# block 1

===== src/rtl/mem_arbiter.sv =====
`timescale 1ns/1ps
`default_nettype none
// ============================================================================
// Module  : mem_arbiter
// Brief   : Alternating-priority arbiter of I-side and D-side cache line
//           requests onto one shared main-memory port, with sticky timeout.
// Revision: 1.0
// ============================================================================
module mem_arbiter #(
  parameter int ADDR_W  = 14,
  parameter int LINE_W  = 64,
  parameter int TIMEOUT = 255
) (
  input  logic              clk,
  input  logic              rst_n,
  input  logic              i_req,
  input  logic [ADDR_W-1:0] i_addr,
  output logic              i_rdy,
  output logic [LINE_W-1:0] i_rdata,
  input  logic              d_req,
  input  logic              d_we,
  input  logic [ADDR_W-1:0] d_addr,
  input  logic [LINE_W-1:0] d_wdata,
  output logic              d_rdy,
  output logic [LINE_W-1:0] d_rdata,
  output logic              mem_re,
  output logic              mem_we,
  output logic [ADDR_W-1:0] mem_addr,
  output logic [LINE_W-1:0] mem_wdata,
  input  logic [LINE_W-1:0] mem_rdata,
  input  logic              mem_rdy,
  output logic              err
);

  localparam int TMR_W = $clog2(TIMEOUT + 1);

  typedef enum logic [1:0] {
    S_IDLE  = 2'd0,
    S_ISSUE = 2'd1,
    S_WAIT  = 2'd2,
    S_RESP  = 2'd3
  } state_t;

  state_t            r_state;
  state_t            w_next;
  logic              r_owner;      // 1 = D side owns the transaction
  logic              r_last;       // 1 = D side was granted last
  logic              r_we;
  logic [ADDR_W-1:0] r_addr;
  logic [LINE_W-1:0] r_wdata;
  logic [LINE_W-1:0] r_i_rdata;
  logic [LINE_W-1:0] r_d_rdata;
  logic [TMR_W-1:0]  r_timer;
  logic              r_err;
  logic              r_post_resp;
  logic              w_i_pend;
  logic              w_d_pend;
  logic              w_grant;
  logic              w_grant_d;
  logic              w_timeout;

  // The side served last may still show req for one cycle after its rdy pulse.
  always_comb begin
    w_i_pend  = i_req & ~(r_post_resp & ~r_owner);
    w_d_pend  = d_req & ~(r_post_resp & r_owner);
    w_grant   = w_i_pend | w_d_pend;
    w_grant_d = w_d_pend & (~w_i_pend | ~r_last);
    w_timeout = (r_timer == TMR_W'(TIMEOUT));
    w_next    = r_state;
    case (r_state)
      S_IDLE:  if (w_grant) w_next = S_ISSUE;
      S_ISSUE: w_next = S_WAIT;
      S_WAIT:  if (mem_rdy || w_timeout) w_next = S_RESP;
      S_RESP:  w_next = S_IDLE;
      default: w_next = S_IDLE;
    endcase
  end

  always_ff @(posedge clk or negedge rst_n) begin
    if (!rst_n) r_state <= S_IDLE;
    else        r_state <= w_next;
  end

  always_ff @(posedge clk or negedge rst_n) begin
    if (!rst_n) begin
      r_owner     <= 1'b0;
      r_last      <= 1'b0;
      r_we        <= 1'b0;
      r_addr      <= '0;
      r_wdata     <= '0;
      r_i_rdata   <= '0;
      r_d_rdata   <= '0;
      r_timer     <= '0;
      r_err       <= 1'b0;
      r_post_resp <= 1'b0;
    end else begin
      r_post_resp <= (r_state == S_RESP);
      case (r_state)
        S_IDLE: begin
          if (w_grant) begin
            r_owner <= w_grant_d;
            r_last  <= w_grant_d;
            r_we    <= w_grant_d & d_we;
            r_addr  <= w_grant_d ? d_addr : i_addr;
            r_wdata <= w_grant_d ? d_wdata : '0;
          end
        end
        S_WAIT: begin
          if (mem_rdy || w_timeout) begin
            r_timer <= '0;
            if (!mem_rdy) r_err <= 1'b1;
            // A timed-out read returns an all-zero line.
            if (!r_we) begin
              if (r_owner) r_d_rdata <= mem_rdy ? mem_rdata : '0;
              else         r_i_rdata <= mem_rdy ? mem_rdata : '0;
            end
          end else begin
            r_timer <= r_timer + TMR_W'(1);
          end
        end
        default: ;
      endcase
    end
  end

  assign mem_re    = (r_state == S_ISSUE) & ~r_we;
  assign mem_we    = (r_state == S_ISSUE) & r_we;
  assign mem_addr  = (r_state == S_ISSUE || r_state == S_WAIT) ? r_addr : '0;
  assign mem_wdata = ((r_state == S_ISSUE || r_state == S_WAIT) && r_we) ? r_wdata : '0;
  assign i_rdy     = (r_state == S_RESP) & ~r_owner;
  assign d_rdy     = (r_state == S_RESP) & r_owner;
  assign i_rdata   = r_i_rdata;
  assign d_rdata   = r_d_rdata;
  assign err       = r_err;

endmodule
`default_nettype wire


===== config.mk =====
export PLATFORM = sky130hd
export DESIGN_NAME = mem_arbiter
export DESIGN_NICKNAME = d
export VERILOG_FILES = /design/src/rtl/mem_arbiter.sv
export SDC_FILE = /design/constraint.sdc
export NUM_CORES = 1
export LEC_CHECK = 0
export CORE_MARGIN = 10
export CORE_UTILIZATION = 46
export CTS_BUF_LIST = sky130_fd_sc_hd__clkbuf_4 sky130_fd_sc_hd__clkbuf_8 sky130_fd_sc_hd__clkbuf_16
export DETAILED_ROUTE_END_ITERATION = 10
export GPL_TIMING_DRIVEN = 0
export PLACE_DENSITY = 0.91
export SYNTH_ARGS = -nofsm -noshare
export SYNTH_HDL_FRONTEND = slang
export SYNTH_SLANG_ARGS = --single-unit

===== constraint.sdc =====
create_clock -name clk -period 5.3 [get_ports clk]
set_input_delay 1.06 -clock clk [delete_from_list [all_inputs] [get_ports clk]]
set_output_delay 1.06 -clock clk [all_outputs]
set_load 0.005 [all_outputs]

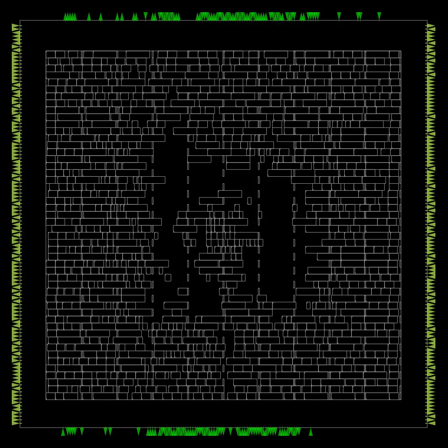
Block 1: cell outlines without signal wires
post-route insts no fill: 1347
flip-flop and latch share of the layout cell area: 0.4032

==> impl_metrics.csv <==
group,metric,value,unit
final_layout,finalInstanceArea,13650,um^2
final_layout,layout.nets,1239,
final_layout,clockNetworkAreaShare,0.05278,
setup_path,worst_path_dominant_cell_family,"buffers and inverters",
synthesis,synth.cells.most_frequent,"220 x dfrtp_1, 128 x a32o_1, 66 x a22o_1, 66 x and3_1, 40 x clkbuf_1",
setup_path,critical-path-max-stage-delay,0.53,ns
final_layout,share_of_layout_cells_above_drive_strength_1,0.07544,
placed_design,port_buffers,371,
setup_path,reg2reg_launch_point,"r_state[0]",
synthesis,synthAoiAreaFrac,0.2325,
synthesis,flop_cell,"dfrtp_1",
status,run_status,"complete, no violations",
floorplanning,floorplan.core_util,0.4706,
final_layout,final.clkbuf_count,31,
synthesis,synth_adder_area_share,0.008471,
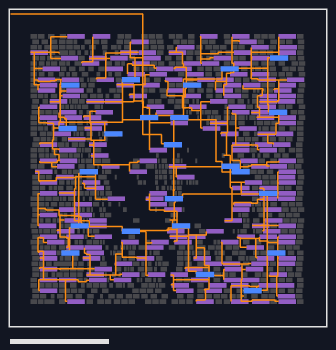
Block 1: clock distribution
Scale bar: 50 um.
orange -> clock wires  # length 2630 um
purple -> flip-flops  # count 220
blue -> clock drivers  # count 23
flops lie = all over the die
routed clock nets = 24


# block 2

Block 2, signal wires on met2:
Cells faint in the background.
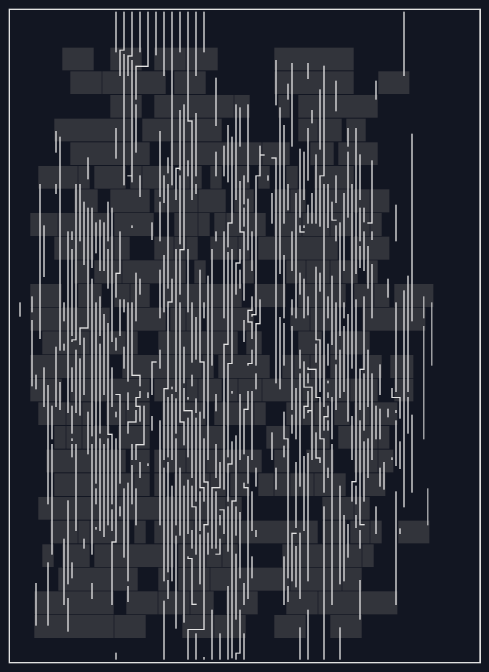
Block 2, gate-type map:
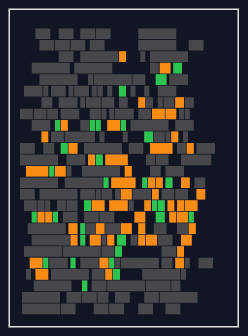
Block 2, cell outlines without signal wires:
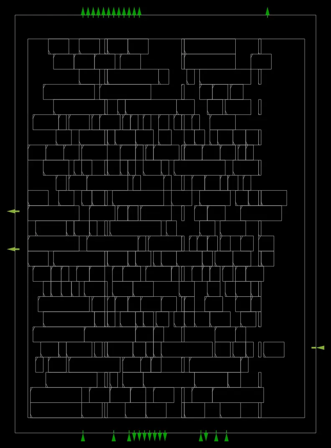
==> config.mk <==
export PLATFORM = sky130hd
export DESIGN_NAME = vend_txn_ctrl
export DESIGN_NICKNAME = d
export VERILOG_FILES = /design/src/rtl/vend_txn_ctrl.sv
export SDC_FILE = /design/constraint.sdc
export NUM_CORES = 1
export LEC_CHECK = 0
export ABC_AREA = 0
export CORE_AREA = 2 2 52 73
export CTS_BUF_LIST = sky130_fd_sc_hd__clkbuf_4
export DETAILED_ROUTE_END_ITERATION = 6
export DIE_AREA = 0 0 54 75
export HOLD_SLACK_MARGIN = 0.05
export PLACE_DENSITY = 0.93
export SYNTH_ARGS = -nofsm -noshare
export SYNTH_HDL_FRONTEND = slang
export SYNTH_SLANG_ARGS = --single-unit
==> constraint.sdc <==
create_clock -name clk -period 8.77 [get_ports clk]
set_clock_uncertainty 0.1 [all_clocks]
set_input_delay 1.3155 -clock clk [delete_from_list [all_inputs] [get_ports clk]]
set_output_delay 1.3155 -clock clk [all_outputs]
set_load 0.01 [all_outputs]
==> src/rtl/vend_txn_ctrl.sv <==
// Vending transaction sequencer: IDLE/BUY/PAY/CHANGE flow, money registers and display value.
// Optional inactivity abort in BUY/PAY is built when VEND_TIMEOUT_EN is defined.
module vend_txn_ctrl #(
    parameter int unsigned ITEM_NUM      = 4,
    parameter int unsigned PRICE_BASE    = 3,
    parameter int unsigned PRICE_STEP    = 2,
    parameter int unsigned COIN_A        = 1,
    parameter int unsigned COIN_B        = 5,
    parameter int unsigned TIMEOUT_TICKS = 5,
    parameter int unsigned CHANGE_TICKS  = 1
) (
    input  logic        clk,
    input  logic        rstn,
    input  logic [3:0]  key,
    input  logic        flag_2s,
    output logic [16:0] show_val,
    output logic        flag_charge,
    output logic        vend_ok,
    output logic [1:0]  state_o,
    output logic [1:0]  item_o
);
    localparam int unsigned MW = 5;
    localparam int unsigned SW = 17;
    localparam int unsigned CW = $clog2(CHANGE_TICKS + 1);

    localparam logic [1:0] S_IDLE   = 2'd0;
    localparam logic [1:0] S_BUY    = 2'd1;
    localparam logic [1:0] S_PAY    = 2'd2;
    localparam logic [1:0] S_CHANGE = 2'd3;

    logic [1:0]    state, state_n;
    logic [1:0]    item, item_n;
    logic [MW-1:0] money_pay, money_pay_n;
    logic [MW-1:0] money_paid, money_paid_n;
    logic [MW-1:0] money_charge, money_charge_n;
    logic [CW-1:0] chg_cnt, chg_cnt_n;
    logic [SW-1:0] show_n;
    logic          vend_n;
    logic          accepted;
    logic          k0, k1, k2, k3;
    logic [MW:0]   paid_sum;
    logic [MW-1:0] paid_sat;

`ifdef VEND_TIMEOUT_EN
    localparam int unsigned TW = $clog2(TIMEOUT_TICKS + 1);
    logic [TW-1:0] to_cnt, to_cnt_n;
`else
    localparam int unsigned UNUSED_TIMEOUT = TIMEOUT_TICKS;
`endif

    function automatic logic [MW-1:0] price(input logic [1:0] idx);
        return MW'(PRICE_BASE) + MW'(idx) * MW'(PRICE_STEP);
    endfunction

    // Only the highest-priority key bit survives
    assign k3 = key[3];
    assign k2 = key[2] & ~key[3];
    assign k1 = key[1] & ~key[3] & ~key[2];
    assign k0 = key[0] & ~key[3] & ~key[2] & ~key[1];

    // Coin addition saturates at the 5-bit maximum
    always_comb begin
        paid_sum = {1'b0, money_paid} + (k2 ? (MW+1)'(COIN_B) : (MW+1)'(COIN_A));
        paid_sat = paid_sum[MW] ? {MW{1'b1}} : paid_sum[MW-1:0];
    end

    // Next-state, money and output computation
    always_comb begin
        state_n        = state;
        item_n         = item;
        money_pay_n    = money_pay;
        money_paid_n   = money_paid;
        money_charge_n = money_charge;
        chg_cnt_n      = chg_cnt;
        vend_n         = 1'b0;
        accepted       = 1'b0;
        show_n         = '0;

        case (state)
            S_IDLE: begin
                if (k0) begin
                    state_n  = S_BUY;
                    item_n   = 2'd0;
                    accepted = 1'b1;
                end
            end
            S_BUY: begin
                if (k3) begin
                    state_n  = S_IDLE;
                    accepted = 1'b1;
                end else if (k1) begin
                    state_n      = S_PAY;
                    money_pay_n  = price(item);
                    money_paid_n = '0;
                    accepted     = 1'b1;
                end else if (k0) begin
                    item_n   = (item == 2'(ITEM_NUM - 1)) ? 2'd0 : item + 2'd1;
                    accepted = 1'b1;
                end
            end
            S_PAY: begin
                if (k3) begin
                    state_n        = S_CHANGE;
                    money_charge_n = money_paid;
                    accepted       = 1'b1;
                end else if (k1 || k2) begin
                    money_paid_n = paid_sat;
                    accepted     = 1'b1;
                    if (paid_sat >= money_pay) begin
                        state_n        = S_CHANGE;
                        money_charge_n = paid_sat - money_pay;
                        vend_n         = 1'b1;
                    end
                end
            end
            default: begin
                if (flag_2s) begin
                    if ((CW+1)'(chg_cnt) + (CW+1)'(1) >= (CW+1)'(CHANGE_TICKS)) begin
                        state_n        = S_IDLE;
                        money_pay_n    = '0;
                        money_paid_n   = '0;
                        money_charge_n = '0;
                    end else begin
                        chg_cnt_n = chg_cnt + CW'(1);
                    end
                end
            end
        endcase

`ifdef VEND_TIMEOUT_EN
        to_cnt_n = to_cnt;
        if (accepted || state_n != state) begin
            to_cnt_n = '0;
        end else if (flag_2s && (state == S_BUY || state == S_PAY)) begin
            if ((TW+1)'(to_cnt) + (TW+1)'(1) >= (TW+1)'(TIMEOUT_TICKS)) begin
                to_cnt_n = '0;
                if (state == S_BUY) begin
                    state_n = S_IDLE;
                end else begin
                    state_n        = S_CHANGE;
                    money_charge_n = money_paid;
                end
            end else begin
                to_cnt_n = to_cnt + TW'(1);
            end
        end
`endif

        if (state_n != state) begin
            chg_cnt_n = '0;
        end

        case (state_n)
            S_IDLE:   show_n = '0;
            S_BUY:    show_n = SW'(price(item_n));
            S_PAY:    show_n = SW'(money_pay_n - money_paid_n);
            default:  show_n = SW'(money_charge_n);
        endcase
    end

    // State and output registers
    always_ff @(posedge clk or negedge rstn) begin
        if (!rstn) begin
            state        <= S_IDLE;
            item         <= 2'd0;
            money_pay    <= '0;
            money_paid   <= '0;
            money_charge <= '0;
            chg_cnt      <= '0;
            show_val     <= '0;
            flag_charge  <= 1'b0;
            vend_ok      <= 1'b0;
        end else begin
            state        <= state_n;
            item         <= item_n;
            money_pay    <= money_pay_n;
            money_paid   <= money_paid_n;
            money_charge <= money_charge_n;
            chg_cnt      <= chg_cnt_n;
            show_val     <= show_n;
            flag_charge  <= (state_n == S_CHANGE);
            vend_ok      <= vend_n;
        end
    end

`ifdef VEND_TIMEOUT_EN
    always_ff @(posedge clk or negedge rstn) begin
        if (!rstn) begin
            to_cnt <= '0;
        end else begin
            to_cnt <= to_cnt_n;
        end
    end
`endif

    assign state_o = state;
    assign item_o  = item;

endmodule

==> impl_metrics.csv <==
group,metric,value,unit
status,run_status,"complete, no violations",
detailed_routing,wl_cell,17.14,um
setup_path,crit_path_top_delay_cell,"clkdlybuf4s50_1",
timing,tightestPinTransition,0.5476,ns
setup_path,launch_point_of_the_worst_path,"key[3]",
final_layout,final_util,0.6504,
grt,globalRouteMet3Util,0.02381,
synthesis,syn-instance-count,208,
final_layout,final.clkbuf_count,3,
worst_hold_path,hold_path_cells,2,
final_layout,layout_top_cells_excl_fill_tap,"29 x clkdlybuf4s50_1, 27 x dfrtp_1, 22 x inv_1, 17 x nand2_1, 14 x ha_1",
power_and_ir_drop,pwr-share-clk,0.064,
placed_design,placement.cell_area,2166,um^2
clocking,cts_hold_repair.buffers,0,
grt,first_global_vias,1667,
power_and_ir_drop,combinationalPowerShare,0.696,
final_layout,flop-count,27,
timing,period_used_share,0.5493,
floorplanning,core_area,3378,um^2
power_and_ir_drop,power_frac_seq,0.240,
timing,whs,0.4638,ns
grt,use_met1,0.3080,
synthesis,synth_dominant_cell_count,"dfrtp_1",
clocking,cts.htree.levels,1,
setup_path,critical_path.endpoint,"show_val[0]",
synthesis,synth.cell_area,1918,um^2
final_layout,area.growth.synth_to_final,14.55,%
synthesis,ys_top_cells_by_area,"dfrtp_1 35%, ha_1 9.1%, buf_4 4.7%",
setup_path,critical-path-max-stage-delay,0.81,ns
detailed_routing,detail_route.wirelength.met1,1.783,mm
clocking,cts_resized,0,
final_layout,final-instance-count-excl-fill,268,
grt,grt_antenna_before_repair,0,
power_and_ir_drop,ir_drop,304.8,uV
synthesis,flop_cell,"dfrtp_1",
clocking,tritoncts_clock_tree,"done",
grt,global_route.overflow_total,0,
detailed_routing,residual_drc,0,
job,max_cap_viols,0,
power_and_ir_drop,group_drawing_the_most_power,"combinational logic",
worst_hold_path,min_path_type,"reg2reg",
floorplanning,tap_cells,40,
synthesis,synth.cells.most_frequent,"27 x dfrtp_1, 22 x inv_1, 17 x nand2_1",
power_and_ir_drop,comb_cell_power,629,uW
timing,maxClockFrequency,0.2076,GHz
final_layout,lay_top_count,"clkdlybuf4s50_1",
power_and_ir_drop,clock_net_power,57.9,uW
placed_design,gp_congestion,0.9208,
setup_path,crit_path_cell_trace,"clkdlybuf4s50_1 -> nor2b_1 -> ha_1 -> a31oi_1 -> nand3b_1 -> o21ai_0 -> ha_1 -> a21o_1 -> a31oi_1 -> o21ai_0 -> a311oi_2 -> a211oi_1 -> a21o_1",
clocking,cts_setup_buffers,0,
detailed_routing,drt_wl_total,4.594,mm
synthesis,xor_share,0.02283,
setup_path,critical_path.startpoint_type,"input pin",
floorplanning,floorplan.core_util,0.5678,
final_layout,layout.nets,252,
final_layout,largest-register,"show_val",
final_layout,final.fill_count,287,
power_and_ir_drop,finalPower,904.1,uW
timing,setup_repair_after_global_routing_missed_its_margin,"false",
About 'signal wires on met2' of block 2:
share of all routed wire = 53%
main direction = vertical
nets with wire on the layer = 226
wire length on this layer = 2450 um
longest straight run = 25.8 um

About 'gate-type map' of block 2:
green -> nand cells  # cells 30, most used nand2_1
orange -> aoi and oai cells  # cells 53, most used a21oi_1

About 'cell outlines without signal wires' of block 2:
flip-flop and latch share of the layout cell area: 0.3075
row cnt: 25


# block 3

Block 3, placed cells, one colour a class:
Scale bar: 100 um.
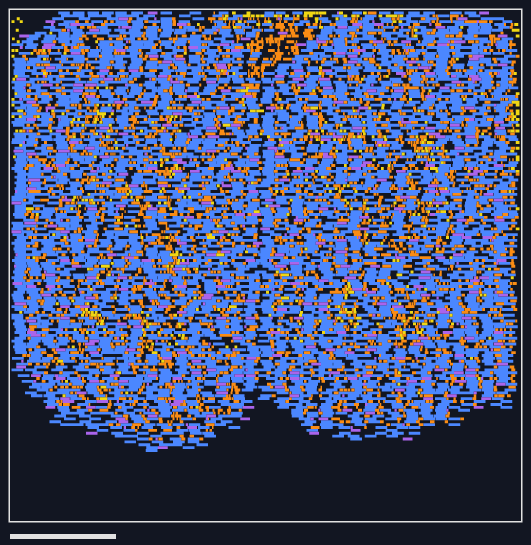
Block 3, clock distribution:
Scale bar: 100 um.
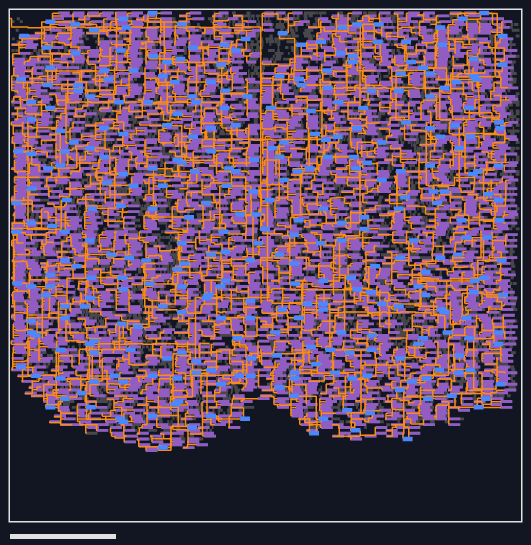
`src/rtl/linebuf_pkg.sv`:
```
// Shared defaults and helpers for the N-row line buffer.
package linebuf_pkg;

    localparam int unsigned LB_NUM_LINES  = 3;
    localparam int unsigned LB_DATA_WIDTH = 16;
    localparam int unsigned LB_MAX_LENGTH = 100;
    localparam int unsigned LB_ADDR_WIDTH = 7;
    localparam int unsigned LB_FILL_WIDTH = $clog2(LB_NUM_LINES);

    // Width of a counter that must reach num_lines-1.
    function automatic int unsigned fill_width(input int unsigned num_lines);
        return (num_lines < 2) ? 1 : $clog2(num_lines);
    endfunction

    // Zero or oversize line lengths fall back to the full memory depth.
    function automatic int unsigned clamp_len(input int unsigned len, input int unsigned max_len);
        return ((len == 0) || (len > max_len)) ? max_len : len;
    endfunction

endpackage

```
`src/rtl/linebuf_ram.sv`:
```
// One line memory: combinational read, synchronous write, no reset on contents.
module linebuf_ram
    import linebuf_pkg::*;
#(
    parameter int unsigned DATA_WIDTH = LB_DATA_WIDTH,
    parameter int unsigned MAX_LENGTH = LB_MAX_LENGTH,
    localparam int unsigned AW = (MAX_LENGTH > 1) ? $clog2(MAX_LENGTH) : 1
) (
    input  logic                  clk,
    input  logic                  i_we,
    input  logic [AW-1:0]         i_addr,
    input  logic [DATA_WIDTH-1:0] i_wdata,
    output logic [DATA_WIDTH-1:0] o_rdata
);

    logic [DATA_WIDTH-1:0] r_mem [MAX_LENGTH];

    assign o_rdata = r_mem[i_addr];

    always_ff @(posedge clk) begin
        if (i_we) begin
            r_mem[i_addr] <= i_wdata;
        end
    end

endmodule

```
`src/rtl/linebuf_nrow.sv`:
```
// N-row line buffer: raster pixels in, vertically aligned columns out,
// with runtime line length, frame restart and valid/ready on both sides.
module linebuf_nrow
    import linebuf_pkg::*;
#(
    parameter int unsigned NUM_LINES  = LB_NUM_LINES,
    parameter int unsigned DATA_WIDTH = LB_DATA_WIDTH,
    parameter int unsigned MAX_LENGTH = LB_MAX_LENGTH,
    parameter int unsigned ADDR_WIDTH = LB_ADDR_WIDTH
) (
    input  logic                            clk,
    input  logic                            rst_n,
    input  logic                            sof,
    input  logic [ADDR_WIDTH-1:0]           line_len,
    input  logic [DATA_WIDTH-1:0]           data_in,
    input  logic                            in_valid,
    output logic                            in_ready,
    output logic [NUM_LINES*DATA_WIDTH-1:0] data_out,
    output logic                            out_valid,
    input  logic                            out_ready,
    output logic                            out_sof,
    output logic                            out_eol
);

    localparam int unsigned FILL_W = fill_width(NUM_LINES);
    localparam int unsigned RAM_AW = (MAX_LENGTH > 1) ? $clog2(MAX_LENGTH) : 1;
    localparam logic [FILL_W-1:0] FILL_MAX = FILL_W'(NUM_LINES - 1);

    logic [ADDR_WIDTH-1:0]           r_col;
    logic [ADDR_WIDTH-1:0]           r_len;
    logic [FILL_W-1:0]               r_fill;
    logic                            r_sof_pend;
    logic                            r_out_valid;
    logic                            r_out_sof;
    logic                            r_out_eol;
    logic [NUM_LINES*DATA_WIDTH-1:0] r_data_out;

    logic                            w_accept;
    logic [ADDR_WIDTH-1:0]           w_col_eff;
    logic [ADDR_WIDTH-1:0]           w_len_eff;
    logic [FILL_W-1:0]               w_fill_eff;
    logic                            w_wrap;
    logic [ADDR_WIDTH-1:0]           w_col_nxt;
    logic [FILL_W-1:0]               w_fill_nxt;
    logic                            w_valid_nxt;
    logic [RAM_AW-1:0]               w_addr;
    logic [NUM_LINES*DATA_WIDTH-1:0] w_data_nxt;
    logic [DATA_WIDTH-1:0]           w_rd [NUM_LINES-1];
    logic [DATA_WIDTH-1:0]           w_wr [NUM_LINES-1];

    assign in_ready  = !r_out_valid || out_ready;
    assign data_out  = r_data_out;
    assign out_valid = r_out_valid;
    assign out_sof   = r_out_sof;
    assign out_eol   = r_out_eol;

    // A sof beat restarts the row at column 0 and the fill count at row 0.
    always_comb begin
        w_accept    = in_valid && in_ready;
        w_col_eff   = sof ? '0 : r_col;
        w_fill_eff  = sof ? '0 : r_fill;
        w_len_eff   = sof ? ADDR_WIDTH'(clamp_len(32'(line_len), MAX_LENGTH)) : r_len;
        w_wrap      = (w_col_eff == (w_len_eff - ADDR_WIDTH'(1)));
        w_col_nxt   = w_wrap ? '0 : (w_col_eff + ADDR_WIDTH'(1));
        w_fill_nxt  = (w_wrap && (w_fill_eff != FILL_MAX)) ? (w_fill_eff + FILL_W'(1)) : w_fill_eff;
        w_valid_nxt = (w_fill_eff == FILL_MAX);
        w_addr      = RAM_AW'(w_col_eff);
    end

    // Column assembly: slice 0 is the incoming pixel, slice k comes from memory k-1.
    always_comb begin
        w_data_nxt = '0;
        w_data_nxt[DATA_WIDTH-1:0] = data_in;
        for (int k = 1; k < NUM_LINES; k++) begin
            w_data_nxt[k*DATA_WIDTH +: DATA_WIDTH] = w_rd[k-1];
        end
    end

    for (genvar k = 0; k < NUM_LINES - 1; k++) begin : g_line
        if (k == 0) begin : g_head
            assign w_wr[k] = data_in;
        end else begin : g_tail
            assign w_wr[k] = w_rd[k-1];
        end

        linebuf_ram #(
            .DATA_WIDTH (DATA_WIDTH),
            .MAX_LENGTH (MAX_LENGTH)
        ) u_ram (
            .clk     (clk),
            .i_we    (w_accept),
            .i_addr  (w_addr),
            .i_wdata (w_wr[k]),
            .o_rdata (w_rd[k])
        );
    end

    // Counters and output register; output holds while stalled.
    always_ff @(posedge clk or negedge rst_n) begin
        if (!rst_n) begin
            r_col       <= '0;
            r_len       <= ADDR_WIDTH'(MAX_LENGTH);
            r_fill      <= '0;
            r_sof_pend  <= 1'b1;
            r_out_valid <= 1'b0;
            r_out_sof   <= 1'b0;
            r_out_eol   <= 1'b0;
            r_data_out  <= '0;
        end else if (w_accept) begin
            r_col       <= w_col_nxt;
            r_len       <= w_len_eff;
            r_fill      <= w_fill_nxt;
            r_sof_pend  <= (sof || r_sof_pend) && !w_valid_nxt;
            r_out_valid <= w_valid_nxt;
            r_out_sof   <= w_valid_nxt && (sof || r_sof_pend);
            r_out_eol   <= w_wrap;
            r_data_out  <= w_data_nxt;
        end else if (out_ready) begin
            r_out_valid <= 1'b0;
            r_out_sof   <= 1'b0;
            r_out_eol   <= 1'b0;
        end
    end

endmodule

```
`config.mk`:
```
export PLATFORM = sky130hd
export DESIGN_NAME = linebuf_nrow
export DESIGN_NICKNAME = d
export VERILOG_FILES = /design/src/rtl/linebuf_pkg.sv /design/src/rtl/linebuf_ram.sv /design/src/rtl/linebuf_nrow.sv
export SDC_FILE = /design/constraint.sdc
export NUM_CORES = 2
export LEC_CHECK = 0
export ABC_CLOCK_PERIOD_IN_PS = 19850
export CAP_MARGIN = 10
export CORE_UTILIZATION = 55
export DETAILED_ROUTE_END_ITERATION = 8
export MAX_ROUTING_LAYER = met4
export PLACE_DENSITY = 0.71
export SYNTH_ARGS = -nofsm -noshare
export SYNTH_HDL_FRONTEND = slang
export SYNTH_HIERARCHICAL = 1
export SYNTH_SLANG_ARGS = --single-unit
```
`constraint.sdc`:
```
create_clock -name clk -period 19.85 [get_ports clk]
set_input_delay 3.97 -clock clk [delete_from_list [all_inputs] [get_ports clk]]
set_output_delay 3.97 -clock clk [all_outputs]
set_load 0.02 [all_outputs]
```
==> impl_metrics.csv <==
group,metric,value,unit
status,run_status,"complete, no violations",
floorplanning,floorplan.die.width,482.9,um
detailed_routing,residual_drc,0,
timing,maxClockFrequency,0.1008,GHz
setup_path,crit_type,"in2reg",
synthesis,yosysCellCount,7561,
floorplanning,floorplan.rows,176,
synthesis,synth.cell_area,127200,um^2
job,max_cap_viols,0,
timing,tightestPinTransition,1.396,ns
synthesis,syn_nets,7592,
synthesis,synthAoiAreaFrac,0.1282,
setup_path,crit_fanout,97,
power_and_ir_drop,combinationalPowerShare,0.159,
grt,globalRouteMet3Util,0.09894,
synthesis,synth.cells.most_frequent,"3200 x edfxtp_1, 642 x a221oi_1, 381 x nand2_1",
power_and_ir_drop,group_drawing_the_most_power,"sequential cells",
setup_path,r2r.worst_path.cells,12,
setup_path,reg2reg_launch_point,"r_col[1]",
clocking,cts.htree.levels,5,
clocking,clockRootBuffer,"clkbuf_16",
detailed_routing,routed-wl-met2,183.1,mm
synthesis,yosys.area.top_type,"edfxtp_1",
About 'placed cells, one colour a class' of block 3:
yellow -> remaining buffers and delay cells  # cells 490, share of their area 2.9%
orange -> combinational and other logic  # cells 3701, share of their area 19%
purple -> clock drivers and dummy loads  # cells 557, share of their area 7.1%
blue -> sequential cells  # cells 3268, share of their area 71%

About 'clock distribution' of block 3:
blue -> clock drivers  # count 323
purple -> flip-flops  # count 3268
orange -> clock wires  # length 34.1 mm
routed clock nets = 324


# block 4

Block 4, signal wires on met2:
Cells faint in the background.
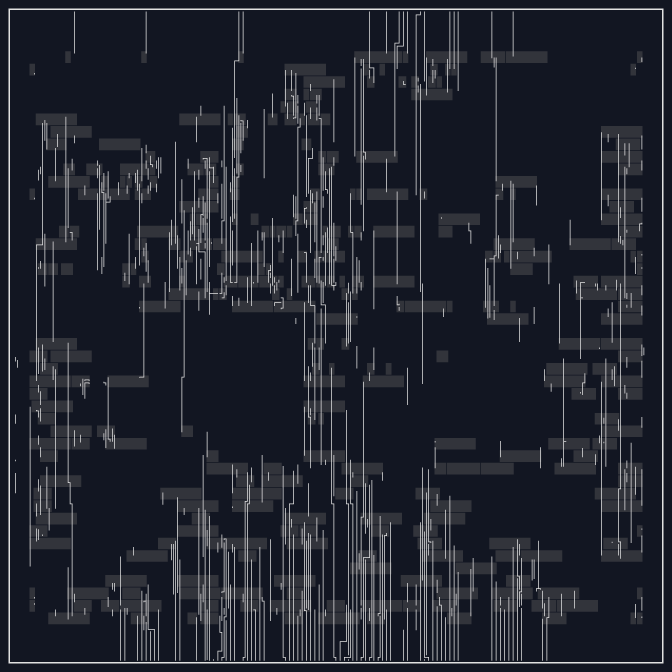
Block 4, cell outlines without signal wires:
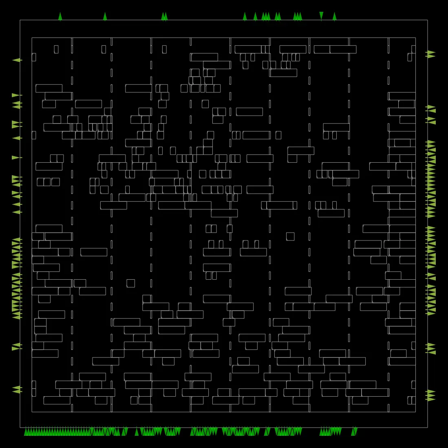
===== src/rtl/snap_ctrl_pkg.sv =====
// Shared definitions for the 10GbE TX snapshot capture sequencer:
// FSM states and bit positions of the software control/status words.
package snap_ctrl_pkg;

    typedef enum logic [1:0] {
        IDLE      = 2'd0,
        WAIT_TRIG = 2'd1,
        CAPTURE   = 2'd2,
        DONE      = 2'd3
    } snap_state_e;

    localparam int CTRL_ARM        = 0;
    localparam int CTRL_TRIG_EN    = 1;
    localparam int CTRL_VALID_GATE = 2;
    localparam int CTRL_ABORT      = 3;

    localparam int ST_DONE = 31;
    localparam int ST_BUSY = 30;

endpackage


===== src/rtl/snap_edge_det.sv =====
// Rising-edge detector for a software-register bit: the previous level is
// registered and the pulse is high for the one cycle the bit goes 0 -> 1.
module snap_edge_det (
    input  logic clk,
    input  logic rst,
    input  logic sig_i,
    output logic rise_o
);

    logic sig_q;

    always_ff @(posedge clk or posedge rst) begin
        if (rst) begin
            sig_q <= 1'b0;
        end else begin
            sig_q <= sig_i;
        end
    end

    assign rise_o = sig_i & ~sig_q;

endmodule


===== src/rtl/snap_capture_ctrl.sv =====
// Snapshot buffer sequencer: arms on a software edge, optionally waits for a
// trigger, then writes qualified TX words into the BRAM until it is full.
//
//   state     | meaning
//   IDLE      | not armed; counter holds the last (possibly partial) count
//   WAIT_TRIG | armed, discarding samples until a qualified trigger
//   CAPTURE   | writing one word per qualified cycle
//   DONE      | buffer full; holds until re-armed
module snap_capture_ctrl
    import snap_ctrl_pkg::*;
#(
    parameter int ADDR_W = 10,
    parameter int DATA_W = 64
) (
    input  logic              user_clk,
    input  logic              user_rst,
    input  logic [31:0]       ctrl_in,
    input  logic [DATA_W-1:0] din_data,
    input  logic              din_valid,
    input  logic              din_trig,
    output logic [ADDR_W-1:0] bram_addr,
    output logic [DATA_W-1:0] bram_data,
    output logic              bram_we,
    output logic [31:0]       status_out
);

    localparam logic [ADDR_W:0] LAST_ADDR = {1'b0, {ADDR_W{1'b1}}};

    snap_state_e       state_q, state_d;
    logic [ADDR_W:0]   cnt_q, cnt_d;
    logic              we_q;
    logic [ADDR_W-1:0] addr_q;
    logic [DATA_W-1:0] data_q;
    logic [31:0]       status_q, status_d;

    logic              arm_rise;
    logic              qual;
    logic              wr;
    logic [ADDR_W-1:0] wr_addr;
    logic              unused_ctrl;

    assign unused_ctrl = ^ctrl_in[31:4];

    snap_edge_det u_arm_edge (
        .clk    (user_clk),
        .rst    (user_rst),
        .sig_i  (ctrl_in[CTRL_ARM]),
        .rise_o (arm_rise)
    );

    assign qual = ctrl_in[CTRL_VALID_GATE] ? din_valid : 1'b1;

    always_comb begin
        state_d = state_q;
        cnt_d   = cnt_q;
        wr      = 1'b0;
        wr_addr = cnt_q[ADDR_W-1:0];

        // Abort wins over a simultaneous arm edge and keeps the partial count.
        if (ctrl_in[CTRL_ABORT]) begin
            state_d = IDLE;
        end else if (arm_rise) begin
            cnt_d   = '0;
            state_d = ctrl_in[CTRL_TRIG_EN] ? WAIT_TRIG : CAPTURE;
        end else begin
            case (state_q)
                WAIT_TRIG: begin
                    if (qual && din_trig) begin
                        wr      = 1'b1;
                        wr_addr = '0;
                        cnt_d   = {{ADDR_W{1'b0}}, 1'b1};
                        state_d = CAPTURE;
                    end
                end
                CAPTURE: begin
                    if (qual) begin
                        wr    = 1'b1;
                        cnt_d = cnt_q + 1'b1;
                        if (cnt_q == LAST_ADDR) begin
                            state_d = DONE;
                        end
                    end
                end
                default: ;
            endcase
        end
    end

    always_comb begin
        status_d              = '0;
        status_d[ADDR_W:0]    = cnt_d;
        status_d[ST_DONE]     = (state_d == DONE);
        status_d[ST_BUSY]     = (state_d == WAIT_TRIG) || (state_d == CAPTURE);
    end

    always_ff @(posedge user_clk or posedge user_rst) begin
        if (user_rst) begin
            state_q  <= IDLE;
            cnt_q    <= '0;
            we_q     <= 1'b0;
            addr_q   <= '0;
            data_q   <= '0;
            status_q <= '0;
        end else begin
            state_q  <= state_d;
            cnt_q    <= cnt_d;
            we_q     <= wr;
            status_q <= status_d;
            if (wr) begin
                addr_q <= wr_addr;
                data_q <= din_data;
            end
        end
    end

    assign bram_we    = we_q;
    assign bram_addr  = addr_q;
    assign bram_data  = data_q;
    assign status_out = status_q;

endmodule


===== config.mk =====
export PLATFORM = sky130hd
export DESIGN_NAME = snap_capture_ctrl
export DESIGN_NICKNAME = d
export VERILOG_FILES = /design/src/rtl/snap_ctrl_pkg.sv /design/src/rtl/snap_edge_det.sv /design/src/rtl/snap_capture_ctrl.sv
export SDC_FILE = /design/constraint.sdc
export NUM_CORES = 1
export LEC_CHECK = 0
export CAP_MARGIN = 20
export CORE_MARGIN = 4
export CORE_UTILIZATION = 23
export DETAILED_ROUTE_END_ITERATION = 16
export DONT_BUFFER_PORTS = 1
export PLACE_DENSITY_LB_ADDON = 0.08
export SLEW_MARGIN = 15
export SYNTH_ARGS = -nofsm -noshare
export SYNTH_HDL_FRONTEND = slang
export SYNTH_SLANG_ARGS = --single-unit

===== constraint.sdc =====
create_clock -name user_clk -period 4.1 [get_ports user_clk]
set_input_delay 1.025 -clock user_clk [delete_from_list [all_inputs] [get_ports user_clk]]
set_output_delay 1.025 -clock user_clk [all_outputs]
set_load 0.01 [all_outputs]

==> impl_metrics.csv <==
group,metric,value,unit
final_layout,comb_cells,199,
power_and_ir_drop,pwr-share-clk,0.344,
setup_path,launch_point_of_the_worst_path,"state_q[0]",
status,run_status,"complete, no violations",
setup_path,r2r.worst_path.cells,6,
detailed_routing,top_signal_layer_used,"met4",
setup_path,cp.required,4.32,ns
power_and_ir_drop,sequentialPower,1340,uW
synthesis,ys_top_cells_by_area,"dfrtp_1 55%, mux2_4 11%, mux2_2 9.5%",
power_and_ir_drop,power_frac_seq,0.540,
timing,timing.final.ws_setup,1.346,ns
final_layout,final-comb-area,1623,um^2
final_layout,lay_top_count,"dfrtp_1",
synthesis,mux_area_frac,0.2003,
worst_hold_path,min_to,"bram_data[4]",
synthesis,synth_flop_count,91,
grt,use_met1,0.1248,
synthesis,ys_seq_share,0.5498,
grt,global_route.overflow_total,0,
final_layout,final-instance-count-excl-fill,556,
setup_path,crit_fanout,12,
final_layout,area.growth.synth_to_final,11.90,%
grt,grt_first_pass_wirelength,15.87,mm
clocking,cts.htree.levels,3,
final_layout,share_of_layout_cells_above_drive_strength_1,0.2749,
detailed_routing,avgViaCountPerCell,4.347,
floorplanning,die_h,142.2,um
placed_design,port_buffers,0,
synthesis,xor_share,0,
synthesis,synth.avg_cell_area,12.74,um^2
final_layout,non_clock_buffer_area_share,0.01674,
grt,globalRouteMet3Util,0.05208,
power_and_ir_drop,ir_drop,229.2,uV
placed_design,placement.setup.worst_slack,1.038,ns
grt,grt_start_max_net_pins,50,
floorplanning,chip_area,20220,um^2
clocking,cts_buffer_depth,2,
final_layout,comb_area_share,0.3502,
setup_path,worst_path_dominant_cell_family,"simple AND/OR/NAND/NOR gates",
synthesis,yosys.area.top_type,"dfrtp_1",
setup_path,crit_type,"reg2reg",
synthesis,synth_adder_area_share,0.01511,
synthesis,synth_dominant_cell_count,"dfrtp_1",
grt,global_route.peak_usage_layer,"met2",
synthesis,yosys_warnings,0,
power_and_ir_drop,group_drawing_the_most_power,"sequential cells",
floorplanning,floorplan.die.width,142.2,um
synthesis,comb_area_leader,"multiplexers",
power_and_ir_drop,cellPowerDensity,535.0,nW/um^2
worst_hold_path,min_path_type,"reg2reg",
job,max_cap_viols,0,
About 'signal wires on met2' of block 4:
nets with wire on the layer = 342
main direction = vertical
wire length on this layer = 4980 um
longest straight run = 45.2 um
share of all routed wire = 48%

About 'cell outlines without signal wires' of block 4:
number of tap cells inserted: 225
core area: 17480 um^2
fill cell count: 1811
sequential cell count: 91
flip-flop and latch share of the layout cell area: 0.4914


# block 5

Block 5, clock distribution:
Scale bar: 20 um.
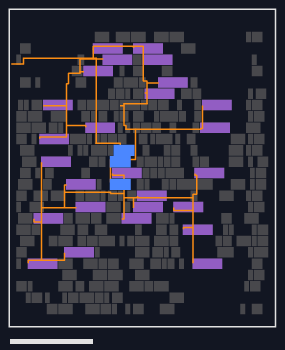
Block 5, cell outlines without signal wires:
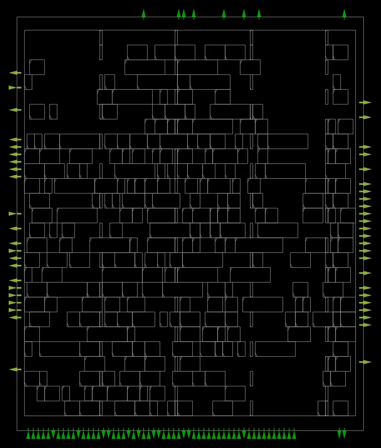
===== src/rtl/write_debug_dr6_deliver_pkg.sv =====
// Shared constants and FSM encoding for write-stage #DB delivery.
// DR6 layout, reserved-ones mask and the #DB vector live here.
package write_debug_dr6_deliver_pkg;

  localparam int DR6_B0 = 0;
  localparam int DR6_B1 = 1;
  localparam int DR6_B2 = 2;
  localparam int DR6_B3 = 3;
  localparam int DR6_BD = 13;
  localparam int DR6_BS = 14;
  localparam int DR6_BT = 15;

  localparam logic [31:0] DR6_RSVD_ONES = 32'hFFFF0FF0;
  localparam logic [7:0]  DB_VECTOR     = 8'd1;

  typedef enum logic [2:0] {
    ST_IDLE,
    ST_CAPTURE,
    ST_WRITE,
    ST_REQ,
    ST_CLEAR
  } dbg_state_e;

endpackage


===== src/rtl/debug_dr6_compose.sv =====
// Builds a new DR6 image from the old value and the latched hits.
// Pure combinational; also used by the GD-fault path.
module debug_dr6_compose
  import write_debug_dr6_deliver_pkg::*;
(
  input  logic [31:0] dr6_in,
  input  logic [3:0]  hit,
  input  logic        step,
  input  logic        task_trap,
  output logic [31:0] dr6_next
);

  logic unused_dr6;
  assign unused_dr6 = ^{dr6_in[31:16], dr6_in[12:0]};

  // B bits are replaced by the new hits; sticky BD/BS/BT accumulate
  always_comb begin
    dr6_next                 = DR6_RSVD_ONES;
    dr6_next[DR6_B3:DR6_B0]  = hit;
    dr6_next[DR6_BD]         = dr6_in[DR6_BD];
    dr6_next[DR6_BS]         = dr6_in[DR6_BS] | step;
    dr6_next[DR6_BT]         = dr6_in[DR6_BT] | task_trap;
  end

endmodule


===== src/rtl/write_debug_dr6_deliver.sv =====
// Write-stage #DB delivery: capture hits, write DR6,
// request vector 1, wait for ack, clear the detector.
module write_debug_dr6_deliver
  import write_debug_dr6_deliver_pkg::*;
#(
  parameter int CNT_W = 16
) (
  input  logic             clk,
  input  logic             rst,
  input  logic             wr_debug_prepare,
  input  logic [3:0]       wr_debug_code_reg,
  input  logic [3:0]       wr_debug_write_reg,
  input  logic [3:0]       wr_debug_read_reg,
  input  logic             wr_debug_step_reg,
  input  logic             wr_debug_task_reg,
  input  logic [31:0]      dr6_in,
  output logic             dr6_write,
  output logic [31:0]      dr6_value,
  output logic             dbg_exc_req,
  output logic [7:0]       dbg_exc_vector,
  input  logic             dbg_exc_ack,
  output logic             wr_debug_trap_clear,
  output logic             dbg_busy,
  output logic [CNT_W-1:0] dbg_events
);

  dbg_state_e  state_q;
  dbg_state_e  state_d;
  logic [3:0]  hit;
  logic        spurious;
  logic [31:0] dr6_next;

  assign hit = wr_debug_code_reg
             | wr_debug_write_reg
             | wr_debug_read_reg;

  assign spurious = (hit == 4'b0000)
                  & ~wr_debug_step_reg
                  & ~wr_debug_task_reg;

  debug_dr6_compose u_compose (
    .dr6_in    (dr6_in),
    .hit       (hit),
    .step      (wr_debug_step_reg),
    .task_trap (wr_debug_task_reg),
    .dr6_next  (dr6_next)
  );

  always_ff @(posedge clk) begin
    if (rst) state_q <= ST_IDLE;
    else     state_q <= state_d;
  end

  always_comb begin
    state_d = state_q;
    unique case (state_q)
      ST_IDLE:
        if (wr_debug_prepare) state_d = ST_CAPTURE;
      ST_CAPTURE:
        state_d = spurious ? ST_CLEAR : ST_WRITE;
      ST_WRITE:
        state_d = ST_REQ;
      ST_REQ:
        if (dbg_exc_ack) state_d = ST_CLEAR;
      ST_CLEAR:
        state_d = ST_IDLE;
      default:
        state_d = ST_IDLE;
    endcase
  end

  // Image is latched at capture so it is stable during the write strobe
  always_ff @(posedge clk) begin
    if (rst)
      dr6_value <= DR6_RSVD_ONES;
    else if (state_q == ST_CAPTURE && !spurious)
      dr6_value <= dr6_next;
  end

  always_ff @(posedge clk) begin
    if (rst)
      dbg_events <= '0;
    else if (state_q == ST_REQ && dbg_exc_ack
             && dbg_events != {CNT_W{1'b1}})
      dbg_events <= dbg_events + CNT_W'(1);
  end

  assign dr6_write           = (state_q == ST_WRITE);
  assign dbg_exc_req         = (state_q == ST_REQ);
  assign wr_debug_trap_clear = (state_q == ST_CLEAR);
  assign dbg_busy            = (state_q != ST_IDLE);
  assign dbg_exc_vector      = DB_VECTOR;

endmodule

===== config.mk =====
export PLATFORM = sky130hd
export DESIGN_NAME = write_debug_dr6_deliver
export DESIGN_NICKNAME = d
export VERILOG_FILES = /design/src/rtl/write_debug_dr6_deliver_pkg.sv /design/src/rtl/debug_dr6_compose.sv /design/src/rtl/write_debug_dr6_deliver.sv
export SDC_FILE = /design/constraint.sdc
export NUM_CORES = 1
export LEC_CHECK = 0
export CAP_MARGIN = 20
export CORE_ASPECT_RATIO = 1.2
export CORE_UTILIZATION = 36
export DETAILED_ROUTE_END_ITERATION = 16
export GPL_TIMING_DRIVEN = 0
export PLACE_DENSITY = 0.81
export SLEW_MARGIN = 0
export SYNTH_ARGS = -nofsm -noshare
export SYNTH_HDL_FRONTEND = slang
export SYNTH_SLANG_ARGS = --single-unit

===== constraint.sdc =====
create_clock -name clk -period 2.9 [get_ports clk]
set_clock_uncertainty 0.05 [all_clocks]
set_input_delay 0.87 -clock clk [delete_from_list [all_inputs] [get_ports clk]]
set_output_delay 0.87 -clock clk [all_outputs]
set_load 0.01 [all_outputs]

==> impl_metrics.csv <==
group,metric,value,unit
detailed_routing,top_signal_layer_used,"met4",
grt,global_route_total_usage_across_every_layer,0.1514,
detailed_routing,drt_wl_total,3.659,mm
placed_design,placement.cell_area,2293,um^2
worst_hold_path,hold_start,"dr6_value[3]",
final_layout,clockNetworkAreaShare,0.02344,
synthesis,xor_share,0.005352,
detailed_routing,drt_iter0_markers,35,
setup_path,cp_data_arrival_time,2.80,ns
final_layout,final.fill_count,401,
setup_path,crit_fanout,10,
final_layout,final-instance-count-excl-fill,336,
status,run_status,"complete, no violations",
detailed_routing,routed-via-count,1587,
synthesis,top_cell_area_share,0.3180,
synthesis,synth_async_sr_flop_share,0,
setup_path,r2r_setup_slack,0.86,ns
timing,setup_viol,0,
clocking,clockRootBuffer,"clkbuf_8",
setup_path,crit_path_top_delay_cell,"clkdlybuf4s50_1",
setup_path,crit_buf_inv,3,
power_and_ir_drop,sequentialPower,377,uW
synthesis,yosys.area.top_type,"dfxtp_1",
setup_path,r2r.worst_path.cells,5,
power_and_ir_drop,comb_cell_power,184,uW
setup_path,critical_path.startpoint_type,"input pin",
timing,max-slew-margin-rel,0.4706,
detailed_routing,detail_route.wirelength.met1,1.553,mm
synthesis,syn-instance-count,198,
synthesis,yosys-stat-area,1637,um^2
job,max_cap_viols,0,
worst_hold_path,min_path_type,"reg2reg",
clocking,cts_setup_buffers,0,
detailed_routing,routed-wl-met2,1.844,mm
floorplanning,floorplan.die.width,63.55,um
power_and_ir_drop,group_drawing_the_most_power,"sequential cells",
grt,gr-usage-met2,0.2908,
clocking,cts.clk_slew.worst_paths,0.09,ns
power_and_ir_drop,ir_drop,219.6,uV
timing,period_used_share,0.9278,
floorplanning,chip_area,4821,um^2
timing,final-max-slew-violation-count,0,
final_layout,share_of_layout_cells_above_drive_strength_1,0.1821,
power_and_ir_drop,clock_net_power,235,uW
setup_path,crit_path_cell_trace,"clkdlybuf4s50_1 -> nand4b_4 -> buf_2 -> or2_0 -> clkbuf_1 -> nor4_1 -> mux2_2",
final_layout,final-comb-area,929.6,um^2
grt,grt_start_max_net_pins,15,
final_layout,final.clkbuf_count,4,
power_and_ir_drop,cell_internal_pwr,597.4,uW
floorplanning,die_h,75.86,um
synthesis,synth_adder_area_share,0.007645,
clocking,cts.htree.levels,1,
setup_path,reg2reg_launch_point,"dbg_events[1]",
detailed_routing,avgViaCountPerCell,4.723,
synthesis,simple_gate_share,0.2928,
placed_design,port_buffers,47,
synthesis,synth.distinct_cells,42,
grt,grt_antenna_before_repair,0,
floorplanning,num_ports,110,
final_layout,flop-count,26,
power_and_ir_drop,pwr-share-clk,0.295,
final_layout,non_clock_buffer_area_share,0.3245,
timing,whs,0.4307,ns
synthesis,synth_dominant_cell_count,"buf_4",
final_layout,flip_flop_count_of_the_largest_register_all_copies_and_words_added,16,
final_layout,biggestCellCategory,"combinational gates",
placed_design,post-dp-hpwl,2.823,mm
clocking,numCtsBuffers,3,
final_layout,finalInstanceArea,2349,um^2
setup_path,r2r_end,"dbg_events[5]",
## Picture notes: 'clock distribution' of block 5
purple -> flip-flops  # count 26
blue -> clock drivers  # count 3
orange -> clock wires  # length 319 um
routed clock nets = 4

## Picture notes: 'cell outlines without signal wires' of block 5
flip-flop and latch share of the layout cell area: 0.2216
row cnt: 26
end-of-flow core utilization: 0.5469
core area: 4294 um^2
number of tap cells inserted: 56


# block 6

### src/rtl/cla_sub_serial4.sv
// ============================================================================
// Module   : cla_sub_serial4
// Brief    : Multi-cycle subtractor, diff = a - b - bin, one 4-bit CLA slice
//            per cycle, LSB first. Optional signed-overflow output is built
//            when the CLA_SUB_OVF_EN macro is defined.
// Revision : 1.0
// ============================================================================
`default_nettype none

module cla_sub_serial4 #(
    parameter int WIDTH = 16
) (
    input  logic             clk,
    input  logic             rst_n,
    input  logic             in_valid,
    output logic             in_ready,
    input  logic [WIDTH-1:0] a,
    input  logic [WIDTH-1:0] b,
    input  logic             bin,
    output logic             out_valid,
    input  logic             out_ready,
    output logic [WIDTH-1:0] diff,
    output logic             bout
`ifdef CLA_SUB_OVF_EN
    ,
    output logic             ovf
`endif
);

    localparam int N    = WIDTH / 4;
    localparam int IDXW = (N > 1) ? $clog2(N) : 1;
    localparam logic [IDXW-1:0] c_last = IDXW'(N - 1);

    typedef enum logic [1:0] {
        S_IDLE = 2'd0,
        S_BUSY = 2'd1,
        S_DONE = 2'd2
    } state_t;

    state_t            r_state;
    state_t            w_next;
    logic [WIDTH-1:0]  r_a;
    logic [WIDTH-1:0]  r_b;
    logic              r_borrow;
    logic [IDXW-1:0]   r_idx;
    logic [WIDTH-1:0]  r_diff;
    logic              r_bout;

    logic [IDXW+1:0]   w_base;
    logic [3:0]        w_x;
    logic [3:0]        w_y;
    logic [3:0]        w_g;
    logic [3:0]        w_p;
    logic [4:0]        w_c;
    logic [3:0]        w_s;
    logic              w_accept;
    logic              w_last;

    assign w_base   = {r_idx, 2'b00};
    assign w_x      = r_a[w_base +: 4];
    assign w_y      = ~r_b[w_base +: 4];
    assign w_accept = in_valid && (r_state == S_IDLE);
    assign w_last   = (r_idx == c_last);

    // Subtraction as a + ~b + carry, where carry-in is the inverted borrow.
    assign w_g = w_x & w_y;
    assign w_p = w_x ^ w_y;

    assign w_c[0] = ~r_borrow;
    assign w_c[1] = w_g[0] | (w_p[0] & w_c[0]);
    assign w_c[2] = w_g[1] | (w_p[1] & w_g[0]) | (w_p[1] & w_p[0] & w_c[0]);
    assign w_c[3] = w_g[2] | (w_p[2] & w_g[1]) | (w_p[2] & w_p[1] & w_g[0])
                  | (w_p[2] & w_p[1] & w_p[0] & w_c[0]);
    assign w_c[4] = w_g[3] | (w_p[3] & w_g[2]) | (w_p[3] & w_p[2] & w_g[1])
                  | (w_p[3] & w_p[2] & w_p[1] & w_g[0])
                  | (w_p[3] & w_p[2] & w_p[1] & w_p[0] & w_c[0]);

    assign w_s = w_p ^ w_c[3:0];

    always_ff @(posedge clk or negedge rst_n) begin
        if (!rst_n) begin
            r_state <= S_IDLE;
        end else begin
            r_state <= w_next;
        end
    end

    always_comb begin
        w_next = r_state;
        case (r_state)
            S_IDLE:  if (w_accept) w_next = S_BUSY;
            S_BUSY:  if (w_last) w_next = S_DONE;
            S_DONE:  if (out_ready) w_next = S_IDLE;
            default: w_next = S_IDLE;
        endcase
    end

    always_ff @(posedge clk or negedge rst_n) begin
        if (!rst_n) begin
            r_a      <= '0;
            r_b      <= '0;
            r_borrow <= 1'b0;
            r_idx    <= '0;
            r_diff   <= '0;
            r_bout   <= 1'b0;
        end else if (w_accept) begin
            r_a      <= a;
            r_b      <= b;
            r_borrow <= bin;
            r_idx    <= '0;
        end else if (r_state == S_BUSY) begin
            r_diff[w_base +: 4] <= w_s;
            r_borrow            <= ~w_c[4];
            r_idx               <= r_idx + 1'b1;
            if (w_last) begin
                r_bout <= ~w_c[4];
            end
        end
    end

`ifdef CLA_SUB_OVF_EN
    logic r_ovf;

    // Signed overflow: operand signs differ and result sign differs from a.
    always_ff @(posedge clk or negedge rst_n) begin
        if (!rst_n) begin
            r_ovf <= 1'b0;
        end else if ((r_state == S_BUSY) && w_last) begin
            r_ovf <= (r_a[WIDTH-1] ^ r_b[WIDTH-1]) & (w_s[3] ^ r_a[WIDTH-1]);
        end
    end

    assign ovf = r_ovf;
`endif

    assign in_ready  = (r_state == S_IDLE);
    assign out_valid = (r_state == S_DONE);
    assign diff      = r_diff;
    assign bout      = r_bout;

endmodule

`default_nettype wire

### config.mk
export PLATFORM = sky130hd
export DESIGN_NAME = cla_sub_serial4
export DESIGN_NICKNAME = d
export VERILOG_FILES = /design/src/rtl/cla_sub_serial4.sv
export SDC_FILE = /design/constraint.sdc
export NUM_CORES = 1
export LEC_CHECK = 0
export CORE_MARGIN = 8
export CORE_UTILIZATION = 54
export DETAILED_ROUTE_END_ITERATION = 8
export PLACE_DENSITY = 0.93
export SLEW_MARGIN = 20
export SYNTH_ARGS = -nofsm -noshare
export SYNTH_HDL_FRONTEND = slang
export SYNTH_SLANG_ARGS = --single-unit
### constraint.sdc
create_clock -name clk -period 6.66 [get_ports clk]
set_input_delay 0.999 -clock clk [delete_from_list [all_inputs] [get_ports clk]]
set_output_delay 0.999 -clock clk [all_outputs]
set_load 0.005 [all_outputs]
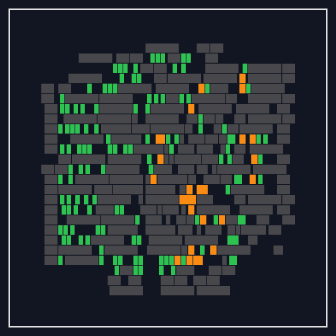
Block 6: gate-type map
orange -> aoi and oai cells  # cells 22, most used o21ai_0
green -> nand cells  # cells 120, most used nand2_1

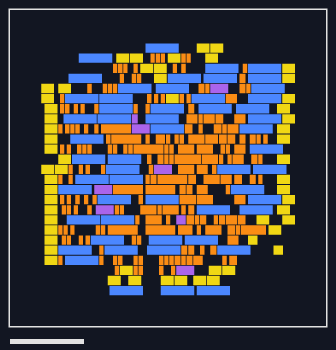
Block 6: placed cells, one colour a class
Scale bar: 20 um.
blue -> sequential cells  # cells 54, share of their area 43%
yellow -> remaining buffers and delay cells  # cells 56, share of their area 18%
purple -> clock drivers and dummy loads  # cells 8, share of their area 3.0%
orange -> combinational and other logic  # cells 199, share of their area 37%

==> impl_metrics.csv <==
group,metric,value,unit
clocking,cts_setup_buffers,0,
power_and_ir_drop,total_leakage_power,0.001552,uW
grt,global_route.peak_usage_layer,"met2",
setup_path,worst_path_dominant_cell_family,"AND-OR/OR-AND gates",
worst_hold_path,hold_start,"r_b[10]",
power_and_ir_drop,ir_drop,278.5,uV
setup_path,r2r_setup_slack,3.77,ns
detailed_routing,firstDrtPassIters,4,
final_layout,final.clkbuf_count,6,
final_layout,biggestCellCategory,"flip-flops and latches",
power_and_ir_drop,netSwitchingPower,747.2,uW
setup_path,critical_path.endpoint,"diff[7]",
power_and_ir_drop,power.switching_fraction,0.4363,
power_and_ir_drop,pwr-share-clk,0.110,
power_and_ir_drop,finalPower,1713,uW
synthesis,xor_share,0.003401,
synthesis,yosys_warnings,0,
final_layout,layout_top_cells_excl_fill_tap,"115 x nand2_1, 54 x dfrtp_1, 54 x clkdlybuf4s50_1, 15 x o21ai_0, 11 x ha_1",
grt,grt_start_max_net_pins,55,
synthesis,syn_nets,312,
grt,global_route_total_usage_across_every_layer,0.1745,
synthesis,edf_count,0,
synthesis,synth.cell_area,2575,um^2
status,run_status,"complete, no violations",
detailed_routing,met3_length,360,um
final_layout,clockNetworkAreaShare,0.02933,
power_and_ir_drop,cellPowerDensity,528.3,nW/um^2
floorplanning,num_ports,56,
placed_design,post-place-cells,363,
timing,clock_skew,0.006094,ns
timing,tightestPinTransition,0.7750,ns
final_layout,final-comb-area,1139,um^2
setup_path,r2r_end,"diff[7]",
job,log_warnings,32,
setup_path,cp.required,6.91,ns
placed_design,placement.setup.worst_slack,3.814,ns
synthesis,top_cell_area_share,0.5248,
final_layout,finalInstanceArea,3242,um^2
power_and_ir_drop,combinationalPowerShare,0.543,
clocking,tritoncts_clock_tree,"done",
power_and_ir_drop,sequentialPower,594,uW
timing,final.setup.tns,0,ns
job,max_cap_viols,0,
detailed_routing,routed-wl-met2,2.972,mm
timing,maxClockFrequency,0.3461,GHz
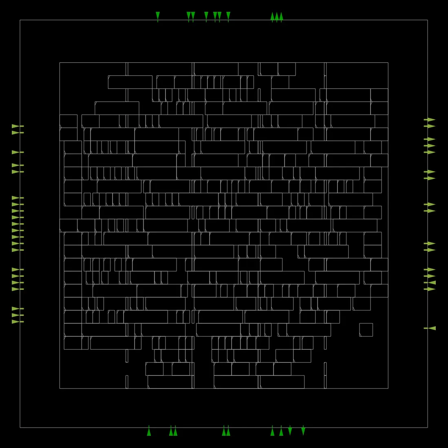
Block 6: cell outlines without signal wires
number of tap cells inserted: 54
flip-flop and latch share of the layout cell area: 0.4168


# block 7

Block 7, placed cells, one colour a class:
Scale bar: 200 um.
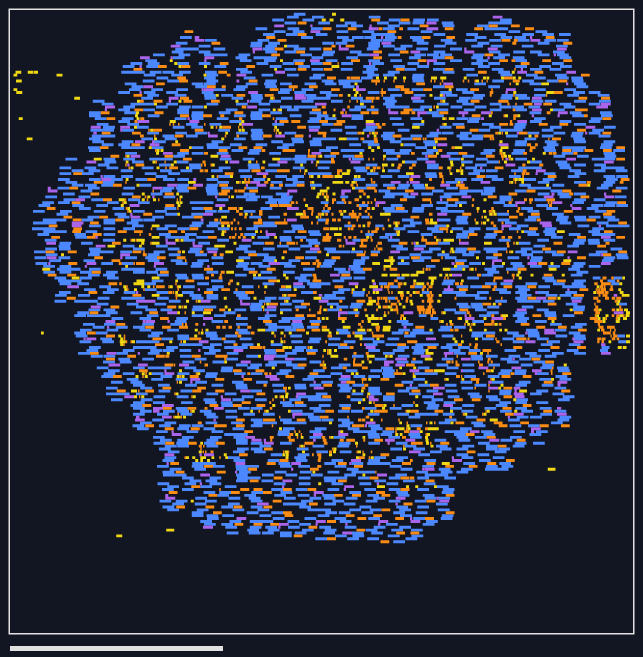
Block 7, clock distribution:
Scale bar: 200 um.
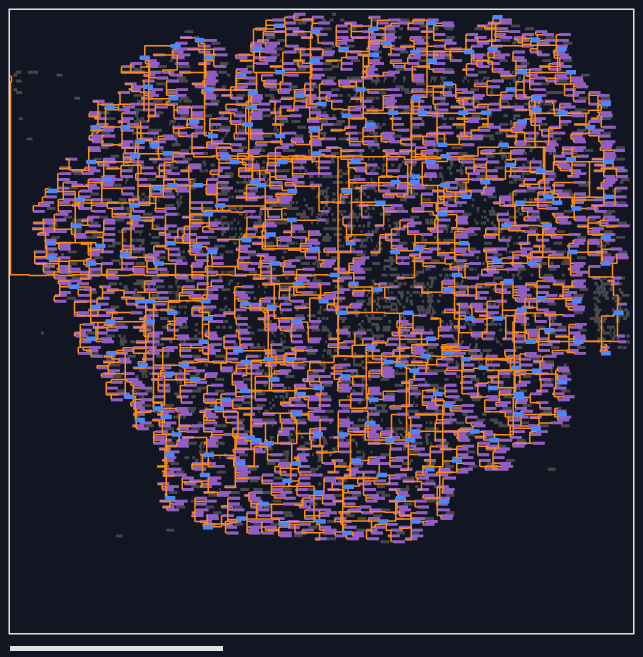
[src/rtl/fifo_buffer_if.sv]
// rtl/fifo_buffer_if.sv - write/read bus between the pixel writer, the delay-line reader and the FIFO
interface fifo_buffer_if #(
   parameter int DATA_WIDTH = 8,
   parameter int DEPTH      = 256,
   parameter int ADDR_WIDTH = $clog2(DEPTH)
);
   logic                  wr_en;
   logic                  rd_en;
   logic [DATA_WIDTH-1:0] wr_data;
   logic [DATA_WIDTH-1:0] rd_data;
   logic                  full;
   logic                  empty;
   logic [ADDR_WIDTH:0]   count;

   modport master (
      output wr_en, rd_en, wr_data,
      input  rd_data, full, empty, count
   );

   modport slave (
      input  wr_en, rd_en, wr_data,
      output rd_data, full, empty, count
   );
endinterface

[src/rtl/fifo_buffer.sv]
// rtl/fifo_buffer.sv - single-clock FIFO with registered read data, used as a pixel delay line
module fifo_buffer #(
   parameter int DATA_WIDTH = 8,
   parameter int DEPTH      = 256,
   parameter int ADDR_WIDTH = $clog2(DEPTH)
) (
   input  logic            clk,
   input  logic            rst,
   fifo_buffer_if.slave    bus
);

   localparam logic [ADDR_WIDTH:0]   FULL_COUNT = (ADDR_WIDTH + 1)'(DEPTH);
   localparam logic [ADDR_WIDTH:0]   COUNT_ONE  = (ADDR_WIDTH + 1)'(1);
   localparam logic [ADDR_WIDTH-1:0] PTR_ONE    = ADDR_WIDTH'(1);

   logic [DATA_WIDTH-1:0] mem [DEPTH];

   logic [ADDR_WIDTH-1:0] wr_ptr_q, wr_ptr_d;
   logic [ADDR_WIDTH-1:0] rd_ptr_q, rd_ptr_d;
   logic [ADDR_WIDTH:0]   count_q, count_d;
   logic [DATA_WIDTH-1:0] rd_data_q, rd_data_d;

   logic full;
   logic empty;
   logic rd_accept;
   logic wr_accept;

   // Status decodes straight from count; a write into a full FIFO is allowed when a read frees a slot in the same cycle
   always_comb begin
      full      = (count_q == FULL_COUNT);
      empty     = (count_q == '0);
      rd_accept = bus.rd_en && !empty;
      wr_accept = bus.wr_en && (!full || rd_accept);
   end

   // Next pointers, occupancy and read register; the read samples the old head even if the same slot is written now
   always_comb begin
      wr_ptr_d  = wr_ptr_q;
      rd_ptr_d  = rd_ptr_q;
      count_d   = count_q;
      rd_data_d = rd_data_q;

      if (wr_accept) begin
         wr_ptr_d = wr_ptr_q + PTR_ONE;
      end

      if (rd_accept) begin
         rd_ptr_d  = rd_ptr_q + PTR_ONE;
         rd_data_d = mem[rd_ptr_q];
      end

      case ({wr_accept, rd_accept})
         2'b10:   count_d = count_q + COUNT_ONE;
         2'b01:   count_d = count_q - COUNT_ONE;
         default: count_d = count_q;
      endcase
   end

   // Control state register with synchronous active-low reset
   always_ff @(posedge clk) begin
      if (!rst) begin
         wr_ptr_q  <= '0;
         rd_ptr_q  <= '0;
         count_q   <= '0;
         rd_data_q <= '0;
      end else begin
         wr_ptr_q  <= wr_ptr_d;
         rd_ptr_q  <= rd_ptr_d;
         count_q   <= count_d;
         rd_data_q <= rd_data_d;
      end
   end

   // Storage array; never cleared, only accepted writes outside reset land in it
   always_ff @(posedge clk) begin
      if (rst && wr_accept) begin
         mem[wr_ptr_q] <= bus.wr_data;
      end
   end

   assign bus.rd_data = rd_data_q;
   assign bus.full    = full;
   assign bus.empty   = empty;
   assign bus.count   = count_q;

endmodule

[src/flat_wrapper.sv]
// flat-port wrapper written by rule: the top's interface ports become plain ports
module fifo_buffer_flat 
#(
   parameter int DATA_WIDTH = 8,
   parameter int DEPTH      = 256,
   parameter int ADDR_WIDTH = $clog2(DEPTH)
)
  (clk, rst, bus_wr_en, bus_rd_en, bus_wr_data, bus_rd_data, bus_full, bus_empty, bus_count);
  fifo_buffer_if #(.DATA_WIDTH(DATA_WIDTH), .DEPTH(DEPTH), .ADDR_WIDTH(ADDR_WIDTH)) bus_i ();
  input  logic clk;
  input  logic rst;
  input wire logic [$bits(bus_i.wr_en)-1:0] bus_wr_en;
  input wire logic [$bits(bus_i.rd_en)-1:0] bus_rd_en;
  input wire logic [$bits(bus_i.wr_data)-1:0] bus_wr_data;
  output wire logic [$bits(bus_i.rd_data)-1:0] bus_rd_data;
  output wire logic [$bits(bus_i.full)-1:0] bus_full;
  output wire logic [$bits(bus_i.empty)-1:0] bus_empty;
  output wire logic [$bits(bus_i.count)-1:0] bus_count;
  assign bus_i.wr_en = bus_wr_en;
  assign bus_i.rd_en = bus_rd_en;
  assign bus_i.wr_data = bus_wr_data;
  assign bus_rd_data = bus_i.rd_data;
  assign bus_full = bus_i.full;
  assign bus_empty = bus_i.empty;
  assign bus_count = bus_i.count;
  fifo_buffer #(.DATA_WIDTH(DATA_WIDTH), .DEPTH(DEPTH), .ADDR_WIDTH(ADDR_WIDTH)) u_core (.clk(clk), .rst(rst), .bus(bus_i));
endmodule
[config.mk]
export PLATFORM = sky130hd
export DESIGN_NAME = fifo_buffer_flat
export DESIGN_NICKNAME = d
export VERILOG_FILES = /design/src/rtl/fifo_buffer_if.sv /design/src/rtl/fifo_buffer.sv /design/src/flat_wrapper.sv
export SDC_FILE = /design/constraint.sdc
export NUM_CORES = 2
export LEC_CHECK = 0
export ABC_AREA = 0
export CORE_MARGIN = 2
export CORE_UTILIZATION = 24
export CTS_CLUSTER_DIAMETER = 60
export DETAILED_ROUTE_END_ITERATION = 16
export PLACE_DENSITY = 0.39
export SLEW_MARGIN = 20
export SYNTH_ARGS = -nofsm -noshare
export SYNTH_HDL_FRONTEND = slang
export SYNTH_SLANG_ARGS = --single-unit
[constraint.sdc]
create_clock -name clk -period 3.44 [get_ports clk]
set_clock_uncertainty 0.1 [all_clocks]
set_input_delay 0.516 -clock clk [delete_from_list [all_inputs] [get_ports clk]]
set_output_delay 0.516 -clock clk [all_outputs]
set_load 0.01 [all_outputs]
==> impl_metrics.csv <==
group,metric,value,unit
setup_path,r2r_setup_slack,0.11,ns
placed_design,port_buffers,30,
detailed_routing,met3_length,12.53,mm
clocking,clock.latency.late_pin,0.90,ns
setup_path,cp_common_cell,"buf_12",
synthesis,synth.avg_cell_area,21.31,um^2
power_and_ir_drop,ir_drop,469.2,uV
grt,globalRouteMet3Util,0.02214,
timing,final.setup.tns,0,ns
synthesis,synth_flop_count,2081,
timing,min_period,3.331,ns
grt,use_met1,0.2075,
timing,final-max-slew-violation-count,0,
floorplanning,core_area,336100,um^2
synthesis,synth_async_sr_flop_share,0,
synthesis,synth.cells.most_frequent,"2048 x edfxtp_1, 528 x mux4_2, 283 x nor2_1",
power_and_ir_drop,power.switching_fraction,0.2634,
grt,gr-usage-met2,0.2406,
detailed_routing,drt_wl_total,254.6,mm
timing,timing.final.ws_setup,0.1088,ns
final_layout,final.clkbuf_count,283,
setup_path,crit_path_top_delay_cell,"mux4_2",
grt,grt_antenna_before_repair,21,
setup_path,cp.required,4.13,ns
power_and_ir_drop,netSwitchingPower,16690,uW
setup_path,cp_data_arrival_time,4.02,ns
status,run_status,"complete, no violations",
job,max_cap_viols,0,
synthesis,yosysCellCount,3798,
power_and_ir_drop,cellPowerDensity,639.9,nW/um^2
placed_design,gp_congestion,0.7754,
final_layout,largest-register,"u_core.mem",
clocking,cts.htree.levels,4,
synthesis,mux_area_frac,0.1629,
final_layout,flip_flop_and_latch_share_of_the_layout_cell_area,0.6279,
About 'placed cells, one colour a class' of block 7:
yellow -> remaining buffers and delay cells  # cells 666, share of their area 6.5%
purple -> clock drivers and dummy loads  # cells 426, share of their area 7.8%
blue -> sequential cells  # cells 2081, share of their area 67%
orange -> combinational and other logic  # cells 1493, share of their area 19%

About 'clock distribution' of block 7:
orange -> clock wires  # length 27.8 mm
blue -> clock drivers  # count 237
purple -> flip-flops  # count 2081
routed clock nets = 238


# block 8

File: src/rtl/ula_mul_sequencer_if.sv
// Handshake and ULA-drive bundle between the multiply sequencer, the microsequencer and the ULA.
// slave is the sequencer side; master is the microsequencer/ULA side.
interface ula_mul_sequencer_if;
  logic        start;
  logic [31:0] op_a;
  logic [31:0] op_b;
  logic        busy;
  logic        done;
  logic [31:0] result;
  logic        res_n;
  logic        res_z;
  logic [31:0] ula_a;
  logic [31:0] ula_b;
  logic [5:0]  ula_sel;
  logic [31:0] ula_out;
  logic        ula_n;
  logic        ula_z;

  modport slave (
    input  start, op_a, op_b, ula_out, ula_n, ula_z,
    output busy, done, result, res_n, res_z, ula_a, ula_b, ula_sel
  );

  modport master (
    output start, op_a, op_b, ula_out, ula_n, ula_z,
    input  busy, done, result, res_n, res_z, ula_a, ula_b, ula_sel
  );
endinterface

File: src/rtl/ula_mul_sequencer.sv
// Shift-and-add multiply controller driving the shared 32-bit ULA; low 32 bits of A*B.
// Optional MUL_EARLY_EXIT_EN: finish as soon as the remaining multiplier bits are all zero.
module ula_mul_sequencer #(
  parameter int unsigned ITER      = 32,
  parameter logic [5:0]  SEL_ADD   = 6'b111100,
  parameter logic [5:0]  SEL_PASSB = 6'b010100,
  parameter logic [5:0]  SEL_ZERO  = 6'b010000
) (
  input logic               clk,
  input logic               rst_n,
  ula_mul_sequencer_if.slave bus
);

  typedef enum logic [1:0] {StIdle, StLoad, StStep, StFin} state_e;

  state_e      state_q;
  logic [31:0] acc_q;
  logic [31:0] mcand_q;
  logic [31:0] mplier_q;
  logic [5:0]  cnt_q;
  logic [31:0] result_q;
  logic        res_n_q;
  logic        res_z_q;
  logic        done_q;
  logic        last_step;

`ifdef MUL_EARLY_EXIT_EN
  assign last_step = (cnt_q == 6'(ITER - 1)) || ((mplier_q >> 1) == 32'd0);
`else
  assign last_step = (cnt_q == 6'(ITER - 1));
`endif

  always_ff @(posedge clk or negedge rst_n) begin
    if (!rst_n) begin
      state_q  <= StIdle;
      acc_q    <= '0;
      mcand_q  <= '0;
      mplier_q <= '0;
      cnt_q    <= '0;
      result_q <= '0;
      res_n_q  <= 1'b0;
      res_z_q  <= 1'b0;
      done_q   <= 1'b0;
    end else begin
      done_q <= 1'b0;
      unique case (state_q)
        StIdle: begin
          if (bus.start) state_q <= StLoad;
        end
        StLoad: begin
          // ULA is on SEL_ZERO here, so acc starts from a clean 0
          acc_q    <= bus.ula_out;
          mcand_q  <= bus.op_a;
          mplier_q <= bus.op_b;
          cnt_q    <= '0;
`ifdef MUL_EARLY_EXIT_EN
          state_q  <= (bus.op_b == 32'd0) ? StFin : StStep;
`else
          state_q  <= StStep;
`endif
        end
        StStep: begin
          acc_q    <= bus.ula_out;
          mcand_q  <= mcand_q << 1;
          mplier_q <= mplier_q >> 1;
          cnt_q    <= cnt_q + 6'd1;
          if (last_step) state_q <= StFin;
        end
        StFin: begin
          // ULA passes acc through so the flags describe the final product
          result_q <= bus.ula_out;
          res_n_q  <= bus.ula_n;
          res_z_q  <= bus.ula_z;
          done_q   <= 1'b1;
          state_q  <= StIdle;
        end
        default: state_q <= StIdle;
      endcase
    end
  end

  always_comb begin
    bus.ula_a   = '0;
    bus.ula_b   = acc_q;
    bus.ula_sel = SEL_PASSB;
    unique case (state_q)
      StLoad: begin
        bus.ula_b   = '0;
        bus.ula_sel = SEL_ZERO;
      end
      StStep: begin
        bus.ula_a   = mcand_q;
        bus.ula_sel = mplier_q[0] ? SEL_ADD : SEL_PASSB;
      end
      default: ;
    endcase
  end

  assign bus.busy   = (state_q != StIdle);
  assign bus.done   = done_q;
  assign bus.result = result_q;
  assign bus.res_n  = res_n_q;
  assign bus.res_z  = res_z_q;

endmodule

File: src/flat_wrapper.sv
// flat-port wrapper written by rule: the top's interface ports become plain ports
module ula_mul_sequencer_flat 
#(
  parameter int unsigned ITER      = 32,
  parameter logic [5:0]  SEL_ADD   = 6'b111100,
  parameter logic [5:0]  SEL_PASSB = 6'b010100,
  parameter logic [5:0]  SEL_ZERO  = 6'b010000
)
  (clk, rst_n, bus_start, bus_op_a, bus_op_b, bus_ula_out, bus_ula_n, bus_ula_z, bus_busy, bus_done, bus_result, bus_res_n, bus_res_z, bus_ula_a, bus_ula_b, bus_ula_sel);
  ula_mul_sequencer_if bus_i ();
  input logic clk;
  input logic rst_n;
  input wire logic [$bits(bus_i.start)-1:0] bus_start;
  input wire logic [$bits(bus_i.op_a)-1:0] bus_op_a;
  input wire logic [$bits(bus_i.op_b)-1:0] bus_op_b;
  input wire logic [$bits(bus_i.ula_out)-1:0] bus_ula_out;
  input wire logic [$bits(bus_i.ula_n)-1:0] bus_ula_n;
  input wire logic [$bits(bus_i.ula_z)-1:0] bus_ula_z;
  output wire logic [$bits(bus_i.busy)-1:0] bus_busy;
  output wire logic [$bits(bus_i.done)-1:0] bus_done;
  output wire logic [$bits(bus_i.result)-1:0] bus_result;
  output wire logic [$bits(bus_i.res_n)-1:0] bus_res_n;
  output wire logic [$bits(bus_i.res_z)-1:0] bus_res_z;
  output wire logic [$bits(bus_i.ula_a)-1:0] bus_ula_a;
  output wire logic [$bits(bus_i.ula_b)-1:0] bus_ula_b;
  output wire logic [$bits(bus_i.ula_sel)-1:0] bus_ula_sel;
  assign bus_i.start = bus_start;
  assign bus_i.op_a = bus_op_a;
  assign bus_i.op_b = bus_op_b;
  assign bus_i.ula_out = bus_ula_out;
  assign bus_i.ula_n = bus_ula_n;
  assign bus_i.ula_z = bus_ula_z;
  assign bus_busy = bus_i.busy;
  assign bus_done = bus_i.done;
  assign bus_result = bus_i.result;
  assign bus_res_n = bus_i.res_n;
  assign bus_res_z = bus_i.res_z;
  assign bus_ula_a = bus_i.ula_a;
  assign bus_ula_b = bus_i.ula_b;
  assign bus_ula_sel = bus_i.ula_sel;
  ula_mul_sequencer #(.ITER(ITER), .SEL_ADD(SEL_ADD), .SEL_PASSB(SEL_PASSB), .SEL_ZERO(SEL_ZERO)) u_core (.clk(clk), .rst_n(rst_n), .bus(bus_i));
endmodule
File: config.mk
export PLATFORM = sky130hd
export DESIGN_NAME = ula_mul_sequencer_flat
export DESIGN_NICKNAME = d
export VERILOG_FILES = /design/src/rtl/ula_mul_sequencer_if.sv /design/src/rtl/ula_mul_sequencer.sv /design/src/flat_wrapper.sv
export SDC_FILE = /design/constraint.sdc
export NUM_CORES = 1
export LEC_CHECK = 0
export ABC_CLOCK_PERIOD_IN_PS = 2100
export CAP_MARGIN = 20
export CORE_MARGIN = 5
export CORE_UTILIZATION = 47
export CTS_BUF_LIST = sky130_fd_sc_hd__clkbuf_4
export DETAILED_ROUTE_END_ITERATION = 8
export PLACE_DENSITY = 0.89
export SYNTH_ARGS = -nofsm -noshare
export SYNTH_HDL_FRONTEND = slang
export SYNTH_SLANG_ARGS = --single-unit
File: constraint.sdc
create_clock -name clk -period 2.1 [get_ports clk]
set_input_delay 0.315 -clock clk [delete_from_list [all_inputs] [get_ports clk]]
set_output_delay 0.315 -clock clk [all_outputs]
set_load 0.03 [all_outputs]
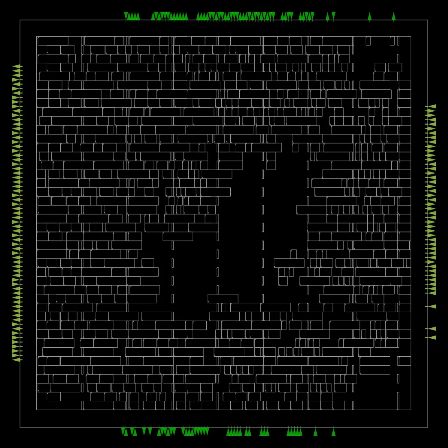
Block 8: cell outlines without signal wires
number of tap cells inserted: 176
post-route insts no fill: 938
row cnt: 42
flip-flop and latch share of the layout cell area: 0.3927

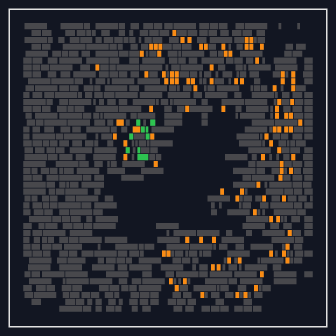
Block 8: gate-type map
green -> nand cells  # cells 9, most used nand3_1, where centre
orange -> aoi and oai cells  # cells 101, most used a21oi_1

==> impl_metrics.csv <==
group,metric,value,unit
status,run_status,"complete, no violations",
detailed_routing,met3_length,1.274,mm
detailed_routing,residual_drc,0,
synthesis,synth_flop_count,139,
final_layout,comb_area_share,0.2995,
synthesis,synth_async_sr_flop_share,1.000,
final_layout,biggestCellCategory,"flip-flops and latches",
clocking,numCtsBuffers,17,
power_and_ir_drop,group_drawing_the_most_power,"combinational logic",
setup_path,crit_path_top_delay_cell,"dfrtp_2",
final_layout,non_clock_buffer_area_share,0.2569,
final_layout,layout_top_cells_excl_fill_tap,"138 x dfrtp_1, 134 x clkdlybuf4s50_1, 94 x a21oi_1, 66 x mux2_2, 64 x nor2_1",
final_layout,final-comb-area,2654,um^2
clocking,cts.htree.levels,4,
job,log_warnings,33,
setup_path,r2r_end,"u_core.mplier_q[5]",
clocking,cts_resized,227,
placed_design,post-dp-hpwl,10.45,mm
synthesis,xor_share,0.001417,
setup_path,r2r.worst_path.cells,7,
synthesis,syn-instance-count,546,
power_and_ir_drop,combinationalPowerShare,0.630,
synthesis,synthAoiAreaFrac,0.09006,
timing,final.setup.tns,0,ns
grt,gr-usage-met2,0.3416,
power_and_ir_drop,power_frac_seq,0.289,
power_and_ir_drop,power.switching_fraction,0.4443,
grt,global_route_total_usage_across_every_layer,0.2043,
power_and_ir_drop,clock_net_power,1340,uW
setup_path,crit_buf_inv,3,
final_layout,final_util,0.6771,
grt,grt_antenna_before_repair,0,
placed_design,gp_congestion,0.7527,
clocking,cts.clk_slew.worst_paths,0.11,ns
floorplanning,floorplan.core_util,0.4725,
grt,global_route.peak_usage_layer,"met2",
clocking,cts_hold_repair.buffers,1,
final_layout,flop-count,139,
clocking,cts_setup_buffers,5,
grt,first_global_vias,5192,
final_layout,area.growth.synth_to_final,43.31,%
setup_path,worst_path_dominant_cell_family,"flip-flops",
setup_path,reg2reg_launch_point,"u_core.state_q[0]",
power_and_ir_drop,cell_internal_pwr,9273,uW
final_layout,share_of_layout_cells_above_drive_strength_1,0.3215,
timing,setup_viol,0,
floorplanning,num_ports,207,
floorplanning,die_h,124.7,um
final_layout,final.fill_count,966,
clocking,clockRootBuffer,"clkbuf_4",
detailed_routing,routed-via-count,4733,
power_and_ir_drop,finalPower,16690,uW
timing,whs,0.3385,ns
job,max_cap_viols,0,
synthesis,yosysCellCount,546,
power_and_ir_drop,cellPowerDensity,1883,nW/um^2
detailed_routing,routed-wl-met2,8.093,mm
final_layout,comb_cells,358,
timing,maxClockFrequency,0.4856,GHz
final_layout,inverters_excl_clock,9,
setup_path,critical-path-max-stage-delay,0.47,ns
grt,use_met1,0.2342,
synthesis,synth.cell_area,6182,um^2
floorplanning,floorplan.die.width,124.7,um
grt,grt_start_max_net_pins,81,
power_and_ir_drop,comb_cell_power,10500,uW

# block 9

$ cat config.mk
export PLATFORM = sky130hd
export DESIGN_NAME = syscall_console_rx
export DESIGN_NICKNAME = d
export VERILOG_FILES = /design/src/rtl/syscall_console_rx.sv
export SDC_FILE = /design/constraint.sdc
export NUM_CORES = 1
export LEC_CHECK = 0
export ABC_AREA = 1
export CAP_MARGIN = 15
export CORE_ASPECT_RATIO = 0.7
export CORE_MARGIN = 2
export CORE_UTILIZATION = 65
export CTS_BUF_LIST = sky130_fd_sc_hd__clkbuf_8
export DETAILED_ROUTE_END_ITERATION = 10
export GPL_TIMING_DRIVEN = 0
export PLACE_DENSITY_LB_ADDON = 0.1
export SYNTH_ARGS = -nofsm -noshare
export SYNTH_HDL_FRONTEND = slang
export SYNTH_SLANG_ARGS = --single-unit
$ cat constraint.sdc
create_clock -name clk -period 3.75 [get_ports clk]
set_clock_uncertainty 0.15 [all_clocks]
set_input_delay 0.75 -clock clk [delete_from_list [all_inputs] [get_ports clk]]
set_output_delay 0.75 -clock clk [all_outputs]
set_load 0.03 [all_outputs]
$ cat src/rtl/syscall_console_rx.sv
// Console receiver for the data-memory syscall string channel. It brings the
// toggle-flagged byte stream into the clk domain and queues the bytes in a FIFO.
module syscall_console_rx #(
    parameter int FIFO_DEPTH = 16,
    parameter int SETTLE     = 3,
    parameter int MAX_LEN    = 255,
    parameter bit NL_ON_END  = 1'b1
) (
    input  logic        clk,
    input  logic        rst_n,
    input  logic        SyscallW,
    input  logic [31:0] char,
    output logic [7:0]  out_data,
    output logic        out_valid,
    input  logic        out_ready,
    output logic        busy,
    output logic        str_done,
    output logic [7:0]  str_len,
    output logic        overflow,
    output logic        len_err,
    output logic [1:0]  dbg_state
);
    localparam int AW = (FIFO_DEPTH > 1) ? $clog2(FIFO_DEPTH) : 1;
    localparam logic [AW:0] DEPTH_C = (AW + 1)'(FIFO_DEPTH);

    typedef enum logic [1:0] {IDLE, ARM, RECV, PROCESS} state_t;

    state_t      state;
    logic [8:0]  char_s1, char_s2;
    logic        sys_s1, sys_s2, sys_s3;
    logic        sys_edge;
    logic [7:0]  settle_cnt;
    logic [7:0]  byte_q;
    logic        last_tog;
    logic [7:0]  next_len;

    logic [7:0]  mem [FIFO_DEPTH];
    logic [AW-1:0] wr_ptr, rd_ptr;
    logic [AW:0] count;
    logic        push_req, push_ok, pop, full;
    logic [7:0]  push_data;

    logic unused_char;
    assign unused_char = ^char[31:9];

    // Two-flop synchronisers; sys_s3 is the previous synced level for edge detection.
    always_ff @(posedge clk or negedge rst_n) begin
        if (!rst_n) begin
            char_s1 <= '0;
            char_s2 <= '0;
            sys_s1  <= 1'b0;
            sys_s2  <= 1'b0;
            sys_s3  <= 1'b0;
        end else begin
            char_s1 <= char[8:0];
            char_s2 <= char_s1;
            sys_s1  <= SyscallW;
            sys_s2  <= sys_s1;
            sys_s3  <= sys_s2;
        end
    end

    assign sys_edge = sys_s2 & ~sys_s3;
    assign next_len = (str_len == 8'hFF) ? 8'hFF : str_len + 8'd1;

    // Handshake: a byte transfers on every cycle where out_valid and out_ready are
    // both high; out_data holds the head byte steadily until that transfer.
    assign out_valid = (count != '0);
    assign out_data  = out_valid ? mem[rd_ptr] : 8'h00;
    assign full      = (count == DEPTH_C);
    assign pop       = out_valid & out_ready;
    assign push_req  = (state == PROCESS) && ((byte_q != 8'h00) || NL_ON_END);
    assign push_data = (byte_q == 8'h00) ? 8'h0A : byte_q;
    assign push_ok   = push_req && (!full || pop);
    assign busy      = (state != IDLE);
    assign dbg_state = state;

    always_ff @(posedge clk) begin
        if (push_ok) mem[wr_ptr] <= push_data;
    end

    always_ff @(posedge clk or negedge rst_n) begin
        if (!rst_n) begin
            wr_ptr <= '0;
            rd_ptr <= '0;
            count  <= '0;
        end else begin
            if (push_ok) wr_ptr <= wr_ptr + AW'(1);
            if (pop)     rd_ptr <= rd_ptr + AW'(1);
            case ({push_ok, pop})
                2'b10:   count <= count + 1'b1;
                2'b01:   count <= count - 1'b1;
                default: count <= count;
            endcase
        end
    end

    always_ff @(posedge clk or negedge rst_n) begin
        if (!rst_n) begin
            state      <= IDLE;
            settle_cnt <= '0;
            byte_q     <= '0;
            last_tog   <= 1'b0;
            str_done   <= 1'b0;
            str_len    <= '0;
            overflow   <= 1'b0;
            len_err    <= 1'b0;
        end else begin
            str_done <= 1'b0;
            if (push_req && !push_ok) overflow <= 1'b1;
            case (state)
                IDLE: begin
                    last_tog <= char_s2[8];
                    if (sys_edge) begin
                        str_len    <= '0;
                        overflow   <= 1'b0;
                        len_err    <= 1'b0;
                        settle_cnt <= 8'(SETTLE);
                        state      <= ARM;
                    end
                end
                // The first byte arrives without a toggle, so it is sampled on a timer.
                ARM: begin
                    if (settle_cnt == 8'd0) begin
                        byte_q   <= char_s2[7:0];
                        last_tog <= char_s2[8];
                        state    <= PROCESS;
                    end else begin
                        settle_cnt <= settle_cnt - 8'd1;
                    end
                end
                RECV: begin
                    if (char_s2[8] != last_tog) begin
                        byte_q   <= char_s2[7:0];
                        last_tog <= char_s2[8];
                        state    <= PROCESS;
                    end
                end
                PROCESS: begin
                    if (byte_q == 8'h00) begin
                        str_done <= 1'b1;
                        state    <= IDLE;
                    end else begin
                        str_len <= next_len;
                        if (next_len == 8'(MAX_LEN)) begin
                            len_err <= 1'b1;
                            state   <= IDLE;
                        end else begin
                            state <= RECV;
                        end
                    end
                end
                default: state <= IDLE;
            endcase
        end
    end
endmodule

==> impl_metrics.csv <==
group,metric,value,unit
setup_path,r2r_end,"mem[7][0]",
grt,global_route.peak_usage_layer,"met1",
power_and_ir_drop,combinationalPowerShare,0.434,
power_and_ir_drop,group_drawing_the_most_power,"combinational logic",
grt,grt_antenna_before_repair,0,
timing,min_period,3.579,ns
placed_design,post-dp-hpwl,12.68,mm
power_and_ir_drop,cellPowerDensity,844.5,nW/um^2
synthesis,synth.cell_area,8079,um^2
synthesis,syn_nets,766,
clocking,clock.latency.late_pin,0.47,ns
detailed_routing,drt_iter0_markers,746,
synthesis,yosysCellCount,713,
setup_path,critical_path.startpoint_type,"flip-flop",
setup_path,launch_point_of_the_worst_path,"rd_ptr[0]",
synthesis,comb_area_leader,"simple AND/OR/NAND/NOR gates",
final_layout,final-comb-area,2281,um^2
final_layout,lay_top_count,"edfxtp_1",
synthesis,yosys.area.top_type,"edfxtp_1",
synthesis,mux_area_frac,0,
setup_path,cp.required,2.85,ns
clocking,numCtsBuffers,17,
placed_design,post-place-cells,911,
setup_path,r2r_setup_slack,0.85,ns
timing,final.setup.tns,0,ns
synthesis,synthAoiAreaFrac,0.1076,
setup_path,reg2reg_launch_point,"dbg_state[0]",
status,run_status,"complete, no violations",
floorplanning,floorplan.die.width,137.3,um
power_and_ir_drop,ir_drop,439.5,uV
detailed_routing,firstDrtPassIters,5,
timing,max-slew-margin-rel,0.3616,
setup_path,crit_buf_inv,3,
power_and_ir_drop,power.switching_fraction,0.4372,
clocking,cts_resized,9,
job,max_cap_viols,0,
final_layout,flop-count,192,
detailed_routing,top_signal_layer_used,"met4",
final_layout,final-instance-count-excl-fill,943,
placed_design,gp_congestion,0.9159,
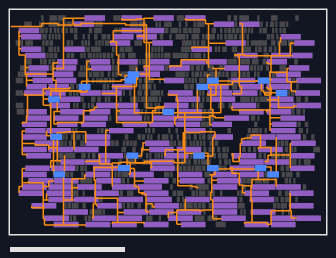
Block 9: clock distribution
Scale bar: 50 um.
purple -> flip-flops  # count 192
blue -> clock drivers  # count 17
orange -> clock wires  # length 1960 um
flops lie = all over the die

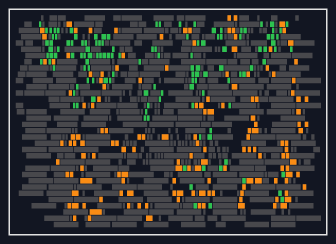
Block 9: gate-type map
green -> nand cells  # cells 126, most used nand2_1
orange -> aoi and oai cells  # cells 150, most used o21ai_0, where all over the die

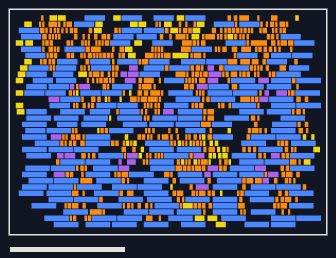
Block 9: placed cells, one colour a class
Scale bar: 50 um.
orange -> combinational and other logic  # cells 489, share of their area 28%
purple -> clock drivers and dummy loads  # cells 32, share of their area 4.4%
yellow -> remaining buffers and delay cells  # cells 68, share of their area 5.9%
blue -> sequential cells  # cells 192, share of their area 62%


# block 10

Block 10, placed cells, one colour a class:
Scale bar: 20 um.
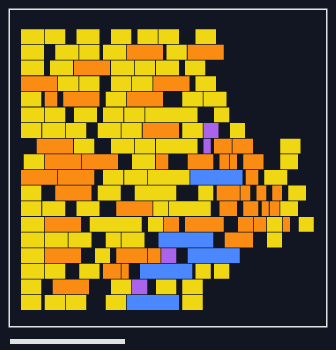
Block 10, signal wires on met2:
Cells faint in the background.
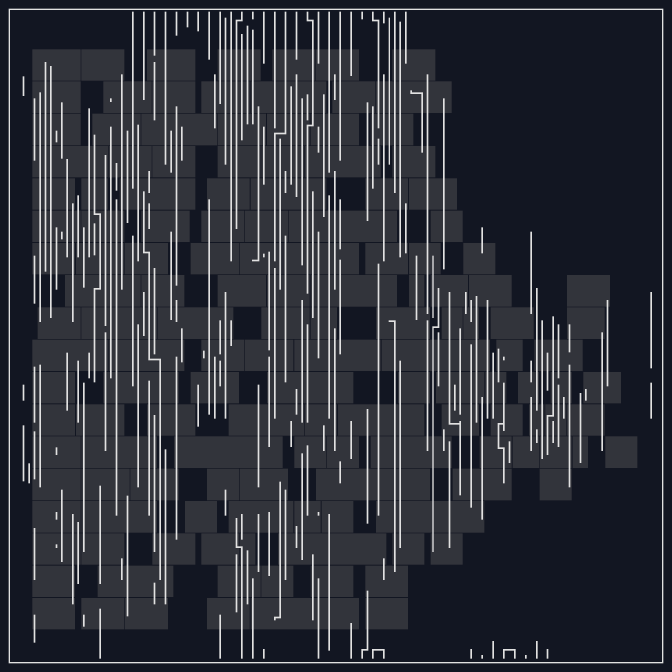
Block 10, cell outlines without signal wires:
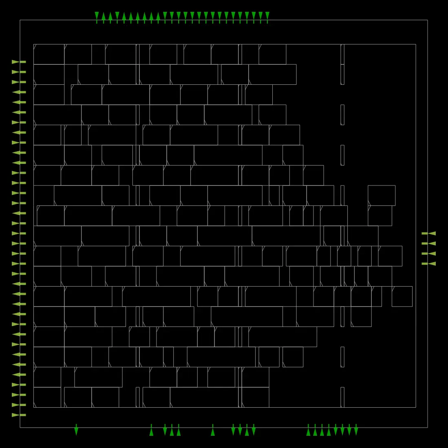
`config.mk`:
```
export PLATFORM = sky130hd
export DESIGN_NAME = ram_arbiter
export DESIGN_NICKNAME = d
export VERILOG_FILES = /design/src/rtl/ram_pkg.sv /design/src/rtl/rr_select.sv /design/src/rtl/ram_arbiter.sv
export SDC_FILE = /design/constraint.sdc
export NUM_CORES = 1
export LEC_CHECK = 0
export CAP_MARGIN = 25
export CORE_MARGIN = 1.5
export CORE_UTILIZATION = 21
export DETAILED_ROUTE_END_ITERATION = 7
export PLACE_DENSITY = 0.88
export SYNTH_ARGS = -nofsm -noshare
export SYNTH_HDL_FRONTEND = slang
export SYNTH_SLANG_ARGS = --single-unit
export TNS_END_PERCENT = 50
```
`constraint.sdc`:
```
create_clock -name clk -period 1.6 [get_ports clk]
set_input_delay 0.32 -clock clk [delete_from_list [all_inputs] [get_ports clk]]
set_output_delay 0.32 -clock clk [all_outputs]
set_load 0.02 [all_outputs]
```
`src/rtl/ram_pkg.sv`:
```
// Shared defaults and state encoding for the RAM arbiter slice.
package ram_pkg;

  localparam int unsigned RAM_A_DEF = 10;
  localparam int unsigned RAM_D_DEF = 8;

  typedef enum logic {
    IDLE   = 1'b0,
    LOCKED = 1'b1
  } arb_state_t;

endpackage

```
`src/rtl/rr_select.sv`:
```
// Combinational round-robin selector: first requester strictly above i_last,
// wrapping to the lowest requester when none is above.
module rr_select #(
  parameter int unsigned N  = 2,
  parameter int unsigned IW = 1
) (
  input  logic [N-1:0]  i_req,
  input  logic [IW-1:0] i_last,
  output logic [N-1:0]  o_gnt,
  output logic [IW-1:0] o_idx
);

  logic [N-1:0] w_hi;
  logic [N-1:0] w_pick;
  logic         w_found;

  always_comb begin
    w_hi = '0;
    for (int unsigned i = 0; i < N; i++) begin
      w_hi[i] = i_req[i] && (i > 32'(i_last));
    end
    // Requests above the last winner take precedence; otherwise wrap around.
    w_pick  = (|w_hi) ? w_hi : i_req;
    o_gnt   = '0;
    o_idx   = '0;
    w_found = 1'b0;
    for (int unsigned i = 0; i < N; i++) begin
      if (w_pick[i] && !w_found) begin
        w_found  = 1'b1;
        o_gnt[i] = 1'b1;
        o_idx    = IW'(i);
      end
    end
  end

endmodule

```
`src/rtl/ram_arbiter.sv`:
```
// N-way round-robin arbiter with bus lock in front of a single-port RAM.
// Grant is combinational; read data is tagged one cycle later by rvalid.
module ram_arbiter
  import ram_pkg::*;
#(
  parameter int unsigned A = RAM_A_DEF,
  parameter int unsigned D = RAM_D_DEF,
  parameter int unsigned N = 2
) (
  input  logic           clk,
  input  logic           rst_n,
  input  logic [N-1:0]   req,
  input  logic [N-1:0]   rw,
  input  logic [N*A-1:0] addr,
  input  logic [N*D-1:0] wdata,
  input  logic [N-1:0]   lock,
  output logic [N-1:0]   gnt,
  output logic [N-1:0]   rvalid,
  output logic [D-1:0]   rdata,
  output logic           ram_cs,
  output logic           ram_rw,
  output logic [A-1:0]   ram_addr,
  output logic [D-1:0]   ram_wdata,
  input  logic [D-1:0]   ram_rdata
);

  localparam int unsigned IW = $clog2(N);

  arb_state_t    r_state;
  logic [IW-1:0] r_owner;
  logic [IW-1:0] r_last;
  logic [N-1:0]  r_rvalid;

  logic [N-1:0]  w_rr_gnt;
  logic [IW-1:0] w_rr_idx;
  logic [N-1:0]  w_own_oh;
  logic [N-1:0]  w_gnt;
  logic [IW-1:0] w_idx;
  logic          w_keep;
  logic          w_any;
  logic          w_rd;
  logic          w_lock_win;

  rr_select #(
    .N  (N),
    .IW (IW)
  ) u_rr (
    .i_req  (req),
    .i_last (r_last),
    .o_gnt  (w_rr_gnt),
    .o_idx  (w_rr_idx)
  );

  always_comb begin
    w_own_oh = N'(1) << r_owner;
    // Owner keeps the bus only while it both requests and holds lock.
    w_keep   = (r_state == LOCKED) && (|(w_own_oh & req & lock));
    w_gnt    = '0;
    w_idx    = w_rr_idx;
    if (rst_n) begin
      if (w_keep) begin
        w_gnt = w_own_oh;
        w_idx = r_owner;
      end else begin
        w_gnt = w_rr_gnt;
      end
    end
    w_any      = |w_gnt;
    w_rd       = |(w_gnt & rw);
    w_lock_win = |(w_gnt & lock);
  end

  always_comb begin
    ram_cs    = w_any;
    ram_rw    = 1'b1;
    ram_addr  = '0;
    ram_wdata = '0;
    for (int unsigned i = 0; i < N; i++) begin
      if (w_gnt[i]) begin
        ram_rw    = rw[i];
        ram_addr  = addr[i*A +: A];
        ram_wdata = wdata[i*D +: D];
      end
    end
  end

  always_comb begin
    gnt    = w_gnt;
    rvalid = r_rvalid;
    rdata  = ram_rdata;
  end

  always_ff @(posedge clk or negedge rst_n) begin
    if (!rst_n) begin
      r_state  <= IDLE;
      r_owner  <= '0;
      r_last   <= IW'(N - 1);
      r_rvalid <= '0;
    end else begin
      r_rvalid <= w_rd ? w_gnt : '0;
      if (w_any) begin
        r_last <= w_idx;
      end
      if (w_keep) begin
        r_state <= LOCKED;
      end else if (w_lock_win) begin
        r_state <= LOCKED;
        r_owner <= w_idx;
      end else begin
        r_state <= IDLE;
      end
    end
  end

endmodule

```
==> impl_metrics.csv <==
group,metric,value,unit
synthesis,comb_area_leader,"AND-OR/OR-AND gates",
final_layout,seqCellArea,126.4,um^2
floorplanning,core_area,2522,um^2
detailed_routing,wl_cell,16.65,um
final_layout,non_clock_buffer_area_share,0.5781,
setup_path,crit_fanout,10,
detailed_routing,met3_length,235,um
setup_path,crit_path_cell_trace,"nor2b_4 -> a211o_1 -> nand4_2 -> inv_4 -> clkbuf_16 -> a22o_4 -> buf_6",
grt,global_route.peak_usage_layer,"met2",
synthesis,synth.distinct_cells,24,
setup_path,kind_of_end_point_of_the_critical_path,"output port",
final_layout,clockNetworkAreaShare,0.01546,
detailed_routing,drt_wl_total,2.913,mm
grt,grt_antenna_before_repair,0,
final_layout,lay_top_count,"clkdlybuf4s50_1",
placed_design,placement.setup.worst_slack,-1.150,ns
grt,use_met1,0.1957,
final_layout,area.growth.synth_to_final,199.8,%
setup_path,r2r.worst_path.cells,6,
synthesis,simple_gate_share,0.1258,
synthesis,synth.avg_cell_area,9.142,um^2
grt,globalRouteMet3Util,0.04839,
synthesis,ys_top_cells_by_area,"a22o_1 28%, dfrtp_1 18%, buf_4 13%",
setup_path,launch_point_of_the_worst_path,"r_state",
synthesis,syn-instance-count,62,
floorplanning,floorplan.rows,18,
power_and_ir_drop,combinationalPowerShare,0.691,
setup_path,crit_path_top_delay_cell,"dfrtp_1",
final_layout,flip_flop_count_of_the_largest_register_all_copies_and_words_added,2,
timing,finalHoldViolCount,0,
status,failing_checks,"negative setup slack",
floorplanning,die_h,54.95,um
synthesis,yosys-stat-area,566.8,um^2
synthesis,synthAoiAreaFrac,0.4592,
timing,setup_viol,23,
timing,tightestPinTransition,0.2397,ns
detailed_routing,routed-wl-met2,1.633,mm
timing,clock_skew,0.003694,ns
placed_design,gp_congestion,0.6887,
timing,setup_repair_after_global_routing_missed_its_margin,"true",
worst_hold_path,min_path_type,"in2async",
clocking,cts.htree.levels,1,
timing,maxClockFrequency,0.4698,GHz
detailed_routing,routed-via-count,860,
power_and_ir_drop,ir_drop,447.9,uV
job,max_cap_viols,0,
clocking,cts_setup_buffers,8,
grt,first_global_vias,917,
setup_path,crit_type,"reg2out",
setup_path,crit_buf_inv,3,
final_layout,layout.nets,198,
power_and_ir_drop,power_frac_seq,0.166,
timing,timing.final.ws_setup,-0.5287,ns
floorplanning,floorplan.die.width,54.95,um
setup_path,cp_data_arrival_time,1.81,ns
status,run_status,"finished with violations",
timing,final.setup.tns,-10.77,ns
power_and_ir_drop,cell_internal_pwr,699.2,uW
synthesis,ys_seq_share,0.2230,
synthesis,mux_area_frac,0,
power_and_ir_drop,cellPowerDensity,624.4,nW/um^2
detailed_routing,drt_iter0_markers,5,
synthesis,syn_nets,114,
synthesis,synth.cell_area,566.8,um^2
power_and_ir_drop,pwr-share-clk,0.144,
final_layout,final.clkbuf_count,4,
Notes on 'placed cells, one colour a class' of block 10 above:
yellow -> remaining buffers and delay cells  # cells 91, share of their area 59%
orange -> combinational and other logic  # cells 45, share of their area 32%
purple -> clock drivers and dummy loads  # cells 4, share of their area 1.6%
blue -> sequential cells  # cells 5, share of their area 7.6%

Notes on 'signal wires on met2' of block 10 above:
nets with wire on the layer = 183
longest straight run = 26.5 um
wire length on this layer = 1630 um
main direction = vertical
share of all routed wire = 56%

Notes on 'cell outlines without signal wires' of block 10 above:
number of tap cells inserted: 30
flip-flop and latch share of the layout cell area: 0.07437
sequential cell count: 5
fill cell count: 186


# block 11

File: src/rtl/fft8_frame_loader.sv
// fft8_frame_loader: double-buffered serial-to-parallel 8-sample frame loader feeding the fft8 core.
module fft8_frame_loader #(
    parameter int DATA_W = 32,
    parameter int CNT_W  = 16
) (
    input  logic              clk,
    input  logic              rst_n,
    input  logic              s_valid,
    output logic              s_ready,
    input  logic [DATA_W-1:0] s_data,
    input  logic              s_last,
    output logic [DATA_W-1:0] A0,
    output logic [DATA_W-1:0] A1,
    output logic [DATA_W-1:0] A2,
    output logic [DATA_W-1:0] A3,
    output logic [DATA_W-1:0] A4,
    output logic [DATA_W-1:0] A5,
    output logic [DATA_W-1:0] A6,
    output logic [DATA_W-1:0] A7,
    output logic              m_valid,
    input  logic              m_ready,
    output logic              frame_err,
    output logic [CNT_W-1:0]  frame_cnt,
    output logic [CNT_W-1:0]  err_cnt
);
    logic [DATA_W-1:0] buf_q [8];
    logic [DATA_W-1:0] buf_d [8];
    logic [DATA_W-1:0] a_q [8];
    logic [DATA_W-1:0] a_d [8];
    logic [3:0]        fill_cnt_q, fill_cnt_d;
    logic              m_valid_q, m_valid_d;
    logic              frame_err_q, frame_err_d;
    logic [CNT_W-1:0]  frame_cnt_q, frame_cnt_d;
    logic [CNT_W-1:0]  err_cnt_q, err_cnt_d;
    logic              accept, at_last, err, complete, slot_free, direct, pend;

    // fill_cnt==8 means a complete frame is parked waiting for the output slot
    assign s_ready = !fill_cnt_q[3];

    always_comb begin
        accept      = s_valid && s_ready;
        at_last     = fill_cnt_q == 4'd7;
        err         = accept && (s_last != at_last);
        complete    = accept && at_last && s_last;
        slot_free   = !m_valid_q || m_ready;
        direct      = complete && slot_free;
        pend        = fill_cnt_q[3] && slot_free;
        buf_d       = buf_q;
        if (accept) buf_d[fill_cnt_q[2:0]] = s_data;
        fill_cnt_d  = (err || direct || pend) ? 4'd0 :
                      complete ? 4'd8 :
                      accept ? fill_cnt_q + 4'd1 : fill_cnt_q;
        a_d         = a_q;
        if (direct) begin
            for (int i = 0; i < 7; i++) a_d[i] = buf_q[i];
            a_d[7] = s_data;
        end else if (pend) begin
            a_d = buf_q;
        end
        m_valid_d   = direct || pend || (m_valid_q && !m_ready);
        frame_err_d = err;
        frame_cnt_d = frame_cnt_q + CNT_W'(direct || pend);
        err_cnt_d   = (err && !(&err_cnt_q)) ? err_cnt_q + CNT_W'(1) : err_cnt_q;
    end

    always_ff @(posedge clk or negedge rst_n) begin
        if (!rst_n) begin
            for (int i = 0; i < 8; i++) begin
                buf_q[i] <= '0;
                a_q[i]   <= '0;
            end
            fill_cnt_q  <= '0;
            m_valid_q   <= 1'b0;
            frame_err_q <= 1'b0;
            frame_cnt_q <= '0;
            err_cnt_q   <= '0;
        end else begin
            buf_q       <= buf_d;
            a_q         <= a_d;
            fill_cnt_q  <= fill_cnt_d;
            m_valid_q   <= m_valid_d;
            frame_err_q <= frame_err_d;
            frame_cnt_q <= frame_cnt_d;
            err_cnt_q   <= err_cnt_d;
        end
    end

    assign A0        = a_q[0];
    assign A1        = a_q[1];
    assign A2        = a_q[2];
    assign A3        = a_q[3];
    assign A4        = a_q[4];
    assign A5        = a_q[5];
    assign A6        = a_q[6];
    assign A7        = a_q[7];
    assign m_valid   = m_valid_q;
    assign frame_err = frame_err_q;
    assign frame_cnt = frame_cnt_q;
    assign err_cnt   = err_cnt_q;
endmodule
File: config.mk
export PLATFORM = sky130hd
export DESIGN_NAME = fft8_frame_loader
export DESIGN_NICKNAME = d
export VERILOG_FILES = /design/src/rtl/fft8_frame_loader.sv
export SDC_FILE = /design/constraint.sdc
export NUM_CORES = 1
export LEC_CHECK = 0
export CAP_MARGIN = 20
export CORE_UTILIZATION = 54
export DETAILED_ROUTE_END_ITERATION = 12
export PLACE_DENSITY_LB_ADDON = 0.15
export SKIP_CTS_REPAIR_TIMING = 1
export SLEW_MARGIN = 10
export SYNTH_ARGS = -nofsm -noshare
export SYNTH_HDL_FRONTEND = slang
export SYNTH_SLANG_ARGS = --single-unit
export TNS_END_PERCENT = 30
File: constraint.sdc
create_clock -name clk -period 4.8 [get_ports clk]
set_input_delay 0.96 -clock clk [delete_from_list [all_inputs] [get_ports clk]]
set_output_delay 0.96 -clock clk [all_outputs]
set_load 0.005 [all_outputs]
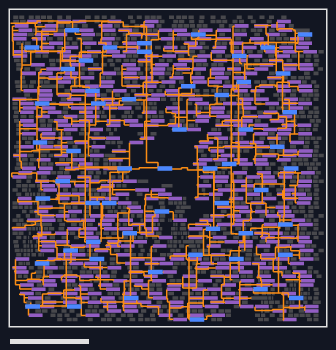
Block 11: clock distribution
Scale bar: 50 um.
orange -> clock wires  # length 6090 um
blue -> clock drivers  # count 55
purple -> flip-flops  # count 550
routed clock nets = 56

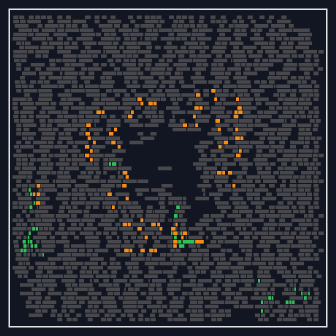
Block 11: gate-type map
orange -> aoi and oai cells  # cells 77
green -> nand cells  # cells 39, most used nand3_1

==> impl_metrics.csv <==
group,metric,value,unit
final_layout,final_util,0.7035,
setup_path,crit_cells,7,
detailed_routing,routed-wl-met2,23.62,mm
floorplanning,tap_cells,511,
floorplanning,num_ports,328,
status,run_status,"complete, no violations",
final_layout,area.growth.synth_to_final,27.29,%
power_and_ir_drop,comb_cell_power,2650,uW
synthesis,yosys.area.top_type,"dfrtp_1",
final_layout,lay_top_count,"dfrtp_1",
final_layout,antenna_cells_inserted,1,
detailed_routing,drt_iter0_markers,513,
synthesis,synth_adder_area_share,0.002984,
power_and_ir_drop,ir_drop,350.6,uV
power_and_ir_drop,cellPowerDensity,519.6,nW/um^2
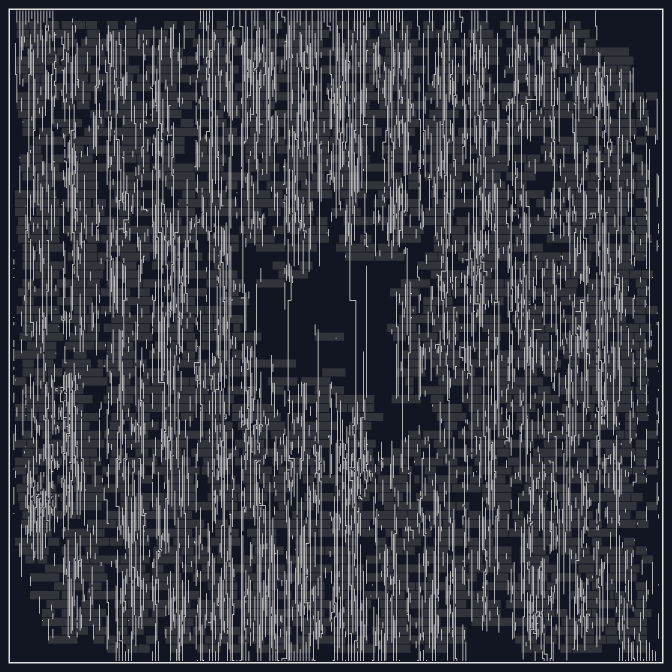
Block 11: signal wires on met2
Cells faint in the background.
longest straight run = 79.0 um
main direction = vertical
nets with wire on the layer = 1621
wire length on this layer = 23.6 mm


# block 12

## src/rtl/cu_seq_if.sv

```systemverilog
// cu_seq_if: ROM fetch, RAM strobe and ALU control bus between the sequencer and its datapath.
interface cu_seq_if #(
    parameter int ADDR_W   = 8,
    parameter int INSTR_W  = 16,
    parameter int ALU_OP_W = 4
);
    logic [ADDR_W-1:0]   rom_addr;
    logic                rom_read;
    logic [INSTR_W-1:0]  rom_data;
    logic                ram_read;
    logic                ram_write;
    logic                alu_enable;
    logic [ALU_OP_W-1:0] alu_op;
    logic                mem_ready;

    modport master (
        output rom_addr, rom_read, ram_read, ram_write, alu_enable, alu_op,
        input  rom_data, mem_ready
    );

    modport slave (
        input  rom_addr, rom_read, ram_read, ram_write, alu_enable, alu_op,
        output rom_data, mem_ready
    );
endinterface

```

## src/rtl/cu_seq.sv

```systemverilog
// cu_seq: multi-cycle fetch/decode/execute/writeback sequencer owning pc and ir.
module cu_seq #(
    parameter int ADDR_W   = 8,
    parameter int INSTR_W  = 16,
    parameter int OPC_W    = 4,
    parameter int ALU_OP_W = 4
) (
    input  logic               clk,
    input  logic               rst_n,
    input  logic               start,
    cu_seq_if.master           bus,
    output logic [ADDR_W-1:0]  pc,
    output logic [INSTR_W-1:0] ir,
    output logic               busy,
    output logic               halted,
    output logic               illegal
);
    typedef enum logic [2:0] {IDLE, FETCH, LOAD, EXEC, WB, HALT} state_t;

    state_t state, state_nx;
    logic [OPC_W-1:0] opc;
    logic is_nop, is_mov, is_alu, is_jmp, is_hlt, is_ill;
    logic [ALU_OP_W-1:0] alu_code;

    assign opc      = ir[INSTR_W-1 -: OPC_W];
    assign is_nop   = opc == OPC_W'(0);
    assign is_mov   = opc == OPC_W'(1);
    assign is_alu   = opc >= OPC_W'(2) && opc <= OPC_W'(11);
    assign is_jmp   = opc == OPC_W'(12);
    assign is_hlt   = opc == OPC_W'(15);
    assign is_ill   = !(is_nop || is_mov || is_alu || is_jmp || is_hlt);
    // ALU opcodes 0010..1011 map onto alu_op 0001..1010
    assign alu_code = ALU_OP_W'(opc - OPC_W'(1));

    always_ff @(posedge clk or negedge rst_n) begin
        if (!rst_n) begin
            state   <= IDLE;
            pc      <= '0;
            ir      <= '0;
            illegal <= 1'b0;
        end else begin
            state <= state_nx;
            if (state == LOAD) begin
                ir <= bus.rom_data;
                pc <= pc + ADDR_W'(1);
            end else if (state == EXEC && is_jmp) begin
                pc <= ir[ADDR_W-1:0];
            end
            if (state == EXEC && is_ill)
                illegal <= 1'b1;
        end
    end

    always_comb begin
        state_nx = state;
        case (state)
            IDLE:    state_nx = start ? FETCH : IDLE;
            FETCH:   state_nx = LOAD;
            LOAD:    state_nx = EXEC;
            EXEC:    state_nx = is_hlt ? HALT : (is_mov || is_alu) ? WB : FETCH;
            WB:      state_nx = bus.mem_ready ? FETCH : WB;
            default: state_nx = state;
        endcase
        bus.rom_addr   = pc;
        bus.rom_read   = state == FETCH;
        bus.ram_read   = state == EXEC && (is_mov || is_alu);
        bus.ram_write  = state == WB && is_mov;
        bus.alu_enable = state == WB && is_alu;
        bus.alu_op     = ((state == EXEC || state == WB) && is_alu) ? alu_code : '0;
        busy           = state == FETCH || state == LOAD || state == EXEC || state == WB;
        halted         = state == HALT;
    end
endmodule

```

## src/flat_wrapper.sv

```systemverilog
// flat-port wrapper written by rule: the top's interface ports become plain ports
module cu_seq_flat 
#(
    parameter int ADDR_W   = 8,
    parameter int INSTR_W  = 16,
    parameter int OPC_W    = 4,
    parameter int ALU_OP_W = 4
)
  (clk, rst_n, start, pc, ir, busy, halted, illegal, bus_rom_addr, bus_rom_read, bus_ram_read, bus_ram_write, bus_alu_enable, bus_alu_op, bus_rom_data, bus_mem_ready);
  cu_seq_if #(.ADDR_W(ADDR_W), .INSTR_W(INSTR_W), .ALU_OP_W(ALU_OP_W)) bus_i ();
  input  logic clk;
  input  logic rst_n;
  input  logic start;
  output logic [ADDR_W-1:0] pc;
  output logic [INSTR_W-1:0] ir;
  output logic busy;
  output logic halted;
  output logic illegal;
  output wire logic [$bits(bus_i.rom_addr)-1:0] bus_rom_addr;
  output wire logic [$bits(bus_i.rom_read)-1:0] bus_rom_read;
  output wire logic [$bits(bus_i.ram_read)-1:0] bus_ram_read;
  output wire logic [$bits(bus_i.ram_write)-1:0] bus_ram_write;
  output wire logic [$bits(bus_i.alu_enable)-1:0] bus_alu_enable;
  output wire logic [$bits(bus_i.alu_op)-1:0] bus_alu_op;
  input wire logic [$bits(bus_i.rom_data)-1:0] bus_rom_data;
  input wire logic [$bits(bus_i.mem_ready)-1:0] bus_mem_ready;
  assign bus_rom_addr = bus_i.rom_addr;
  assign bus_rom_read = bus_i.rom_read;
  assign bus_ram_read = bus_i.ram_read;
  assign bus_ram_write = bus_i.ram_write;
  assign bus_alu_enable = bus_i.alu_enable;
  assign bus_alu_op = bus_i.alu_op;
  assign bus_i.rom_data = bus_rom_data;
  assign bus_i.mem_ready = bus_mem_ready;
  cu_seq #(.ADDR_W(ADDR_W), .INSTR_W(INSTR_W), .OPC_W(OPC_W), .ALU_OP_W(ALU_OP_W)) u_core (.clk(clk), .rst_n(rst_n), .start(start), .bus(bus_i), .pc(pc), .ir(ir), .busy(busy), .halted(halted), .illegal(illegal));
endmodule
```

## config.mk

```make
export PLATFORM = sky130hd
export DESIGN_NAME = cu_seq_flat
export DESIGN_NICKNAME = d
export VERILOG_FILES = /design/src/rtl/cu_seq_if.sv /design/src/rtl/cu_seq.sv /design/src/flat_wrapper.sv
export SDC_FILE = /design/constraint.sdc
export NUM_CORES = 1
export LEC_CHECK = 0
export CAP_MARGIN = 40
export CORE_ASPECT_RATIO = 1.75
export CORE_MARGIN = 8
export CORE_UTILIZATION = 44
export CTS_CLUSTER_DIAMETER = 150
export DETAILED_ROUTE_END_ITERATION = 10
export PLACE_DENSITY = 0.83
export SYNTH_ARGS = -nofsm -noshare
export SYNTH_HDL_FRONTEND = slang
export SYNTH_SLANG_ARGS = --single-unit
export TNS_END_PERCENT = 50
```

## constraint.sdc

```tcl
create_clock -name clk -period 1.8 [get_ports clk]
set_input_delay 0.27 -clock clk [delete_from_list [all_inputs] [get_ports clk]]
set_output_delay 0.27 -clock clk [all_outputs]
set_load 0.05 [all_outputs]
```

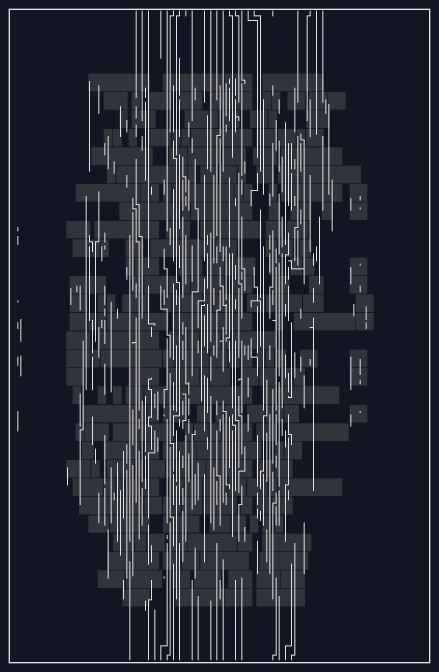
Block 12: signal wires on met2
Cells faint in the background.
main direction = vertical
wire length on this layer = 2770 um
share of all routed wire = 58%
nets with wire on the layer = 252

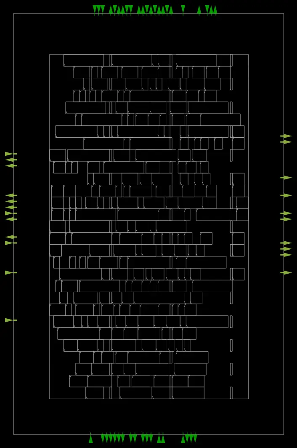
Block 12: cell outlines without signal wires
fill cell count: 266
sequential cell count: 28
flip-flop and latch share of the layout cell area: 0.2838
number of tap cells inserted: 46

==> impl_metrics.csv <==
group,metric,value,unit
status,run_status,"finished with violations",
status,failing_checks,"negative setup slack",
placed_design,gp_congestion,0.8615,
setup_path,cp_data_arrival_time,1.56,ns
final_layout,flip_flop_count_of_the_largest_register_all_copies_and_words_added,16,
detailed_routing,drt.antenna.violating_nets,0,
synthesis,synth_flop_count,28,
grt,gr-usage-met2,0.3088,
final_layout,inverters_excl_clock,2,
floorplanning,num_ports,63,
final_layout,final_util,0.6959,
setup_path,cp.required,1.53,ns
clocking,tritoncts_clock_tree,"done",
timing,max-slew-margin-rel,0.6585,
synthesis,synth.cell_area,1625,um^2
final_layout,final-instance-count-excl-fill,307,
detailed_routing,met3_length,175,um
detailed_routing,avgViaCountPerCell,5.153,
setup_path,crit_path_top_delay_cell,"dfrtp_2",
timing,whs,0.3723,ns
timing,setup_viol,6,
worst_hold_path,min_path_type,"in2async",
synthesis,mux_area_frac,0.006159,
grt,use_met1,0.1639,
synthesis,syn_nets,218,
final_layout,final.clkbuf_count,4,
synthesis,synth_dominant_cell_count,"nand2_1",
setup_path,crit_cells,5,
clocking,cts_setup_buffers,10,
synthesis,edf_count,0,
grt,global_route.overflow_total,0,
setup_path,r2r_end,"u_core.bus.rom_addr[3]",
floorplanning,floorplan.die.width,61.95,um
final_layout,clockNetworkAreaShare,0.02202,
job,log_warnings,33,
clocking,cts_buffer_depth,2,
timing,timing.final.ws_setup,-0.02986,ns
synthesis,synth_async_sr_flop_share,1.000,
clocking,cts_resized,11,
synthesis,synth_adder_area_share,0.04619,
synthesis,comb_area_leader,"simple AND/OR/NAND/NOR gates",
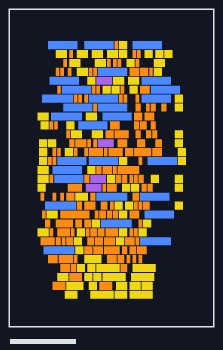
Block 12: placed cells, one colour a class
Scale bar: 20 um.
orange -> combinational and other logic  # cells 146, share of their area 37%
blue -> sequential cells  # cells 28, share of their area 29%
purple -> clock drivers and dummy loads  # cells 4, share of their area 2.3%
yellow -> remaining buffers and delay cells  # cells 83, share of their area 32%


# block 13

Block 13, clock distribution:
Scale bar: 10 um.
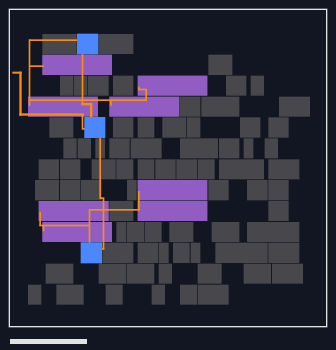
==> config.mk <==
export PLATFORM = sky130hd
export DESIGN_NAME = seq_mul_controller
export DESIGN_NICKNAME = d
export VERILOG_FILES = /design/src/rtl/seq_mul_controller.sv
export SDC_FILE = /design/constraint.sdc
export NUM_CORES = 1
export LEC_CHECK = 0
export ABC_CLOCK_PERIOD_IN_PS = 2150
export CAP_MARGIN = 10
export CORE_MARGIN = 2
export CORE_UTILIZATION = 41
export DETAILED_ROUTE_END_ITERATION = 10
export PLACE_DENSITY = 0.84
export SETUP_SLACK_MARGIN = 0.2
export SYNTH_ARGS = -nofsm -noshare
export SYNTH_HDL_FRONTEND = slang
export SYNTH_SLANG_ARGS = --single-unit
export TNS_END_PERCENT = 5
==> constraint.sdc <==
create_clock -name clk -period 2.15 [get_ports clk]
set_clock_uncertainty 0.2 [all_clocks]
set_input_delay 0.43 -clock clk [delete_from_list [all_inputs] [get_ports clk]]
set_output_delay 0.43 -clock clk [all_outputs]
set_load 0.02 [all_outputs]
==> src/rtl/seq_mul_controller.sv <==
// rtl/seq_mul_controller.sv - radix-2 Booth sequential multiplier control FSM with watchdog
// Drives load enables, mux selects and ALU op for an external multiplier datapath.
module seq_mul_controller #(
  parameter int N_ITER   = 16,
  parameter int WD_LIMIT = N_ITER + 2
) (
  input  logic       clk,
  input  logic       rst_n,
  input  logic       src_valid,
  output logic       src_ready,
  output logic       dst_valid,
  input  logic       dst_ready,
  input  logic       count_done,
  input  logic       Q0,
  input  logic       Q_1,
  output logic       en_mltd,
  output logic       en_multr,
  output logic       en_ac,
  output logic       en_count,
  output logic       selQ,
  output logic       selA,
  output logic       selQ_1,
  output logic [1:0] alu_op,
  output logic       en_out,
  output logic       clear,
  output logic       busy,
  output logic       err
);

  localparam int WD_W = $clog2(WD_LIMIT + 1);

  typedef enum logic [2:0] {
    S_IDLE,
    S_LOAD,
    S_CALC,
    S_DONE,
    S_ERR
  } state_t;

  state_t          r_state;
  logic [WD_W-1:0] r_wd;
  logic            w_wd_last;

  // The CALC cycle that brings the watchdog to WD_LIMIT is the last one allowed.
  assign w_wd_last = (r_wd == WD_W'(WD_LIMIT - 1));

  always_ff @(posedge clk or negedge rst_n) begin
    if (!rst_n) begin
      r_state <= S_IDLE;
      r_wd    <= '0;
    end else begin
      case (r_state)
        S_IDLE: if (src_valid) r_state <= S_LOAD;
        S_LOAD: begin
          r_wd    <= '0;
          r_state <= S_CALC;
        end
        S_CALC: begin
          r_wd <= r_wd + WD_W'(1);
          if (count_done)     r_state <= S_DONE;
          else if (w_wd_last) r_state <= S_ERR;
        end
        S_DONE: if (dst_ready) r_state <= S_IDLE;
        S_ERR:  r_state <= S_IDLE;
        default: r_state <= S_IDLE;
      endcase
    end
  end

  // Outputs are decoded from state, with rst_n gating so reset values appear immediately.
  always_comb begin
    src_ready = 1'b0;
    dst_valid = 1'b0;
    en_mltd   = 1'b0;
    en_multr  = 1'b0;
    en_ac     = 1'b0;
    en_count  = 1'b0;
    selQ      = 1'b0;
    selA      = 1'b0;
    selQ_1    = 1'b0;
    alu_op    = 2'b00;
    en_out    = 1'b1;
    clear     = 1'b0;
    busy      = 1'b0;
    err       = 1'b0;
    if (rst_n) begin
      case (r_state)
        S_IDLE: begin
          src_ready = 1'b1;
          clear     = src_valid;
        end
        S_LOAD: begin
          en_mltd  = 1'b1;
          en_multr = 1'b1;
          en_ac    = 1'b1;
          busy     = 1'b1;
        end
        S_CALC: begin
          en_out = 1'b0;
          busy   = 1'b1;
          if (!count_done) begin
            en_multr = 1'b1;
            en_ac    = 1'b1;
            en_count = 1'b1;
            selQ     = 1'b1;
            selA     = 1'b1;
            selQ_1   = 1'b1;
            case ({Q0, Q_1})
              2'b10:   alu_op = 2'b10;
              2'b01:   alu_op = 2'b01;
              default: alu_op = 2'b00;
            endcase
          end
        end
        S_DONE: begin
          en_out    = 1'b0;
          dst_valid = 1'b1;
          busy      = 1'b1;
        end
        S_ERR: begin
          err   = 1'b1;
          clear = 1'b1;
        end
        default: ;
      endcase
    end
  end

endmodule
==> impl_metrics.csv <==
group,metric,value,unit
status,run_status,"finished with violations",
status,failing_checks,"negative setup slack",
clocking,clockRootBuffer,"clkbuf_4",
final_layout,share_of_layout_cells_above_drive_strength_1,0.4048,
power_and_ir_drop,power_frac_seq,0.281,
placed_design,gp_congestion,0.8188,
grt,grt_antenna_before_repair,0,
synthesis,xor_share,0,
power_and_ir_drop,cell_internal_pwr,534.1,uW
setup_path,crit_fanout,4,
detailed_routing,firstDrtPassIters,5,
synthesis,comb_area_leader,"simple AND/OR/NAND/NOR gates",
clocking,cts_hold_repair.buffers,0,
power_and_ir_drop,ir_drop,589.0,uV
grt,gr-usage-met2,0.3047,
detailed_routing,top_signal_layer_used,"met4",
timing,finalHoldViolCount,0,
job,max_cap_viols,0,
placed_design,placement.setup.worst_slack,-0.8849,ns
timing,whs,0.09221,ns
detailed_routing,drt_iter0_markers,4,
setup_path,kind_of_end_point_of_the_critical_path,"output port",
job,log_warnings,30,
floorplanning,num_ports,22,
detailed_routing,avgViaCountPerCell,5.343,
timing,timing.final.ws_setup,-0.1494,ns
grt,grt_start_max_net_pins,12,
setup_path,crit_buf_inv,1,
final_layout,flip_flop_and_latch_share_of_the_layout_cell_area,0.2395,
synthesis,mux_area_frac,0.01770,
detailed_routing,routed-wl-met2,626,um
timing,setup_repair_after_global_routing_missed_its_margin,"true",
synthesis,simple_gate_share,0.3407,
final_layout,biggestCellCategory,"combinational gates",
grt,global_route_total_usage_across_every_layer,0.1795,
setup_path,critical-path-max-stage-delay,0.56,ns
final_layout,final.fill_count,121,
timing,final.setup.tns,-0.6667,ns
final_layout,final.clkbuf_count,3,
timing,setup_viol,8,
power_and_ir_drop,netSwitchingPower,390.4,uW
floorplanning,tap_cells,15,
final_layout,non_clock_buffer_area_share,0.2844,
timing,min_period,2.299,ns
timing,max-slew-margin-rel,0.8187,
final_layout,layout_top_cells_excl_fill_tap,"12 x buf_4, 8 x dfrtp_1, 5 x buf_2",
synthesis,top_cell_area_share,0.3540,
detailed_routing,drt_wl_total,1.272,mm
synthesis,synth_dominant_cell_count,"dfrtp_1",
placed_design,port_buffers,21,
clocking,tritoncts_clock_tree,"done",
timing,maxClockFrequency,0.4349,GHz
synthesis,synth.cells.most_frequent,"8 x dfrtp_1, 5 x buf_4, 4 x and3_1, 4 x nor2_1, 4 x nor3b_1",
clocking,cts_buffer_depth,2,
synthesis,yosys.area.top_type,"dfrtp_1",
synthesis,synth_async_sr_flop_share,1.000,
floorplanning,core_area,1301,um^2
final_layout,largest-register,"r_wd",
synthesis,synth.cell_area,565.5,um^2
clocking,numCtsBuffers,3,
timing,tightestPinTransition,0.2695,ns
## Picture notes: 'clock distribution' of block 13
orange -> clock wires  # length 110 um
blue -> clock drivers  # count 3
purple -> flip-flops  # count 8
routed clock nets = 4



==> notes/layouts.md <==
Pictures saved along the way, in no particular order.

Clock distribution.
(a)
Scale bar: 20 um.
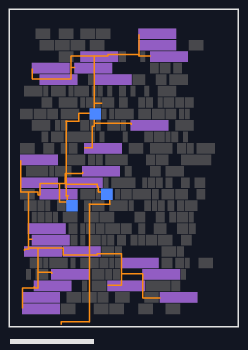
(b)
Scale bar: 50 um.
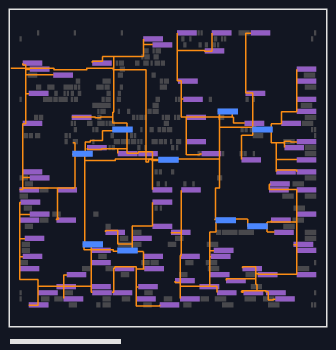
(c)
Scale bar: 20 um.
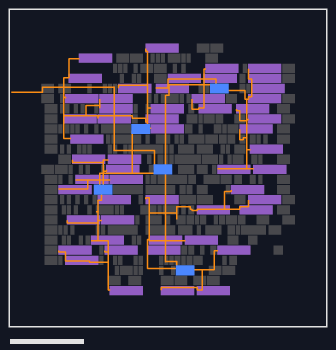
(d)
Scale bar: 20 um.
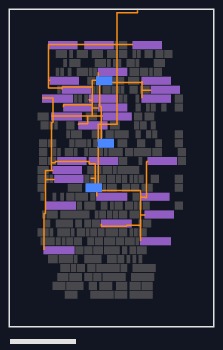
(e)
Scale bar: 20 um.
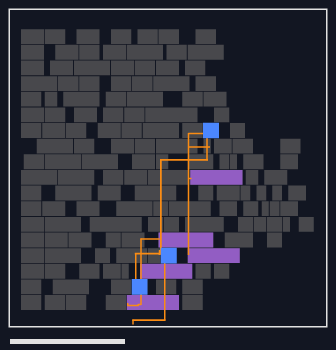
(f)
Scale bar: 20 um.
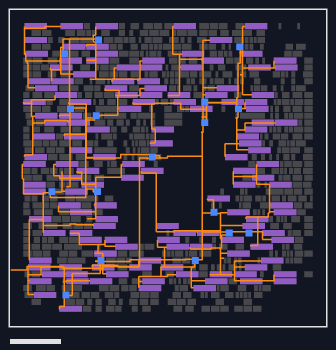
(f): block 8
(b): block 4
(c): block 6
(e): block 10
(a): block 2
(d): block 12
Of these, fewest sequential cells: (e)


## Gallery

Signal wires on met2.
Cells faint in the background.
picture 1
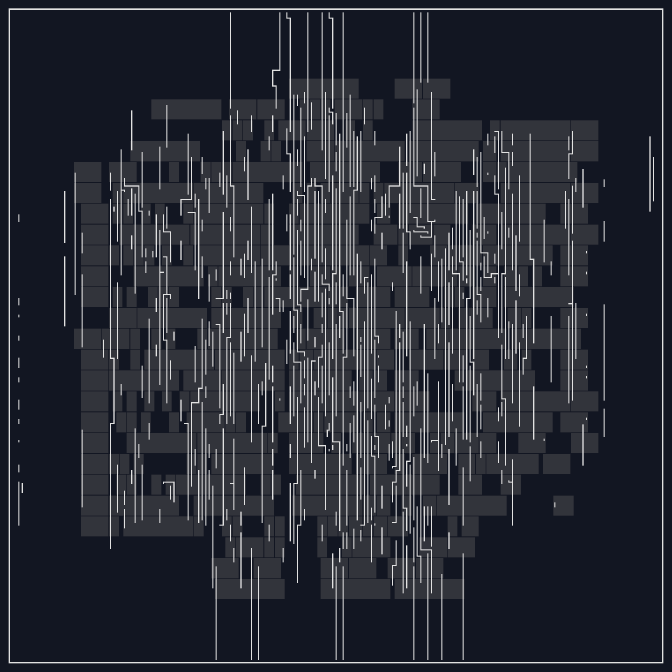
picture 2
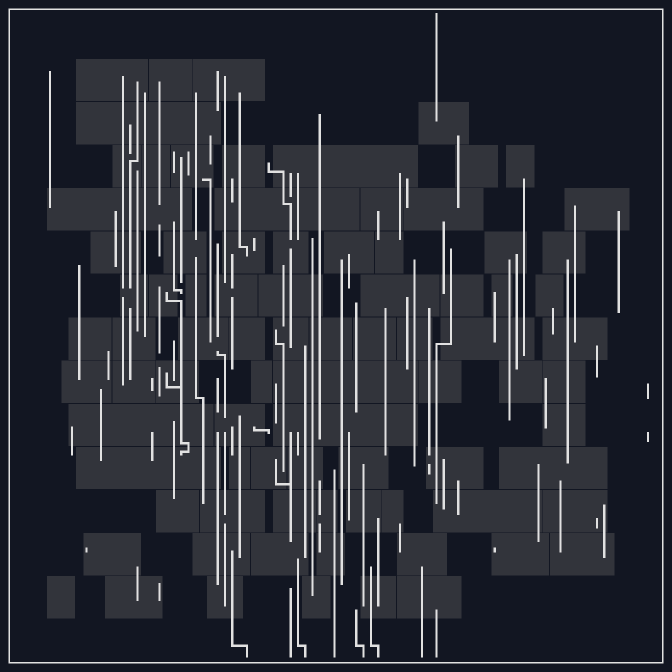
picture 3
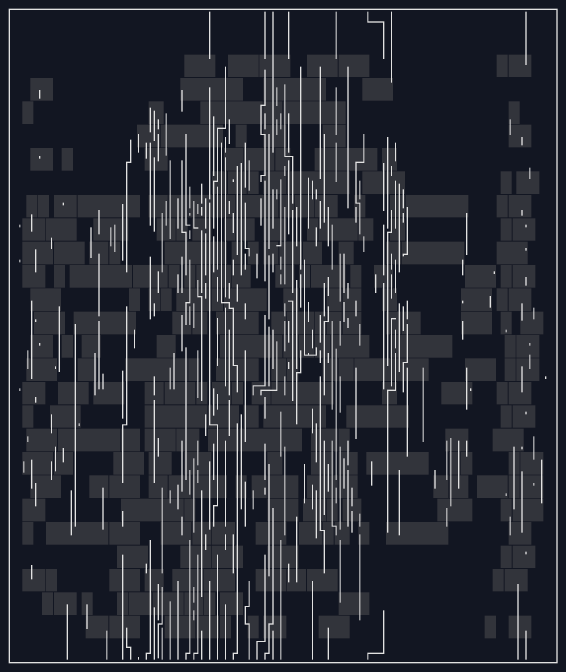
picture 4
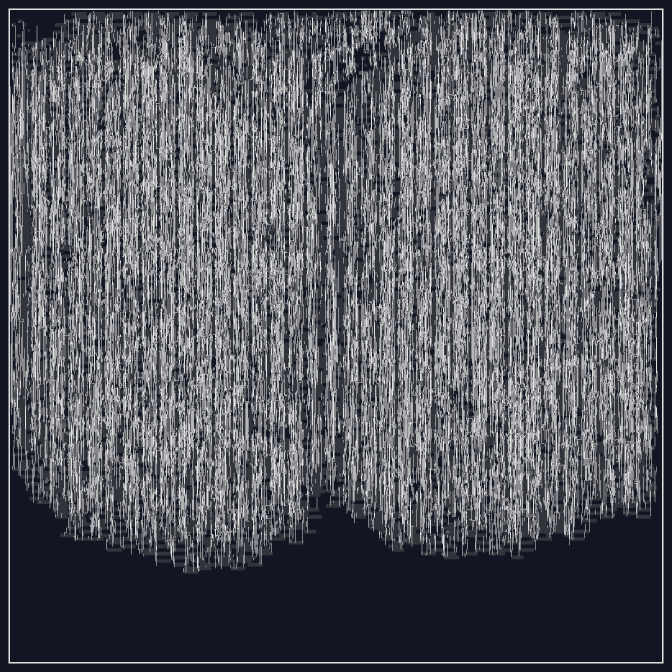
picture 5
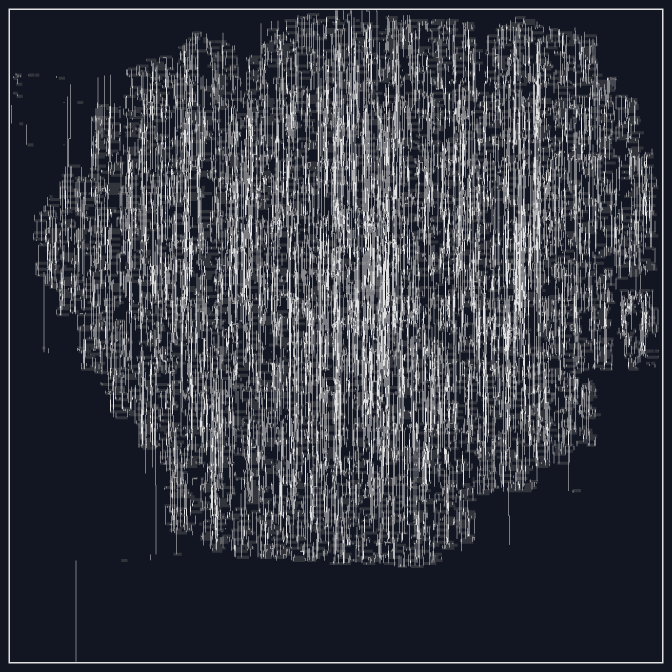
- block 5 = picture 3
- block 3 = picture 4
- block 13 = picture 2
- block 7 = picture 5
- block 6 = picture 1

Key to picture 5:
share of all routed wire = 48%
longest straight run = 223 um
wire length on this layer = 122 mm
main direction = vertical
nets with wire on the layer = 3977

Power and IR drop assume default switching activity.
